# cordic_iter_core_flat

==> cordic_iter_core_flat/cell_classes.png <==
Bar = 20 µm.
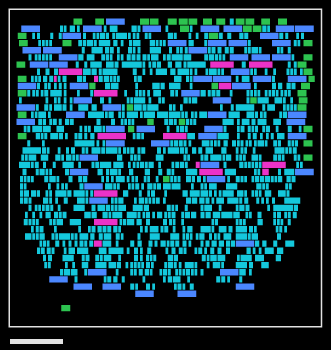

### src/rtl/cordic_iter_core_if.sv
// Start/done handshake and operand/result bus for cordic_iter_core.
// The master drives the request side (start, mode, operands). The slave
// (the CORDIC core) drives status and results.
interface cordic_iter_core_if #(
  parameter int WIDTH = 8
);
  logic                    start;
  logic                    mode;
  logic signed [WIDTH-1:0] x_in;
  logic signed [WIDTH-1:0] y_in;
  logic signed [WIDTH-1:0] z_in;
  logic                    busy;
  logic                    done;
  logic                    valid;
  logic signed [WIDTH-1:0] x_out;
  logic signed [WIDTH-1:0] y_out;
  logic signed [WIDTH-1:0] z_out;

  modport master (
    output start, mode, x_in, y_in, z_in,
    input  busy, done, valid, x_out, y_out, z_out
  );

  modport slave (
    input  start, mode, x_in, y_in, z_in,
    output busy, done, valid, x_out, y_out, z_out
  );
endinterface

### src/rtl/cordic_iter_core.sv
// Iterative CORDIC engine: one micro-rotation per clock.
// Rotation mode produces cos/sin of z_in, scaled by the pre-applied gain K.
// Vectoring mode produces magnitude and phase. It is compiled in only when
// CORDIC_VECTOR_EN is defined. Without that macro, mode/x_in/y_in are
// ignored and every operation is rotation.
// Internal x/y/z carry GUARD extra bits at both ends. Outputs are rounded
// and then saturated back to WIDTH.
module cordic_iter_core #(
  parameter int WIDTH = 8,
  parameter int ITERS = 6,
  parameter int GUARD = 2
) (
  input  logic              clk,
  input  logic              reset,
  cordic_iter_core_if.slave bus
);

  localparam int IW   = WIDTH + 2 * GUARD;
  localparam int IT_W = (ITERS > 1) ? $clog2(ITERS) : 1;

  // Gain 0.607253 held at 2^24 scale, then rounded to the x/y format 2^(WIDTH-2).
  localparam int K_VAL = (10188014 + (1 << (25 - WIDTH))) >>> (26 - WIDTH);
  localparam logic signed [IW-1:0] K_INT = IW'(K_VAL << GUARD);

  localparam logic signed [IW:0] RND_ADD = (IW+1)'((1 << GUARD) >> 1);
  localparam logic signed [IW:0] SAT_HI  = (IW+1)'((1 << (WIDTH - 1)) - 1);
  localparam logic signed [IW:0] SAT_LO  = (IW+1)'(-(1 << (WIDTH - 1)));

  // atan(2^-i)/pi at 2^24 scale. For i >= 15 the value is below any legal WIDTH's LSB.
  function automatic int atan_frac(input int i);
    case (i)
      0:       return 4194304;
      1:       return 2476042;
      2:       return 1308273;
      3:       return 664100;
      4:       return 333333;
      5:       return 166832;
      6:       return 83436;
      7:       return 41721;
      8:       return 20861;
      9:       return 10430;
      10:      return 5215;
      11:      return 2608;
      12:      return 1304;
      13:      return 652;
      14:      return 326;
      default: return 0;
    endcase
  endfunction

  // Build the arctangent table at elaboration time.
  // Each entry is rounded to the z format 2^(WIDTH-1) per 180 deg, then moved under the guard bits.
  function automatic logic [ITERS*IW-1:0] build_rom();
    logic [ITERS*IW-1:0] rom;
    int                  e;
    rom = '0;
    for (int i = 0; i < ITERS; i++) begin
      e = (atan_frac(i) + (1 << (24 - WIDTH))) >>> (25 - WIDTH);
      rom[i*IW +: IW] = IW'(e << GUARD);
    end
    return rom;
  endfunction

  localparam logic [ITERS*IW-1:0] ATAN_ROM = build_rom();

  // Drop the guard LSBs with round-half-up, then clamp to the signed WIDTH range.
  function automatic logic signed [WIDTH-1:0] to_out(input logic signed [IW-1:0] v);
    logic signed [IW:0] w;
    w = ((IW+1)'(v) + RND_ADD) >>> GUARD;
    if (w > SAT_HI)      to_out = {1'b0, {(WIDTH-1){1'b1}}};
    else if (w < SAT_LO) to_out = {1'b1, {(WIDTH-1){1'b0}}};
    else                 to_out = w[WIDTH-1:0];
  endfunction

  typedef enum logic [1:0] {
    S_IDLE,
    S_CALC,
    S_DONE
  } state_t;

  state_t                  r_state;
  state_t                  w_state_nxt;
  logic                    w_accept;
  logic                    w_last;
  logic [IT_W-1:0]         r_iter;
  logic signed [IW-1:0]    r_x, r_y, r_z;
  logic signed [IW-1:0]    w_x_sh, w_y_sh, w_atan;
  logic signed [IW-1:0]    w_x_nxt, w_y_nxt, w_z_nxt;
  logic                    w_d_pos;
  logic                    w_vec;
  logic                    r_valid;
  logic signed [WIDTH-1:0] r_x_out, r_y_out, r_z_out;

`ifdef CORDIC_VECTOR_EN
  logic r_mode;
  assign w_vec = r_mode;
`else
  assign w_vec = 1'b0;
`endif

  assign w_last = (r_iter == IT_W'(ITERS - 1));

  // State register. Reset has priority, so a start during reset is dropped.
  always_ff @(posedge clk) begin
    if (reset) r_state <= S_IDLE;
    else       r_state <= w_state_nxt;
  end

  // Next-state logic: accept start only in IDLE, leave CALC after the last step, DONE lasts one cycle.
  always_comb begin
    // NOTE: every signal gets a default first so that no path leaves it unassigned and infers a latch.
    w_state_nxt = r_state;
    w_accept    = 1'b0;
    case (r_state)
      S_IDLE: if (bus.start) begin
        w_accept    = 1'b1;
        w_state_nxt = S_CALC;
      end
      S_CALC:  if (w_last) w_state_nxt = S_DONE;
      S_DONE:  w_state_nxt = S_IDLE;
      default: w_state_nxt = S_IDLE;
    endcase
  end

  // One micro-rotation. d comes from the sign of z (rotation) or the sign of y (vectoring).
  always_comb begin
    w_x_sh  = r_x >>> r_iter;
    w_y_sh  = r_y >>> r_iter;
    w_atan  = ATAN_ROM[int'(r_iter)*IW +: IW];
    w_d_pos = w_vec ? r_y[IW-1] : ~r_z[IW-1];
    if (w_d_pos) begin
      w_x_nxt = r_x - w_y_sh;
      w_y_nxt = r_y + w_x_sh;
      w_z_nxt = r_z - w_atan;
    end else begin
      w_x_nxt = r_x + w_y_sh;
      w_y_nxt = r_y - w_x_sh;
      w_z_nxt = r_z + w_atan;
    end
  end

  // Datapath: load on accept, step in CALC, register rounded results on the last step.
  always_ff @(posedge clk) begin
    // NOTE: working registers are reset along with the outputs. That makes an
    // aborted operation leave no stale state, and the cost is only a handful of flops.
    if (reset) begin
      r_iter  <= '0;
      r_x     <= '0;
      r_y     <= '0;
      r_z     <= '0;
      r_valid <= 1'b0;
      r_x_out <= '0;
      r_y_out <= '0;
      r_z_out <= '0;
`ifdef CORDIC_VECTOR_EN
      r_mode  <= 1'b0;
`endif
    end else if (w_accept) begin
      // NOTE: non-blocking assignments here so that every register in this block updates from pre-edge values.
      r_iter  <= '0;
      r_valid <= 1'b0;
      r_z     <= IW'(bus.z_in) <<< GUARD;
`ifdef CORDIC_VECTOR_EN
      r_mode  <= bus.mode;
      if (bus.mode) begin
        r_x <= IW'(bus.x_in) <<< GUARD;
        r_y <= IW'(bus.y_in) <<< GUARD;
      end else begin
        r_x <= K_INT;
        r_y <= '0;
      end
`else
      r_x     <= K_INT;
      r_y     <= '0;
`endif
    end else if (r_state == S_CALC) begin
      r_x    <= w_x_nxt;
      r_y    <= w_y_nxt;
      r_z    <= w_z_nxt;
      r_iter <= r_iter + IT_W'(1);
      if (w_last) begin
        r_x_out <= to_out(w_x_nxt);
        r_y_out <= to_out(w_y_nxt);
        r_z_out <= to_out(w_z_nxt);
        r_valid <= 1'b1;
      end
    end
  end

  assign bus.busy  = (r_state == S_CALC);
  assign bus.done  = (r_state == S_DONE);
  assign bus.valid = r_valid;
  assign bus.x_out = r_x_out;
  assign bus.y_out = r_y_out;
  assign bus.z_out = r_z_out;

endmodule

### src/flat_wrapper.sv
// flat-port wrapper written by rule: the top's interface ports become plain ports
module cordic_iter_core_flat 
#(
  parameter int WIDTH = 8,
  parameter int ITERS = 6,
  parameter int GUARD = 2
)
  (clk, reset, bus_start, bus_mode, bus_x_in, bus_y_in, bus_z_in, bus_busy, bus_done, bus_valid, bus_x_out, bus_y_out, bus_z_out);
  cordic_iter_core_if #(.WIDTH(WIDTH)) bus_i ();
  input  logic clk;
  input  logic reset;
  input wire logic [$bits(bus_i.start)-1:0] bus_start;
  input wire logic [$bits(bus_i.mode)-1:0] bus_mode;
  input wire logic [$bits(bus_i.x_in)-1:0] bus_x_in;
  input wire logic [$bits(bus_i.y_in)-1:0] bus_y_in;
  input wire logic [$bits(bus_i.z_in)-1:0] bus_z_in;
  output wire logic [$bits(bus_i.busy)-1:0] bus_busy;
  output wire logic [$bits(bus_i.done)-1:0] bus_done;
  output wire logic [$bits(bus_i.valid)-1:0] bus_valid;
  output wire logic [$bits(bus_i.x_out)-1:0] bus_x_out;
  output wire logic [$bits(bus_i.y_out)-1:0] bus_y_out;
  output wire logic [$bits(bus_i.z_out)-1:0] bus_z_out;
  assign bus_i.start = bus_start;
  assign bus_i.mode = bus_mode;
  assign bus_i.x_in = bus_x_in;
  assign bus_i.y_in = bus_y_in;
  assign bus_i.z_in = bus_z_in;
  assign bus_busy = bus_i.busy;
  assign bus_done = bus_i.done;
  assign bus_valid = bus_i.valid;
  assign bus_x_out = bus_i.x_out;
  assign bus_y_out = bus_i.y_out;
  assign bus_z_out = bus_i.z_out;
  cordic_iter_core #(.WIDTH(WIDTH), .ITERS(ITERS), .GUARD(GUARD)) u_core (.clk(clk), .reset(reset), .bus(bus_i));
endmodule
### config.mk
export PLATFORM = sky130hd
export DESIGN_NAME = cordic_iter_core_flat
export DESIGN_NICKNAME = d
export VERILOG_FILES = /design/src/rtl/cordic_iter_core_if.sv /design/src/rtl/cordic_iter_core.sv /design/src/flat_wrapper.sv
export SDC_FILE = /design/constraint.sdc
export NUM_CORES = 1
export LEC_CHECK = 0
export ABC_AREA = 1
export CORE_AREA = 2 2 116 118
export CTS_CLUSTER_DIAMETER = 120
export DETAILED_ROUTE_END_ITERATION = 8
export DIE_AREA = 0 0 118 120
export PLACE_DENSITY = 0.72
export SETUP_SLACK_MARGIN = 0.1
export SLEW_MARGIN = 0
export SYNTH_ARGS = -nofsm -noshare
export SYNTH_HDL_FRONTEND = slang
export SYNTH_SLANG_ARGS = --single-unit
### constraint.sdc
create_clock -name clk -period 5.27 [get_ports clk]
set_input_delay 0.527 -clock clk [delete_from_list [all_inputs] [get_ports clk]]
set_output_delay 0.527 -clock clk [all_outputs]
set_load 0.02 [all_outputs]
# alu_instr_encoder

<file path="config.mk">
export PLATFORM = sky130hd
export DESIGN_NAME = alu_instr_encoder
export DESIGN_NICKNAME = d
export VERILOG_FILES = /design/src/rtl/alu_instr_encoder.sv
export SDC_FILE = /design/constraint.sdc
export NUM_CORES = 1
export LEC_CHECK = 0
export CORE_MARGIN = 2
export CORE_UTILIZATION = 45
export DETAILED_ROUTE_END_ITERATION = 12
export PLACE_DENSITY = 0.66
export SLEW_MARGIN = 20
export SYNTH_ARGS = -nofsm -noshare
export SYNTH_HDL_FRONTEND = slang
export SYNTH_SLANG_ARGS = --single-unit
</file>
<file path="constraint.sdc">
create_clock -name clk -period 2.7 [get_ports clk]
set_input_delay 0.81 -clock clk [delete_from_list [all_inputs] [get_ports clk]]
set_output_delay 0.81 -clock clk [all_outputs]
set_load 0.05 [all_outputs]
</file>
<file path="src/rtl/alu_instr_encoder.sv">
// Streaming MIPS instruction encoder with a two-word constant-load FSM and an output FIFO.
// Optional build macro LI_SHORT_EN: constant loads collapse to one word when the value allows it.
module alu_instr_encoder #(
    parameter int DEPTH = 4
) (
    input  logic        clk,
    input  logic        rst_n,
    input  logic        in_valid,
    output logic        in_ready,
    input  logic [3:0]  in_alu_op,
    input  logic [1:0]  in_form,
    input  logic [4:0]  in_rs,
    input  logic [4:0]  in_rt,
    input  logic [4:0]  in_rd,
    input  logic [31:0] in_imm,
    output logic        out_valid,
    input  logic        out_ready,
    output logic [31:0] out_instr,
    output logic        err_illegal,
    output logic [7:0]  illegal_cnt
);
    // ALUop.vh operation codes; 12..15 are undefined.
    localparam logic [3:0] OP_ADDU = 4'd0;
    localparam logic [3:0] OP_SUBU = 4'd1;
    localparam logic [3:0] OP_AND  = 4'd2;
    localparam logic [3:0] OP_OR   = 4'd3;
    localparam logic [3:0] OP_XOR  = 4'd4;
    localparam logic [3:0] OP_NOR  = 4'd5;
    localparam logic [3:0] OP_SLT  = 4'd6;
    localparam logic [3:0] OP_SLTU = 4'd7;
    localparam logic [3:0] OP_SLL  = 4'd8;
    localparam logic [3:0] OP_SRL  = 4'd9;
    localparam logic [3:0] OP_SRA  = 4'd10;
    localparam logic [3:0] OP_LUI  = 4'd11;

    localparam int AW = (DEPTH > 1) ? $clog2(DEPTH) : 1;

    typedef enum logic {
        ST_IDLE,
        ST_EMIT2
    } state_t;

    state_t        state_q;
    logic [31:0]   pend_q;
    logic          err_q;
    logic [7:0]    cnt_q;
    logic [31:0]   mem_q [DEPTH];
    logic [AW-1:0] wr_ptr_q;
    logic [AW-1:0] rd_ptr_q;
    logic [AW:0]   count_q;
    logic [AW:0]   count_d;

    logic [5:0]    funct;
    logic [5:0]    opcode;
    logic [31:0]   enc_word;
    logic [31:0]   enc_second;
    logic          enc_legal;
    logic          enc_two;
    logic          fifo_full;
    logic          accept;
    logic          push;
    logic          pop;
    logic [31:0]   push_data;

    always_comb begin
        funct      = 6'h00;
        opcode     = 6'h00;
        enc_legal  = 1'b1;
        enc_two    = 1'b0;
        enc_word   = '0;
        enc_second = '0;
        case (in_form)
            2'd0: begin
                case (in_alu_op)
                    OP_ADDU: funct = 6'h21;
                    OP_SUBU: funct = 6'h23;
                    OP_AND:  funct = 6'h24;
                    OP_OR:   funct = 6'h25;
                    OP_XOR:  funct = 6'h26;
                    OP_NOR:  funct = 6'h27;
                    OP_SLT:  funct = 6'h2A;
                    OP_SLTU: funct = 6'h2B;
                    OP_SLL:  funct = 6'h04;
                    OP_SRL:  funct = 6'h06;
                    OP_SRA:  funct = 6'h07;
                    default: enc_legal = 1'b0;
                endcase
                enc_word = {6'h00, in_rs, in_rt, in_rd, 5'd0, funct};
            end
            2'd1: begin
                case (in_alu_op)
                    OP_SLL:  funct = 6'h00;
                    OP_SRL:  funct = 6'h02;
                    OP_SRA:  funct = 6'h03;
                    default: enc_legal = 1'b0;
                endcase
                enc_word = {6'h00, 5'd0, in_rt, in_rd, in_imm[4:0], funct};
            end
            2'd2: begin
                case (in_alu_op)
                    OP_ADDU: opcode = 6'h09;
                    OP_SLT:  opcode = 6'h0A;
                    OP_SLTU: opcode = 6'h0B;
                    OP_AND:  opcode = 6'h0C;
                    OP_OR:   opcode = 6'h0D;
                    OP_XOR:  opcode = 6'h0E;
                    OP_LUI:  opcode = 6'h0F;
                    default: enc_legal = 1'b0;
                endcase
                enc_word = {opcode, (in_alu_op == OP_LUI) ? 5'd0 : in_rs, in_rt, in_imm[15:0]};
            end
            default: begin
                enc_word   = {6'h0F, 5'd0, in_rt, in_imm[31:16]};
                enc_second = {6'h0D, in_rt, in_rt, in_imm[15:0]};
                enc_two    = 1'b1;
`ifdef LI_SHORT_EN
                if (in_imm[31:16] == 16'h0000) begin
                    enc_word = {6'h0D, 5'd0, in_rt, in_imm[15:0]};
                    enc_two  = 1'b0;
                end else if (&in_imm[31:15]) begin
                    enc_word = {6'h09, 5'd0, in_rt, in_imm[15:0]};
                    enc_two  = 1'b0;
                end else if (in_imm[15:0] == 16'h0000) begin
                    enc_two  = 1'b0;
                end
`endif
            end
        endcase
    end

    // in_ready deliberately ignores a same-cycle pop to keep it off the out_ready path.
    assign fifo_full   = (count_q == (AW+1)'(DEPTH));
    assign in_ready    = (state_q == ST_IDLE) && !fifo_full;
    assign accept      = in_valid && in_ready;
    assign push        = (state_q == ST_EMIT2) ? !fifo_full : (accept && enc_legal);
    assign push_data   = (state_q == ST_EMIT2) ? pend_q : enc_word;
    assign out_valid   = (count_q != '0);
    assign pop         = out_valid && out_ready;
    assign out_instr   = out_valid ? mem_q[rd_ptr_q] : '0;
    assign err_illegal = err_q;
    assign illegal_cnt = cnt_q;

    always_comb begin
        count_d = count_q;
        case ({push, pop})
            2'b10:   count_d = count_q + (AW+1)'(1);
            2'b01:   count_d = count_q - (AW+1)'(1);
            default: count_d = count_q;
        endcase
    end

    always_ff @(posedge clk or negedge rst_n) begin
        if (!rst_n) begin
            state_q <= ST_IDLE;
            pend_q  <= '0;
            err_q   <= 1'b0;
            cnt_q   <= 8'd0;
        end else begin
            err_q <= accept && !enc_legal;
            if (accept && !enc_legal && (cnt_q != 8'hFF)) begin
                cnt_q <= cnt_q + 8'd1;
            end
            case (state_q)
                ST_IDLE: begin
                    if (accept && enc_legal && enc_two) begin
                        state_q <= ST_EMIT2;
                        pend_q  <= enc_second;
                    end
                end
                default: begin
                    if (!fifo_full) begin
                        state_q <= ST_IDLE;
                    end
                end
            endcase
        end
    end

    always_ff @(posedge clk or negedge rst_n) begin
        if (!rst_n) begin
            wr_ptr_q <= '0;
            rd_ptr_q <= '0;
            count_q  <= '0;
        end else begin
            if (push) begin
                wr_ptr_q <= wr_ptr_q + AW'(1);
            end
            if (pop) begin
                rd_ptr_q <= rd_ptr_q + AW'(1);
            end
            count_q <= count_d;
        end
    end

    // Storage needs no reset: out_instr is masked while the FIFO is empty.
    always_ff @(posedge clk) begin
        if (push) begin
            mem_q[wr_ptr_q] <= push_data;
        end
    end

endmodule
</file>
==> alu_instr_encoder/registers.png <==
Bar = 50 µm. Other sequential cells in the stronger gray, the rest of the logic in the fainter gray.
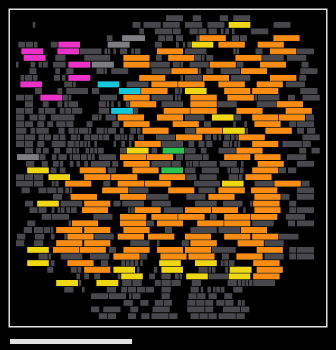
legend:
  `mem_q`:
    color: orange
    placed_flops: 120
  `pend_q`:
    color: yellow
    placed_flops: 22
  `count_q`:
    color: cyan
    placed_flops: 3
  `illegal_cnt`:
    color: magenta
    placed_flops: 8
    where: top left
  `wr_ptr_q`:
    color: green
    placed_flops: 2
not colored: 4
fin util: 0.623
Seq/total area: 0.470

==> alu_instr_encoder/final_congestion.png <==
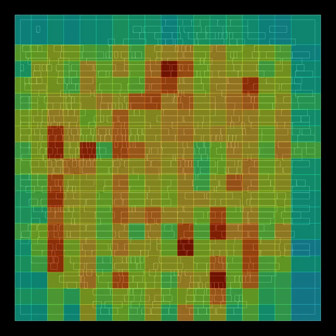
DR WL/cell: 18.4 µm
M2 GR Usage: 0.325
met1 Usage GRT: 0.262
grt met3 use: 0.0484

==> changes_impl.md, alu_instr_encoder <==
## Implementation

* Most instantiated cells after synthesis: edfxtp_1 (120), nand2_1 (53), dfrtp_1 (39)
* Internal Power at 7.82 mW
* Critical Path Source: rd_ptr_q[0]
* Layout cell share with drive strength beyond 1 at 0.317
* Yosys aoi share at 0.0593
* Worst-path clk slew at 0.06 ns
* Number of antenna violations at the first check in global routing at 0
* Static Leakage at 3.69 nW
* Layout Area Growth over Synthesis at 36.8%
* Slowest cell on crit path: mux4_2
* Status: finished with violations
* Vias at 4471
* Failing checks: setup timing
* Worst-path cell chain: buf_12 -> buf_12 -> mux4_2 -> and2_4 -> buf_12
* Crit path top cell by count: buf_12
* Min Clock Period, post-route at 2.73 ns
* VDD IR max at 0.000593 V
* Final hold vios at 0
* Setup ws final at -0.0321 ns
* Area leader share at 0.506
* Comb power at 6.09 mW
* Die footprint at 0.0169 mm²
* Synth cell types at 53
* Sink Count at 159
* Layer with the highest usage: met2
* Ant diodes at 0
* Max reg flops at 120
* Flop+latch power at 3.59 mW
* Synthesized instance count at 478
* Final Setup Violations at 8
## alu_instr_encoder: layout make-up
cell class | instances | area [µm²] | share of cell area
clock buffers | 24 | 452 | 0.0463
repair buffers | 146 | 1800 | 0.185
well taps | 216 | 270 | 0.0277
inverters | 10 | 37.5 | 0.00385
clock inverters | 8 | 116 | 0.0119
flip-flops and latches | 159 | 4580 | 0.470
multi-input cells | 281 | 2490 | 0.255
## alu_instr_encoder: worst max-delay path: cells and delay by family, from the launching register on
kind,cells,cell delay [ns]
flops,1,0.37
simple gates,1,0.19
mux,1,0.53
buf+inv,3,0.41
==> cordic_iter_core_flat/final_congestion.png <==
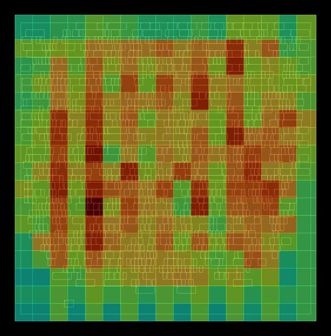
fin util: 0.564
layer with the highest usage: met2
All-Layer GR Usage: 0.248
grt met3 use: 0.0342

==> cordic_iter_core_flat/registers.png <==
Bar = 20 µm. Other sequential cells in the stronger gray, the rest of the logic in the fainter gray.
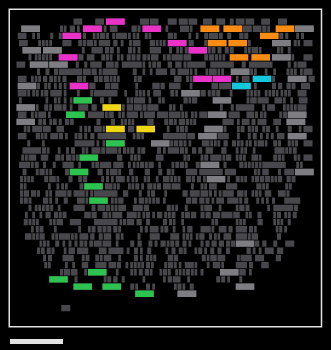
legend:
  `u_core.r_iter`:
    color: yellow
    placed_flops: 3
  `u_core.bus.z_out`:
    color: orange
    placed_flops: 8
    where: top right
  `u_core.r_y`:
    color: green
    placed_flops: 12
  `u_core.r_z`:
    color: magenta
    placed_flops: 10
  `u_core.r_state`:
    color: cyan
    placed_flops: 2
Flop+latch power: 541 µW
Seq/total area: 0.175
sequential cell area: 0.00128 mm²

About cordic_iter_core_flat/cell_classes.png:
legend:
  other buffers and delay cells:
    color: green
    cells: 46
    share_of_their_area: 6.2%
  flip-flops:
    color: blue
    cells: 64
    share_of_their_area: 18%
  clock drivers and dummy loads:
    color: magenta
    cells: 16
    share_of_their_area: 4.2%
  all other logic:
    color: cyan
    cells: 966
    share_of_their_area: 72%
cell row count: 42
CORE AREA: 0.0130 mm²
final instance area: 0.00731 mm²

==> changes_impl.md, cordic_iter_core_flat <==
## Implementation

* Number of global-route vias before repair at 6142
* R2r worst-path depth at 27
* Worst-Skew Late Latency at 0.34 ns
* Arr. time, crit path at 4.79 ns
* Setup TNS at 0 ns
* Internal Power at 1.38 mW
* Hold/Removal Path Class: register to register
* YS warnings at 0
* Post-synthesis area per instance at 6.15 µm²
* Crit. End Element: register
* Most common cell in the synthesized netlist: nand2_1
* Status: finished, final reports clean
* Yosys Instances at 1068
* Number of antenna violations at the first check in global routing at 0
* Post-CTS Hold Buffers at 0
* CP max stage delay at 0.59 ns
* Slowest cell on crit path: dfxtp_1
* Post-DP HPWL at 12.9 mm
* Clk pwr share at 0.232
* Postcts setup bufs at 0
* Yosys synthesis chip area at 0.00657 mm²
* Crit-path max FO at 14
* Post-synth regs at 64
[cordic_iter_core_flat: metal layers]
metal	vias to the layer above	share of wire	GRT usage
li1	3470	-	-
met1	3003	0.47	0.322
met2	126	0.48	0.428
met3	25	0.039	0.0342
met4	0	0.018	0.0700
met5	-	0	0
[cordic_iter_core_flat: final cells by class]
class / instances / area, µm² / area share
timing repair buffer: 46 / 438 / 0.0599
sequential: 64 / 1280 / 0.175
clock buffer: 11 / 243 / 0.0332
inverter: 138 / 523 / 0.0715
multi-input combinational: 828 / 4550 / 0.622
clock inverter: 5 / 56.3 / 0.00770
tap: 176 / 220 / 0.0301

==> layout pictures side by side <==
Clock distribution.
shot_01.png
Bar = 50 µm.
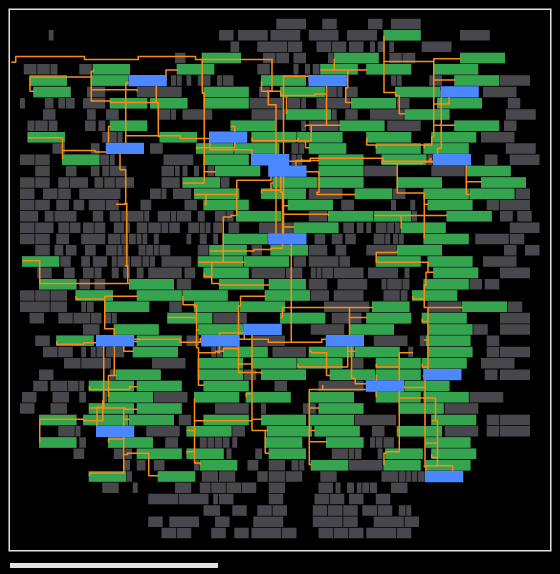
shot_02.png
Bar = 20 µm.
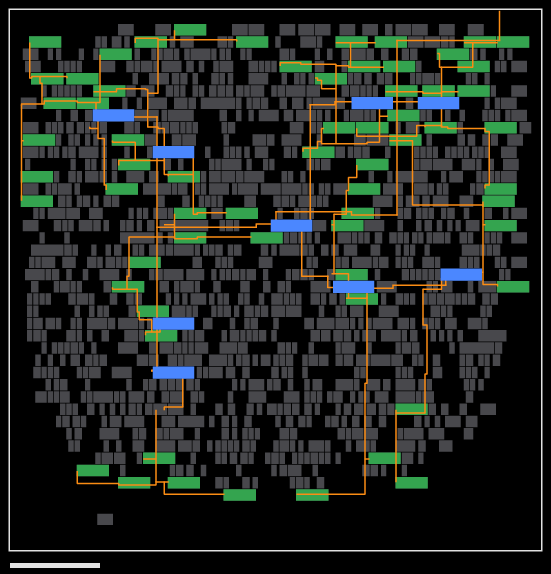
For cordic_iter_core_flat, see shot_02.png.
For alu_instr_encoder, see shot_01.png.


# f2c_producer

==> f2c_producer/final_congestion.png <==
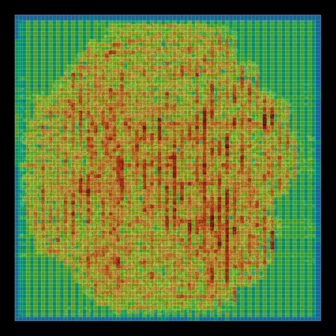

$ cat config.mk
export PLATFORM = sky130hd
export DESIGN_NAME = f2c_producer
export DESIGN_NICKNAME = d
export VERILOG_FILES = /design/src/rtl/f2c_producer_pkg.sv /design/src/rtl/f2c_fifo.sv /design/src/rtl/f2c_producer.sv
export SDC_FILE = /design/constraint.sdc
export NUM_CORES = 2
export LEC_CHECK = 0
export CAP_MARGIN = 20
export CORE_MARGIN = 10
export CORE_UTILIZATION = 30
export CTS_BUF_LIST = sky130_fd_sc_hd__clkbuf_4
export DETAILED_ROUTE_END_ITERATION = 6
export PLACE_DENSITY = 0.42
export SETUP_SLACK_MARGIN = 0.02
export SYNTH_ARGS = -nofsm -noshare
export SYNTH_HDL_FRONTEND = slang
export SYNTH_SLANG_ARGS = --single-unit
$ cat constraint.sdc
create_clock -name pcieClk_in -period 7.5 [get_ports pcieClk_in]
set_input_delay 0.75 -clock pcieClk_in [delete_from_list [all_inputs] [get_ports pcieClk_in]]
set_output_delay 0.75 -clock pcieClk_in [all_outputs]
set_load 0.02 [all_outputs]
$ cat src/rtl/f2c_producer_pkg.sv
// f2c_producer_pkg
//   Shared types for the CPU-fed F2C stream source.
//   Data    : one 32-bit CPU register write
//   uint64  : one stream word
//   F2cState: pairing state (EMPTY_HALF = no LSW held since last push,
//             LSW_HELD = an LSW is waiting for its MSW)
//   swapHalves(): 16-bit half swap used for the optional endian fix-up.
package f2c_producer_pkg;

    typedef logic [31:0] Data;
    typedef logic [63:0] uint64;

    typedef enum logic {
        EMPTY_HALF = 1'b0,
        LSW_HELD   = 1'b1
    } F2cState;

    function automatic Data swapHalves(input Data d);
        return {d[15:0], d[31:16]};
    endfunction

endpackage

$ cat src/rtl/f2c_fifo.sv
// f2c_fifo
//   Single-clock show-ahead FIFO with a registered output word.
//   A word pushed at edge N is presented on popData/popValid after edge N+1.
//   Ports:
//     clk, reset_n        clock, async active-low reset
//     flush               sync clear of pointers and output valid
//     push, pushData      write request (refused when full or flushing)
//     popReady            consumer ready; pop = popValid & popReady
//     popData, popValid   registered head-of-queue word
//     full                all 2**DEPTH_LOG2 entries occupied
//     level               words held, including the one on popData
module f2c_fifo #(
    parameter int WIDTH      = 64,
    parameter int DEPTH_LOG2 = 5
) (
    input  logic                  clk,
    input  logic                  reset_n,
    input  logic                  flush,
    input  logic                  push,
    input  logic [WIDTH-1:0]      pushData,
    input  logic                  popReady,
    output logic [WIDTH-1:0]      popData,
    output logic                  popValid,
    output logic                  full,
    output logic [DEPTH_LOG2:0]   level
);

    localparam int DEPTH = 1 << DEPTH_LOG2;
    localparam logic [DEPTH_LOG2:0] PTR_ONE = {{DEPTH_LOG2{1'b0}}, 1'b1};

    logic [WIDTH-1:0]    mem [DEPTH];
    logic [DEPTH_LOG2:0] wrPtr;
    logic [DEPTH_LOG2:0] rdPtr;
    logic [DEPTH_LOG2:0] rdNext;
    logic                pushOk;
    logic                pop;

    // Extra pointer MSB distinguishes full from empty when the indices match.
    assign full   = (wrPtr[DEPTH_LOG2] != rdPtr[DEPTH_LOG2]) &&
                    (wrPtr[DEPTH_LOG2-1:0] == rdPtr[DEPTH_LOG2-1:0]);
    assign level  = wrPtr - rdPtr;
    assign pop    = popValid & popReady;
    assign pushOk = push & ~full & ~flush;
    assign rdNext = pop ? (rdPtr + PTR_ONE) : rdPtr;

    always_ff @(posedge clk) begin
        if (pushOk) begin
            mem[wrPtr[DEPTH_LOG2-1:0]] <= pushData;
        end
    end

    // Output stage: prefetch the head selected by the post-pop read pointer.
    // Comparing against the pre-push write pointer gives the one-cycle
    // push-to-visible latency; an unpopped head is simply reloaded unchanged.
    always_ff @(posedge clk or negedge reset_n) begin
        if (!reset_n) begin
            wrPtr    <= '0;
            rdPtr    <= '0;
            popValid <= 1'b0;
            popData  <= '0;
        end else if (flush) begin
            wrPtr    <= '0;
            rdPtr    <= '0;
            popValid <= 1'b0;
        end else begin
            if (pushOk) begin
                wrPtr <= wrPtr + PTR_ONE;
            end
            rdPtr    <= rdNext;
            popValid <= (wrPtr != rdNext);
            popData  <= mem[rdNext[DEPTH_LOG2-1:0]];
        end
    end

endmodule

$ cat src/rtl/f2c_producer.sv
// f2c_producer
//   CPU-fed source for the FPGA->CPU DMA stream. CPU writes arrive as 32-bit
//   halves (LSW then MSW); they are paired into 64-bit words, queued in
//   f2c_fifo and offered on a valid/ready stream toward tlp_xcvr.
//   Optional feature: define F2C_CKSUM_EN to add cksum_out, the modulo-2**64
//   sum of every popped word.
//   Ports:
//     pcieClk_in, reset_n_in   clock, async active-low reset
//     f2cReset_in              sync flush (pointers, FSM, hold, overflow, checksum)
//     wrLsw_in, wrMsw_in       CPU write strobes for the LSW / MSW channels
//     wrData_in                CPU write data
//     wrReady_out              an MSW write can be accepted (FIFO not full)
//     f2cData_out/f2cValid_out/f2cReady_in   output stream
//     level_out                words currently queued
//     overflow_out             sticky: an MSW arrived while full and was dropped
//     cksum_out                (F2C_CKSUM_EN only) sum of popped words
module f2c_producer
    import f2c_producer_pkg::*;
#(
    parameter int DEPTH_LOG2 = 5,
    parameter int EN_SWAP    = 0
) (
    input  logic                pcieClk_in,
    input  logic                reset_n_in,
    input  logic                f2cReset_in,
    input  logic                wrLsw_in,
    input  logic                wrMsw_in,
    input  Data                 wrData_in,
    output logic                wrReady_out,
    output uint64               f2cData_out,
    output logic                f2cValid_out,
    input  logic                f2cReady_in,
    output logic [DEPTH_LOG2:0] level_out,
`ifdef F2C_CKSUM_EN
    output uint64               cksum_out,
`endif
    output logic                overflow_out
);

    F2cState state;
    Data     hold;
    Data     wrDataSw;
    uint64   pushWord;
    logic    full;

    assign wrDataSw    = (EN_SWAP != 0) ? swapHalves(wrData_in) : wrData_in;
    // A simultaneous LSW supplies the low half directly instead of the hold reg.
    assign pushWord    = {wrDataSw, (wrLsw_in ? wrDataSw : hold)};
    assign wrReady_out = ~full;

    f2c_fifo #(
        .WIDTH      (64),
        .DEPTH_LOG2 (DEPTH_LOG2)
    ) fifo (
        .clk      (pcieClk_in),
        .reset_n  (reset_n_in),
        .flush    (f2cReset_in),
        .push     (wrMsw_in),
        .pushData (pushWord),
        .popReady (f2cReady_in),
        .popData  (f2cData_out),
        .popValid (f2cValid_out),
        .full     (full),
        .level    (level_out)
    );

    // Pairing FSM; hold is not cleared after a push so a bare MSW reuses it.
    always_ff @(posedge pcieClk_in or negedge reset_n_in) begin
        if (!reset_n_in) begin
            state        <= EMPTY_HALF;
            hold         <= '0;
            overflow_out <= 1'b0;
        end else if (f2cReset_in) begin
            state        <= EMPTY_HALF;
            hold         <= '0;
            overflow_out <= 1'b0;
        end else begin
            if (wrMsw_in && full) begin
                overflow_out <= 1'b1;
            end
            if (wrLsw_in) begin
                hold <= wrDataSw;
            end
            case (state)
                EMPTY_HALF: begin
                    if (!wrMsw_in && wrLsw_in) begin
                        state <= LSW_HELD;
                    end
                end
                LSW_HELD: begin
                    if (wrMsw_in) begin
                        state <= EMPTY_HALF;
                    end
                end
                default: state <= EMPTY_HALF;
            endcase
        end
    end

`ifdef F2C_CKSUM_EN
    always_ff @(posedge pcieClk_in or negedge reset_n_in) begin
        if (!reset_n_in) begin
            cksum_out <= '0;
        end else if (f2cReset_in) begin
            cksum_out <= '0;
        end else if (f2cValid_out && f2cReady_in) begin
            cksum_out <= cksum_out + f2cData_out;
        end
    end
`endif

endmodule

# mario_sprite_renderer

--- src/rtl/mario_pkg.sv ---
// Shared types and constants for the Mario sprite pixel pipeline.
package mario_pkg;

  localparam int          SPRITE_DIM   = 16;
  localparam int          SCREEN_W     = 640;
  localparam int          SCREEN_H     = 480;
  localparam logic [23:0] KEY_RGB_DFLT = 24'hFFD700;

  typedef logic [23:0] rgb_t;
  typedef logic [9:0]  coord_t;

  // The ROM is stored in reverse raster order, so the top-left texel sits at address 255.
  function automatic logic [7:0] tex_addr(input logic [3:0] row, input logic [3:0] col,
                                          input logic mirror);
    logic [3:0] c;
    c = mirror ? 4'(4'd15 - col) : col;
    return ~{row, c};
  endfunction

endpackage

--- src/rtl/sprite_anim_ctr.sv ---
// Walk-animation phase generator: counts moving frames and toggles the ROM variant select.
module sprite_anim_ctr #(
  parameter int ANIM_FRAMES = 8
) (
  input  logic Clk,
  input  logic Reset_n,
  input  logic frame_start,
  input  logic moving,
  output logic rom_sel
);

  localparam logic [7:0] LAST = 8'(ANIM_FRAMES - 1);

  logic [7:0] cnt_q, cnt_d;
  logic       sel_q, sel_d;

  // NOTE: every signal driven here gets a default first, so no path can infer a latch.
  always_comb begin
    cnt_d = cnt_q;
    sel_d = sel_q;
    if (frame_start) begin
      if (!moving) begin
        cnt_d = '0;
        sel_d = 1'b0;
      end else if (cnt_q == LAST) begin
        cnt_d = '0;
        sel_d = ~sel_q;
      end else begin
        cnt_d = cnt_q + 8'd1;
      end
    end
  end

  // NOTE: state registers use non-blocking assignments so every flop samples pre-edge values.
  always_ff @(posedge Clk or negedge Reset_n) begin
    if (!Reset_n) begin
      cnt_q <= '0;
      sel_q <= 1'b0;
    end else begin
      cnt_q <= cnt_d;
      sel_q <= sel_d;
    end
  end

  assign rom_sel = sel_q;

endmodule

--- src/rtl/mario_sprite_renderer.sv ---
// Two-stage sprite compositor: maps the draw coordinate into the Mario ROM, then chroma-keys
// the returned texel over the background pixel.
module mario_sprite_renderer
  import mario_pkg::*;
#(
  parameter int   SCALE_LOG2  = 1,
  parameter int   ANIM_FRAMES = 8,
  parameter rgb_t KEY_RGB     = KEY_RGB_DFLT
) (
  input  logic       Clk,
  input  logic       Reset_n,
  input  logic       frame_start,
  input  logic       pix_valid_in,
  input  coord_t     DrawX,
  input  coord_t     DrawY,
  input  rgb_t       bg_rgb,
  input  coord_t     mario_x,
  input  coord_t     mario_y,
  input  logic       facing_left,
  input  logic       moving,
  output logic [7:0] rom_addr,
  output logic       rom_sel,
  input  rgb_t       rom_rgb,
  output rgb_t       rgb_out,
  output logic       pix_valid_out,
  output logic       sprite_hit_out
);

  localparam logic [10:0] DIM_S = 11'(SPRITE_DIM << SCALE_LOG2);

  // Shadow copy of the sprite position, refreshed only at frame start to avoid tearing.
  coord_t sx_q, sy_q;
  logic   face_q;

  logic [7:0] addr_q;
  logic       hit1_q, valid1_q;
  rgb_t       bg1_q;
  rgb_t       rgb_q;
  logic       valid2_q, hit2_q;

  logic [10:0] dx, dy, dx_sh, dy_sh;
  logic        hit;
  logic        opaque;

  assign dx    = {1'b0, DrawX} - {1'b0, sx_q};
  assign dy    = {1'b0, DrawY} - {1'b0, sy_q};
  assign dx_sh = dx >> SCALE_LOG2;
  assign dy_sh = dy >> SCALE_LOG2;

  // A negative difference sets bit 10, so sprites hanging off the left/top clip instead of wrapping.
  assign hit = pix_valid_in && !dx[10] && (dx < DIM_S) && !dy[10] && (dy < DIM_S);

  // NOTE: the pixel data registers are reset too, so a mid-line reset flushes the pipeline at once.
  always_ff @(posedge Clk or negedge Reset_n) begin
    if (!Reset_n) begin
      sx_q     <= '0;
      sy_q     <= '0;
      face_q   <= 1'b1;
      addr_q   <= '0;
      hit1_q   <= 1'b0;
      valid1_q <= 1'b0;
      bg1_q    <= '0;
    end else begin
      if (frame_start) begin
        sx_q   <= mario_x;
        sy_q   <= mario_y;
        face_q <= facing_left;
      end
      if (hit) addr_q <= tex_addr(dy_sh[3:0], dx_sh[3:0], !face_q);
      hit1_q   <= hit;
      valid1_q <= pix_valid_in;
      bg1_q    <= bg_rgb;
    end
  end

  assign opaque = hit1_q && (rom_rgb != KEY_RGB);

  always_ff @(posedge Clk or negedge Reset_n) begin
    if (!Reset_n) begin
      rgb_q    <= '0;
      valid2_q <= 1'b0;
      hit2_q   <= 1'b0;
    end else begin
      rgb_q    <= !valid1_q ? '0 : (opaque ? rom_rgb : bg1_q);
      valid2_q <= valid1_q;
      hit2_q   <= opaque;
    end
  end

  sprite_anim_ctr #(
    .ANIM_FRAMES(ANIM_FRAMES)
  ) u_anim (
    .Clk        (Clk),
    .Reset_n    (Reset_n),
    .frame_start(frame_start),
    .moving     (moving),
    .rom_sel    (rom_sel)
  );

  assign rom_addr       = addr_q;
  assign rgb_out        = rgb_q;
  assign pix_valid_out  = valid2_q;
  assign sprite_hit_out = hit2_q;

endmodule

--- config.mk ---
export PLATFORM = sky130hd
export DESIGN_NAME = mario_sprite_renderer
export DESIGN_NICKNAME = d
export VERILOG_FILES = /design/src/rtl/mario_pkg.sv /design/src/rtl/sprite_anim_ctr.sv /design/src/rtl/mario_sprite_renderer.sv
export SDC_FILE = /design/constraint.sdc
export NUM_CORES = 1
export LEC_CHECK = 0
export ABC_AREA = 1
export ABC_CLOCK_PERIOD_IN_PS = 2000
export CAP_MARGIN = 20
export CORE_ASPECT_RATIO = 1.4
export CORE_MARGIN = 4
export CORE_UTILIZATION = 25
export CTS_CLUSTER_DIAMETER = 40
export DETAILED_ROUTE_END_ITERATION = 16
export PLACE_DENSITY = 0.58
export SKIP_LAST_GASP = 1
export SYNTH_ARGS = -nofsm -noshare
export SYNTH_HDL_FRONTEND = slang
export SYNTH_HIERARCHICAL = 1
export SYNTH_SLANG_ARGS = --single-unit
--- constraint.sdc ---
create_clock -name Clk -period 2 [get_ports Clk]
set_input_delay 0.4 -clock Clk [delete_from_list [all_inputs] [get_ports Clk]]
set_output_delay 0.4 -clock Clk [all_outputs]
set_load 0.005 [all_outputs]
# clk_gate_ctrl

`config.mk`:
```
export PLATFORM = sky130hd
export DESIGN_NAME = clk_gate_ctrl
export DESIGN_NICKNAME = d
export VERILOG_FILES = /design/src/rtl/clk_gate_pkg.sv /design/src/rtl/gate_sat_counter.sv /design/src/rtl/clk_gate_ctrl.sv
export SDC_FILE = /design/constraint.sdc
export NUM_CORES = 1
export LEC_CHECK = 0
export ABC_AREA = 1
export CAP_MARGIN = 10
export CORE_MARGIN = 3
export CORE_UTILIZATION = 39
export CTS_CLUSTER_SIZE = 40
export DETAILED_ROUTE_END_ITERATION = 12
export PLACE_DENSITY = 0.89
export SLEW_MARGIN = 20
export SYNTH_ARGS = -nofsm -noshare
export SYNTH_HDL_FRONTEND = slang
export SYNTH_SLANG_ARGS = --single-unit
```
`constraint.sdc`:
```
create_clock -name clk -period 1.7 [get_ports clk]
set_input_delay 0.255 -clock clk [delete_from_list [all_inputs] [get_ports clk]]
set_output_delay 0.255 -clock clk [all_outputs]
set_load 0.02 [all_outputs]
```
`src/rtl/clk_gate_pkg.sv`:
```
// Shared types and constants for the clock-gate controller.
package clk_gate_pkg;

  typedef enum logic [1:0] {
    GS_RUN   = 2'd0,
    GS_GATED = 2'd1,
    GS_WAKE  = 2'd2
  } gate_state_e;

  localparam int unsigned STATS_W = 32;

endpackage

```
`src/rtl/gate_sat_counter.sv`:
```
// Saturating up-counter with synchronous clear; clear beats increment.
module gate_sat_counter #(
  parameter int unsigned W = 32
) (
  input  logic         clk,
  input  logic         rst_n,
  input  logic         i_clr,
  input  logic         i_inc,
  output logic [W-1:0] o_cnt
);

  logic [W-1:0] r_cnt;
  logic [W-1:0] w_cnt_d;

  always_comb begin
    w_cnt_d = r_cnt;
    if (i_clr) begin
      w_cnt_d = '0;
    end else if (i_inc && (r_cnt != {W{1'b1}})) begin
      w_cnt_d = r_cnt + W'(1);
    end
  end

  always_ff @(posedge clk or negedge rst_n) begin
    if (!rst_n) begin
      r_cnt <= '0;
    end else begin
      r_cnt <= w_cnt_d;
    end
  end

  assign o_cnt = r_cnt;

endmodule

```
`src/rtl/clk_gate_ctrl.sv`:
```
// Idle-driven clock-enable controller with wake handshake.
// Optional gated-cycle statistics counter enabled by defining CLK_GATE_STATS_EN.
module clk_gate_ctrl
  import clk_gate_pkg::*;
#(
  parameter int unsigned IDLE_CYCLES = 16,
  parameter int unsigned WAKE_CYCLES = 2,
  parameter int unsigned CNT_W       = $clog2(IDLE_CYCLES + WAKE_CYCLES + 1)
) (
  input  logic               clk,
  input  logic               rst_n,
  input  logic               activity,
  input  logic               wake_req,
  input  logic               force_on,
  input  logic               stats_clr,
  output logic               clk_en,
  output logic               gated,
  output logic               wake_ack,
  output logic [STATS_W-1:0] gated_cycles
);

  localparam logic [1:0] ST_RUN   = GS_RUN;
  localparam logic [1:0] ST_GATED = GS_GATED;
  localparam logic [1:0] ST_WAKE  = GS_WAKE;

  localparam logic [CNT_W-1:0] IDLE_LAST = CNT_W'(IDLE_CYCLES - 1);
  localparam logic [CNT_W-1:0] WAKE_LAST = CNT_W'(WAKE_CYCLES - 1);

  logic [1:0]       r_state;
  logic [1:0]       w_state_d;
  logic [CNT_W-1:0] r_cnt;
  logic [CNT_W-1:0] w_cnt_d;
  logic             r_clk_en;
  logic             r_gated;
  logic             r_wake_ack;
  logic             w_idle;

  assign w_idle = !activity && !wake_req && !force_on;

  always_comb begin
    w_state_d = r_state;
    w_cnt_d   = r_cnt;
    case (r_state)
      ST_RUN: begin
        if (w_idle) begin
          if (r_cnt == IDLE_LAST) begin
            w_state_d = ST_GATED;
            w_cnt_d   = '0;
          end else begin
            w_cnt_d = r_cnt + CNT_W'(1);
          end
        end else begin
          w_cnt_d = '0;
        end
      end
      ST_GATED: begin
        if (!w_idle) begin
          w_state_d = ST_WAKE;
          w_cnt_d   = '0;
        end
      end
      // Settle time: inputs are deliberately ignored until the count completes.
      ST_WAKE: begin
        if (r_cnt == WAKE_LAST) begin
          w_state_d = ST_RUN;
          w_cnt_d   = '0;
        end else begin
          w_cnt_d = r_cnt + CNT_W'(1);
        end
      end
      default: begin
        w_state_d = ST_RUN;
        w_cnt_d   = '0;
      end
    endcase
  end

  // clk_en resets high so downstream synchronous resets still see clock edges.
  always_ff @(posedge clk or negedge rst_n) begin
    if (!rst_n) begin
      r_state    <= ST_RUN;
      r_cnt      <= '0;
      r_clk_en   <= 1'b1;
      r_gated    <= 1'b0;
      r_wake_ack <= 1'b0;
    end else begin
      r_state    <= w_state_d;
      r_cnt      <= w_cnt_d;
      r_clk_en   <= (w_state_d != ST_GATED);
      r_gated    <= (w_state_d == ST_GATED);
      r_wake_ack <= (r_state == ST_RUN) && wake_req;
    end
  end

  assign clk_en   = r_clk_en;
  assign gated    = r_gated;
  assign wake_ack = r_wake_ack;

`ifdef CLK_GATE_STATS_EN
  logic w_in_gated;
  assign w_in_gated = (r_state == ST_GATED);

  gate_sat_counter #(
    .W(STATS_W)
  ) u_stats (
    .clk  (clk),
    .rst_n(rst_n),
    .i_clr(stats_clr),
    .i_inc(w_in_gated),
    .o_cnt(gated_cycles)
  );
`else
  logic w_unused_stats_clr;
  assign w_unused_stats_clr = stats_clr;
  assign gated_cycles       = '0;
`endif

endmodule
```
# alu_multilane

### config.mk
export PLATFORM = sky130hd
export DESIGN_NAME = alu_multilane
export DESIGN_NICKNAME = d
export VERILOG_FILES = /design/src/rtl/alu_multilane.sv
export SDC_FILE = /design/constraint.sdc
export NUM_CORES = 1
export LEC_CHECK = 0
export CORE_MARGIN = 2
export CORE_UTILIZATION = 35
export CTS_CLUSTER_SIZE = 40
export DETAILED_ROUTE_END_ITERATION = 12
export SYNTH_ARGS = -nofsm -noshare
export SYNTH_HDL_FRONTEND = slang
export SYNTH_SLANG_ARGS = --single-unit
### constraint.sdc
create_clock -name clk -period 4.26 [get_ports clk]
set_input_delay 1.278 -clock clk [delete_from_list [all_inputs] [get_ports clk]]
set_output_delay 1.278 -clock clk [all_outputs]
set_load 0.05 [all_outputs]
### src/rtl/alu_multilane.sv
// Lane-serial multi-byte ALU: one DATA_W lane per clock, carry/shift bit chained in a register.
// Define ALU_MULTILANE_DECIMAL_EN to enable BCD correction for ADC/SBC.
module alu_multilane #(
  parameter int unsigned DATA_W = 8,
  parameter int unsigned LANES  = 2
) (
  input  logic                    clk,
  input  logic                    rst,
  input  logic                    start,
  input  logic [3:0]              op,
  input  logic                    decimal,
  input  logic                    carry_in,
  input  logic [DATA_W*LANES-1:0] alu_a,
  input  logic [DATA_W*LANES-1:0] alu_b,
  output logic                    busy,
  output logic                    done,
  output logic [DATA_W*LANES-1:0] alu_out,
  output logic [7:0]              flags_out,
  output logic [7:0]              flags_ena
);

  localparam int unsigned WIDTH = DATA_W * LANES;
  localparam int unsigned CNT_W = (LANES > 1) ? $clog2(LANES) : 1;
  localparam int unsigned NIBS  = DATA_W / 4;

`ifdef ALU_MULTILANE_DECIMAL_EN
  localparam logic DEC_EN = 1'b1;
`else
  localparam logic DEC_EN = 1'b0;
`endif

  typedef enum logic [1:0] {S_IDLE, S_RUN, S_DONE} state_t;

  typedef enum logic [3:0] {
    OP_ADD, OP_ADC, OP_SBC, OP_CMP, OP_AND, OP_ORA, OP_EOR, OP_ASL,
    OP_LSR, OP_ROL, OP_ROR, OP_INC, OP_DEC, OP_RSV13, OP_RSV14, OP_RSV15
  } op_t;

  function automatic logic f_init_carry(input op_t f_op, input logic f_cin);
    case (f_op)
      OP_ADC, OP_SBC, OP_ROL, OP_ROR: return f_cin;
      OP_CMP, OP_INC:                 return 1'b1;
      default:                        return 1'b0;
    endcase
  endfunction

  function automatic logic [7:0] f_mask(input op_t f_op);
    case (f_op)
      OP_ADC, OP_SBC:                                 return 8'hC3;
      OP_ADD, OP_CMP, OP_ASL, OP_LSR, OP_ROL, OP_ROR: return 8'h83;
      OP_AND, OP_ORA, OP_EOR, OP_INC, OP_DEC:         return 8'h82;
      default:                                        return 8'h00;
    endcase
  endfunction

  state_t             r_state;
  state_t             w_next;
  op_t                r_op;
  logic               r_dec;
  logic [WIDTH-1:0]   r_a;
  logic [WIDTH-1:0]   r_b;
  logic [WIDTH-1:0]   r_res;
  logic               r_carry;
  logic               r_v;
  logic [CNT_W-1:0]   r_cnt;
  logic               r_busy;
  logic               r_done;
  logic [WIDTH-1:0]   r_alu_out;
  logic [7:0]         r_flags_out;
  logic [7:0]         r_flags_ena;

  logic               w_accept;
  logic               w_last;
  logic               w_msb_first;
  logic [CNT_W-1:0]   w_lane;
  logic [DATA_W-1:0]  w_a_lane;
  logic [DATA_W-1:0]  w_b_lane;
  logic [DATA_W-1:0]  w_bop;
  logic [DATA_W:0]    w_bin;
  logic [DATA_W-1:0]  w_dsum;
  logic [4:0]         w_nib;
  logic               w_nc;
  logic               w_dec_mode;
  logic [DATA_W-1:0]  w_lane_out;
  logic               w_lane_c;
  logic               w_v;
  logic [7:0]         w_mask;

  assign w_accept    = (r_state == S_IDLE) && start && !r_done;
  assign w_last      = (r_cnt == CNT_W'(LANES - 1));
  assign w_msb_first = (r_op == OP_LSR) || (r_op == OP_ROR);
  assign w_lane      = w_msb_first ? (CNT_W'(LANES - 1) - r_cnt) : r_cnt;
  assign w_a_lane    = r_a[w_lane*DATA_W +: DATA_W];
  assign w_b_lane    = r_b[w_lane*DATA_W +: DATA_W];
  assign w_dec_mode  = r_dec && DEC_EN && ((r_op == OP_ADC) || (r_op == OP_SBC));
  assign w_mask      = f_mask(r_op);

  always_ff @(posedge clk or posedge rst) begin
    if (rst) r_state <= S_IDLE;
    else     r_state <= w_next;
  end

  always_comb begin
    w_next = r_state;
    case (r_state)
      S_IDLE:  if (w_accept) w_next = S_RUN;
      S_RUN:   if (w_last) w_next = S_DONE;
      S_DONE:  w_next = S_IDLE;
      default: w_next = S_IDLE;
    endcase
  end

  // One lane of datapath; INC/DEC reuse the adder with a constant B operand.
  always_comb begin
    w_bop      = w_b_lane;
    w_bin      = '0;
    w_dsum     = '0;
    w_nib      = '0;
    w_nc       = r_carry;
    w_lane_out = '0;
    w_lane_c   = r_carry;
    w_v        = 1'b0;
    case (r_op)
      OP_SBC, OP_CMP: w_bop = ~w_b_lane;
      OP_INC:         w_bop = '0;
      OP_DEC:         w_bop = '1;
      default:        w_bop = w_b_lane;
    endcase
    w_bin = {1'b0, w_a_lane} + {1'b0, w_bop} + {{DATA_W{1'b0}}, r_carry};
    for (int unsigned i = 0; i < NIBS; i++) begin
      w_nib = {1'b0, w_a_lane[i*4 +: 4]} + {1'b0, w_bop[i*4 +: 4]} + {4'b0, w_nc};
      if (r_op == OP_SBC) begin
        w_nc = w_nib[4];
        if (!w_nc) w_nib = w_nib - 5'd6;
      end else if (w_nib > 5'd9) begin
        w_nib = w_nib + 5'd6;
        w_nc  = 1'b1;
      end else begin
        w_nc = 1'b0;
      end
      w_dsum[i*4 +: 4] = w_nib[3:0];
    end
    w_v = (w_a_lane[DATA_W-1] == w_bop[DATA_W-1]) && (w_bin[DATA_W-1] != w_a_lane[DATA_W-1]);
    case (r_op)
      OP_ADD, OP_ADC, OP_SBC, OP_CMP, OP_INC, OP_DEC: begin
        if (w_dec_mode) begin
          w_lane_out = w_dsum;
          w_lane_c   = w_nc;
        end else begin
          w_lane_out = w_bin[DATA_W-1:0];
          w_lane_c   = w_bin[DATA_W];
        end
      end
      OP_AND: w_lane_out = w_a_lane & w_b_lane;
      OP_ORA: w_lane_out = w_a_lane | w_b_lane;
      OP_EOR: w_lane_out = w_a_lane ^ w_b_lane;
      OP_ASL, OP_ROL: begin
        w_lane_out = {w_a_lane[DATA_W-2:0], r_carry};
        w_lane_c   = w_a_lane[DATA_W-1];
      end
      OP_LSR, OP_ROR: begin
        w_lane_out = {r_carry, w_a_lane[DATA_W-1:1]};
        w_lane_c   = w_a_lane[0];
      end
      default: w_lane_out = '0;
    endcase
  end

  always_ff @(posedge clk or posedge rst) begin
    if (rst) begin
      r_op        <= OP_ADD;
      r_dec       <= 1'b0;
      r_a         <= '0;
      r_b         <= '0;
      r_res       <= '0;
      r_carry     <= 1'b0;
      r_v         <= 1'b0;
      r_cnt       <= '0;
      r_busy      <= 1'b0;
      r_done      <= 1'b0;
      r_alu_out   <= '0;
      r_flags_out <= '0;
      r_flags_ena <= '0;
    end else begin
      r_done <= 1'b0;
      case (r_state)
        S_IDLE: begin
          if (w_accept) begin
            r_op    <= op_t'(op);
            r_dec   <= decimal;
            r_a     <= alu_a;
            r_b     <= alu_b;
            r_res   <= '0;
            r_carry <= f_init_carry(op_t'(op), carry_in);
            r_cnt   <= '0;
            r_busy  <= 1'b1;
          end
        end
        S_RUN: begin
          r_res[w_lane*DATA_W +: DATA_W] <= w_lane_out;
          r_carry <= w_lane_c;
          r_cnt   <= w_last ? '0 : r_cnt + 1'b1;
          if (w_last) r_v <= w_v;
        end
        S_DONE: begin
          r_done      <= 1'b1;
          r_busy      <= 1'b0;
          r_alu_out   <= r_res;
          r_flags_ena <= w_mask;
          r_flags_out <= {r_res[WIDTH-1] & w_mask[7], r_v & w_mask[6], 4'b0000,
                          (r_res == '0) & w_mask[1], r_carry & w_mask[0]};
        end
        default: ;
      endcase
    end
  end

  assign busy      = r_busy;
  assign done      = r_done;
  assign alu_out   = r_alu_out;
  assign flags_out = r_flags_out;
  assign flags_ena = r_flags_ena;

endmodule


==> layout pictures side by side <==
Routing congestion.
panel A
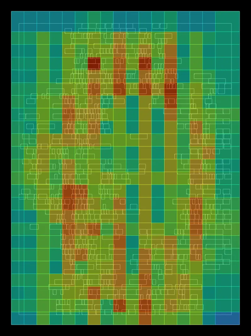
panel B
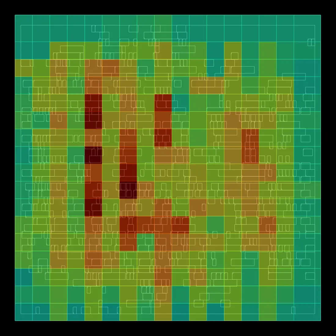
panel C
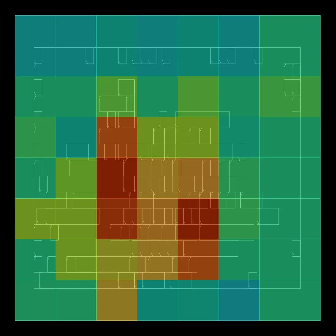
Panel C is clk_gate_ctrl.
Panel B is alu_multilane.
Panel A is mario_sprite_renderer.
Of these, highest track usage: panel B
Of these, least wire per cell: panel C

==> clk_gate_ctrl/registers.png <==
Bar = 20 µm. Other sequential cells in the stronger gray, the rest of the logic in the fainter gray.
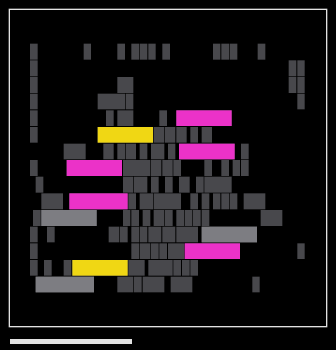
legend:
  `r_cnt`:
    color: magenta
    placed_flops: 5
  `r_state`:
    color: yellow
    placed_flops: 2
fin util: 0.446
sequential cell area: 253 µm²

==> changes_impl.md, clk_gate_ctrl <==
## Implementation

* DRT antenna net count at 0
* Ant diodes at 0
* Die Height at 51.7 µm
* Status: finished, final reports clean
* Layout Area Growth over Synthesis at 0.614%
* CORE AREA at 0.00184 mm²
* All-Layer GR Usage at 0.120
* Crit-path max FO at 1
* Die footprint at 0.00267 mm²
* Simple Share, Synth at 0.244
* # DRC at 0
* Yosys aoi share at 0.0123
* GPL Wtd Cong at 0.833
* Fill cells at 189
* Met1 Usage GRT at 0.127
* DR WL/cell at 9.80 µm
* Worst-path cell chain: clkdlybuf4s50_1
* Routed length on met2 at 705 µm
* Number of antenna violations at the first check in global routing at 0
[clk_gate_ctrl: final cells by class]
class,instances,area share
multi-input combinational,80,0.463
sequential,10,0.308
timing repair buffer,7,0.0855
inverter,16,0.0733
tap,25,0.0382
clock buffer,4,0.0321
[clk_gate_ctrl: path summary, 6_finish.rpt]
kind | to | slack, ns | cells past startpoint
min in group clk | r_cnt[3] | 0.52 | 2
worst max register to register | r_state[0] | 0.20 | 8
max in group asynchronous | clk_en | 1.06 | 1
worst max-delay path | clk_en | 0.06 | 1
worst min-delay path | r_cnt[2] | 0.29 | 1
worst min register to register | r_cnt[3] | 0.52 | 2
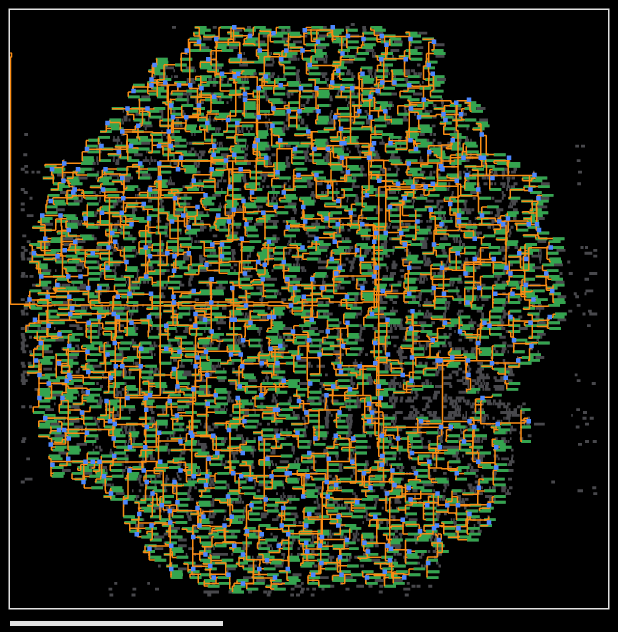
(f2c_producer/clock_map.png)
Bar = 200 µm.
legend:
  cells driving clock nets:
    color: blue
    count: 601
  flip-flops:
    color: green
    count: 2158
  clock wires:
    color: orange
    length: 32.1 mm
flops lie: spread over the die
Worst-Skew Late Latency: 1.54 ns
worst clock skew: 0.135 ns

About f2c_producer/final_congestion.png:
fin util: 0.352
met1 Usage GRT: 0.280
M2 GR Usage: 0.317
grt met3 use: 0.0354

==> changes_impl.md, f2c_producer <==
## Implementation

* Top cell excl fill/tap: edfxtp_1
* Vias per cell at 5.54
* HP Start: wrData_in[7]
* Postcts setup bufs at 0
* Simple Share, Synth at 0.0622
* Max transition margin at 0.251
* All-Layer GR Usage at 0.199
* DRT antenna net count at 0
* Most common cell in the synthesized netlist: edfxtp_1
* Maximum number of pins on one net before global-route repair at 132
* Most instantiated cells after synthesis: edfxtp_1 (2048), nand2_1 (436), nor2_1 (272)
* Hold/Removal Path Class: primary input to register
* Reg-to-reg slack, setup at 2.43 ns
* Final Max-Slew Violation Tally at 0
* Critical Path End: level_out[5]
* Number of antenna violations at the first check in global routing at 23
* Status: finished, final reports clean
* CP max stage delay at 0.76 ns
* Crit path DRT at 6.75 ns
* Drt pass-1 iters at 5
* Fin cells at 10540
* Total grt overflow at 0
* Die Height at 562 µm
* Gate Area at 0.0220 mm²
* Global-route wire length before repair at 456 mm
* Fmax at 193 MHz
* Seq/total area at 0.626
* Asr flop ratio synth at 0.0510
* Die footprint at 0.315 mm²
[f2c_producer: layer usage]
metal / part of all wire / GRT usage / vias to the layer above
li1: - / - / 24393
met1: 0.44 / 0.280 / 30756
met2: 0.46 / 0.317 / 2636
met3: 0.069 / 0.0354 / 577
met4: 0.026 / 0.0582 / 4
met5: 0.000061 / 0 / -
[f2c_producer: what timing repair did]
action	in CTS	in global routing
hold endpoints to repair	748	0
hold buffers	32	0
endpoints found under the setup margin	0	0
==> mario_sprite_renderer/cell_classes.png <==
Bar = 20 µm.
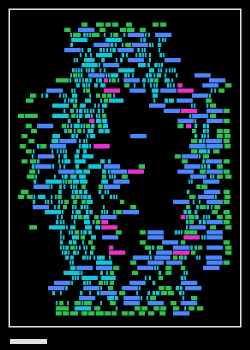
legend:
  clock drivers and dummy loads:
    color: magenta
    cells: 16
    share_of_their_area: 4.1%
  all other logic:
    color: cyan
    cells: 466
    share_of_their_area: 38%
  other buffers and delay cells:
    color: green
    cells: 181
    share_of_their_area: 25%
  flip-flops:
    color: blue
    cells: 90
    share_of_their_area: 32%
final instance area: 0.00726 mm²
fin util: 0.400
cell row count: 58

==> changes_impl.md, mario_sprite_renderer <==
## Implementation

* Status: finished with violations
* Failing checks: setup timing
* Die footprint at 0.0210 mm²
* Final Setup Violations at 2
* Setup ws final at -0.00853 ns
* Most common logic cells in the final layout: nand2_1 (122), clkdlybuf4s50_1 (111), dfrtp_1 (89)
* Crit path max-delay family: simple AND/OR/NAND/NOR gates
* # DRC at 0
* GPL Wtd Cong at 0.796
* Sink Count at 90
* I/O Buffers at 128
* Worst reg2reg endpoint: rom_addr[5]
* Top cell excl fill/tap: nand2_1
* Top cells by area: dfrtp_1 (48%), nand2_1 (11%), inv_1 (6.2%)
* Worst clock skew at 0.00880 ns
* Most common cell in the synthesized netlist: nand2_1
* Global-route wire length before repair at 20.9 mm
* Crit-path max FO at 7
* Worst-path cell chain: clkdlybuf4s50_1 -> ha_4 -> nand2_1 -> nand2_1 -> inv_1 -> nand3_1 -> nand2_1 -> nand2_2 -> nor2_4 -> nand3_4 -> nor2_8 -> nand2_4 -> nand2_1 -> nand2_1
* Initial core utilization at 0.258
* H-tree levels at 3
* Arr. time, crit path at 2.24 ns
* Post-DP HPWL at 9.99 mm
-- mario_sprite_renderer: routing by layer --
layer	global-route usage	part of all wire	vias to the layer above
li1	-	-	2146
met1	0.144	0.39	1914
met2	0.238	0.55	94
met3	0.0247	0.046	11
met4	0.0448	0.016	0
met5	0	0	-
-- mario_sprite_renderer: area by class of cell --
type / instances / area [µm²]
fillers: 1835 / 10900
multi-input cells: 384 / 2360
flip-flops and latches: 90 / 2250
repair buffers: 181 / 1750
inverters: 82 / 308
well taps: 240 / 300
clock buffers: 9 / 225
clock inverters: 7 / 60.1
==> alu_multilane/gate_families.png <==
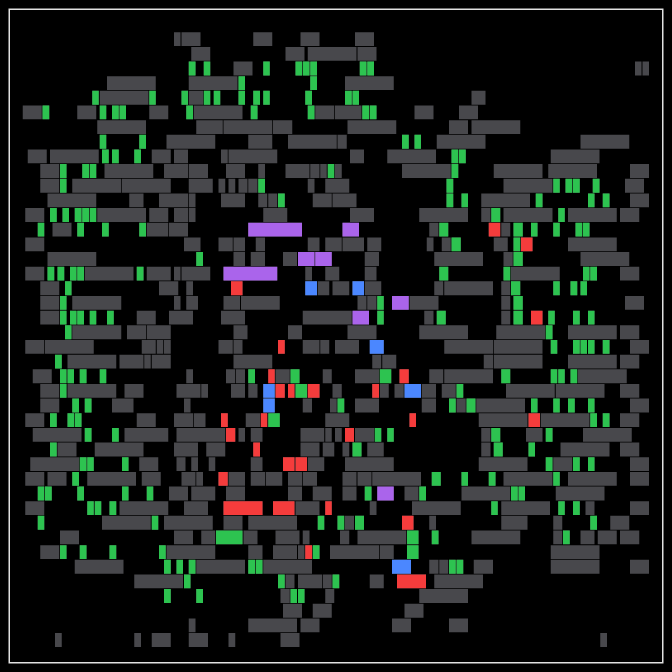
legend:
  NOR gates:
    color: red
    cells: 27
    most_used: nor2_1
  NAND gates:
    color: green
    cells: 209
    most_used: nand2_1
    where: spread over the die
  AND and OR gates:
    color: blue
    cells: 7
    where: middle
  XOR/XNOR gates:
    color: purple
    cells: 8
    where: middle
combinational share of cell area: 0.416
Top cell excl fill/tap: nand2_1
fin cells: 796

==> alu_multilane/clock_map.png <==
Bar = 20 µm.
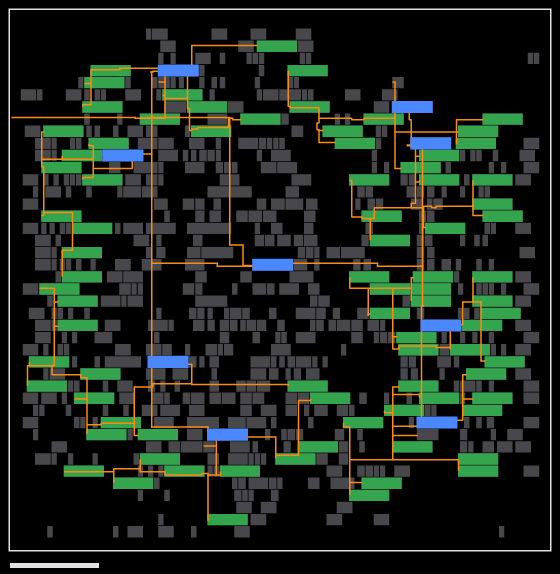
legend:
  clock wires:
    color: orange
    length: 1120 µm
  flip-flops:
    color: green
    count: 82
  cells driving clock nets:
    color: blue
    count: 9
routed clock nets: 10
flops lie: spread over the die
worst clock skew: 0.00650 ns
Worst-Skew Late Latency: 0.35 ns

==> changes_impl.md, alu_multilane <==
## Implementation

* Die footprint at 0.0146 mm²
* Gate Area at 0.00247 mm²
* Max-cap check violation count at 0
* I/O Buffers at 65
* M2 GR Usage at 0.274
* Fa+ha+maj area frac at 0.0789
* Die Height at 121 µm
* Most instantiated cells after synthesis: nand2_1 (185), dfrtp_1 (82), inv_1 (33)
* Vias per cell at 4.94
* Setup ws final at 0.473 ns
* Synth cell types at 57
* Top cells by area: dfrtp_1 (43%), nand2_1 (14%), ha_1 (7.0%)
* Tool warning count at 38
* Status: finished, final reports clean
* Fill cells at 1335
alu_multilane: cell type report:
| class | count | area share |
|---|---|---|
| Multi-Input combinational cell | 406 | 0.416 |
| Sequential cell | 82 | 0.346 |
| Timing Repair Buffer | 83 | 0.132 |
| Clock buffer | 10 | 0.0403 |
| Tap cell | 176 | 0.0371 |
| Inverter | 33 | 0.0211 |
| Clock inverter | 6 | 0.00717 |


==> layout pictures side by side <==
Cell classes on the final placement.
Plate I
Bar = 20 µm.
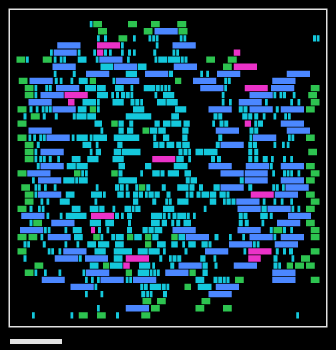
Plate II
Bar = 200 µm.
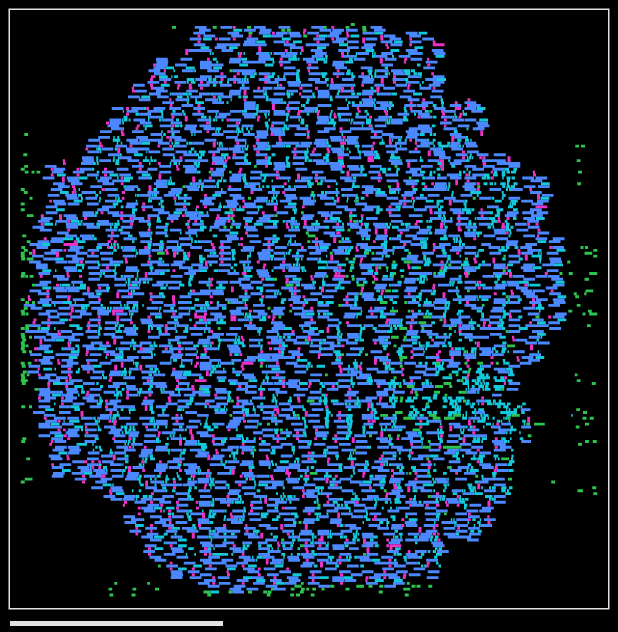
Plate III
Bar = 20 µm.
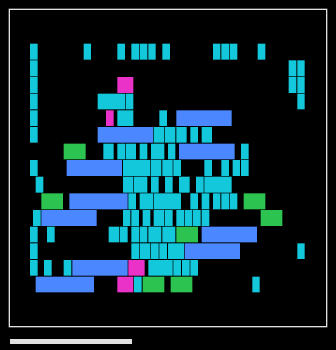
Plate IV
Bar = 50 µm.
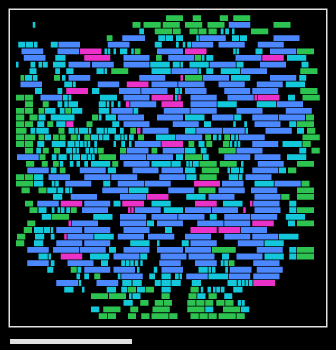
- clk_gate_ctrl = Plate III
- alu_instr_encoder = Plate IV
- alu_multilane = Plate I
- f2c_producer = Plate II
The one with the lowest utilization is Plate II.


## Gallery

Gate-type map.
(a)
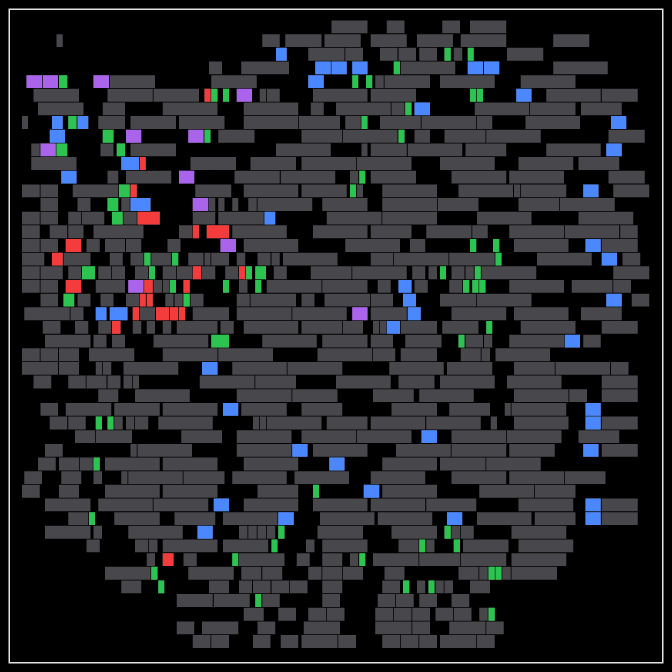
(b)
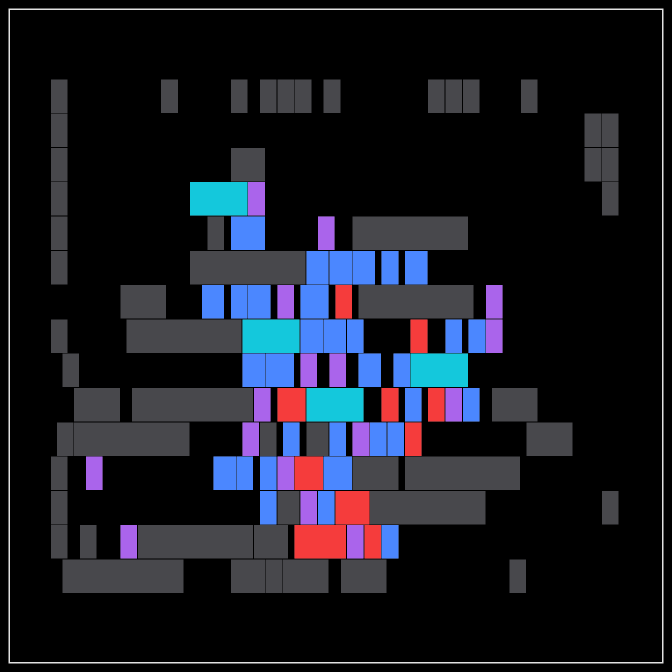
(c)
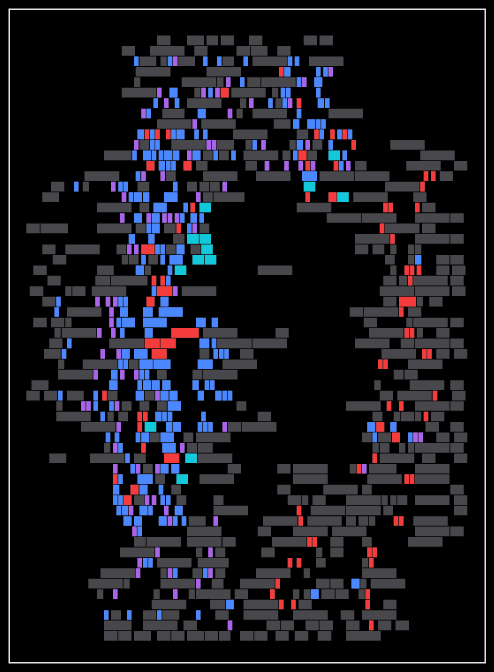
(d)
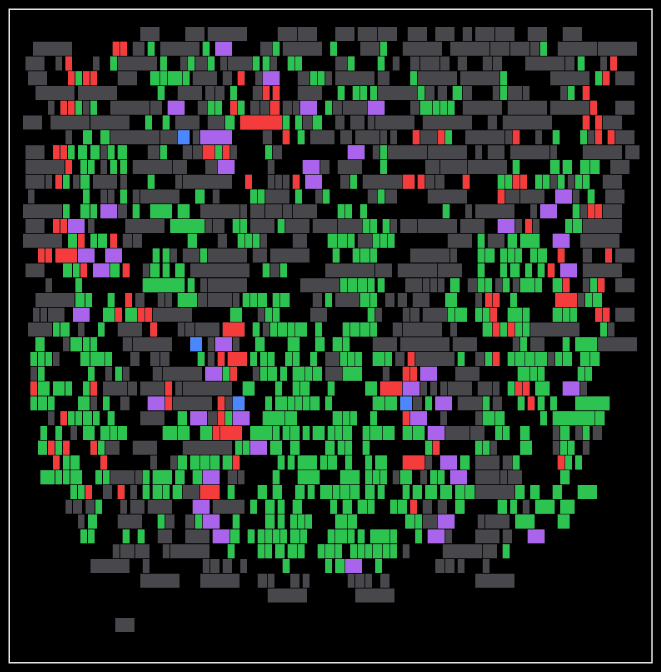
(d) is cordic_iter_core_flat.
(c) is mario_sprite_renderer.
(a) is alu_instr_encoder.
(b) is clk_gate_ctrl.

Power and IR drop assume default switching activity.
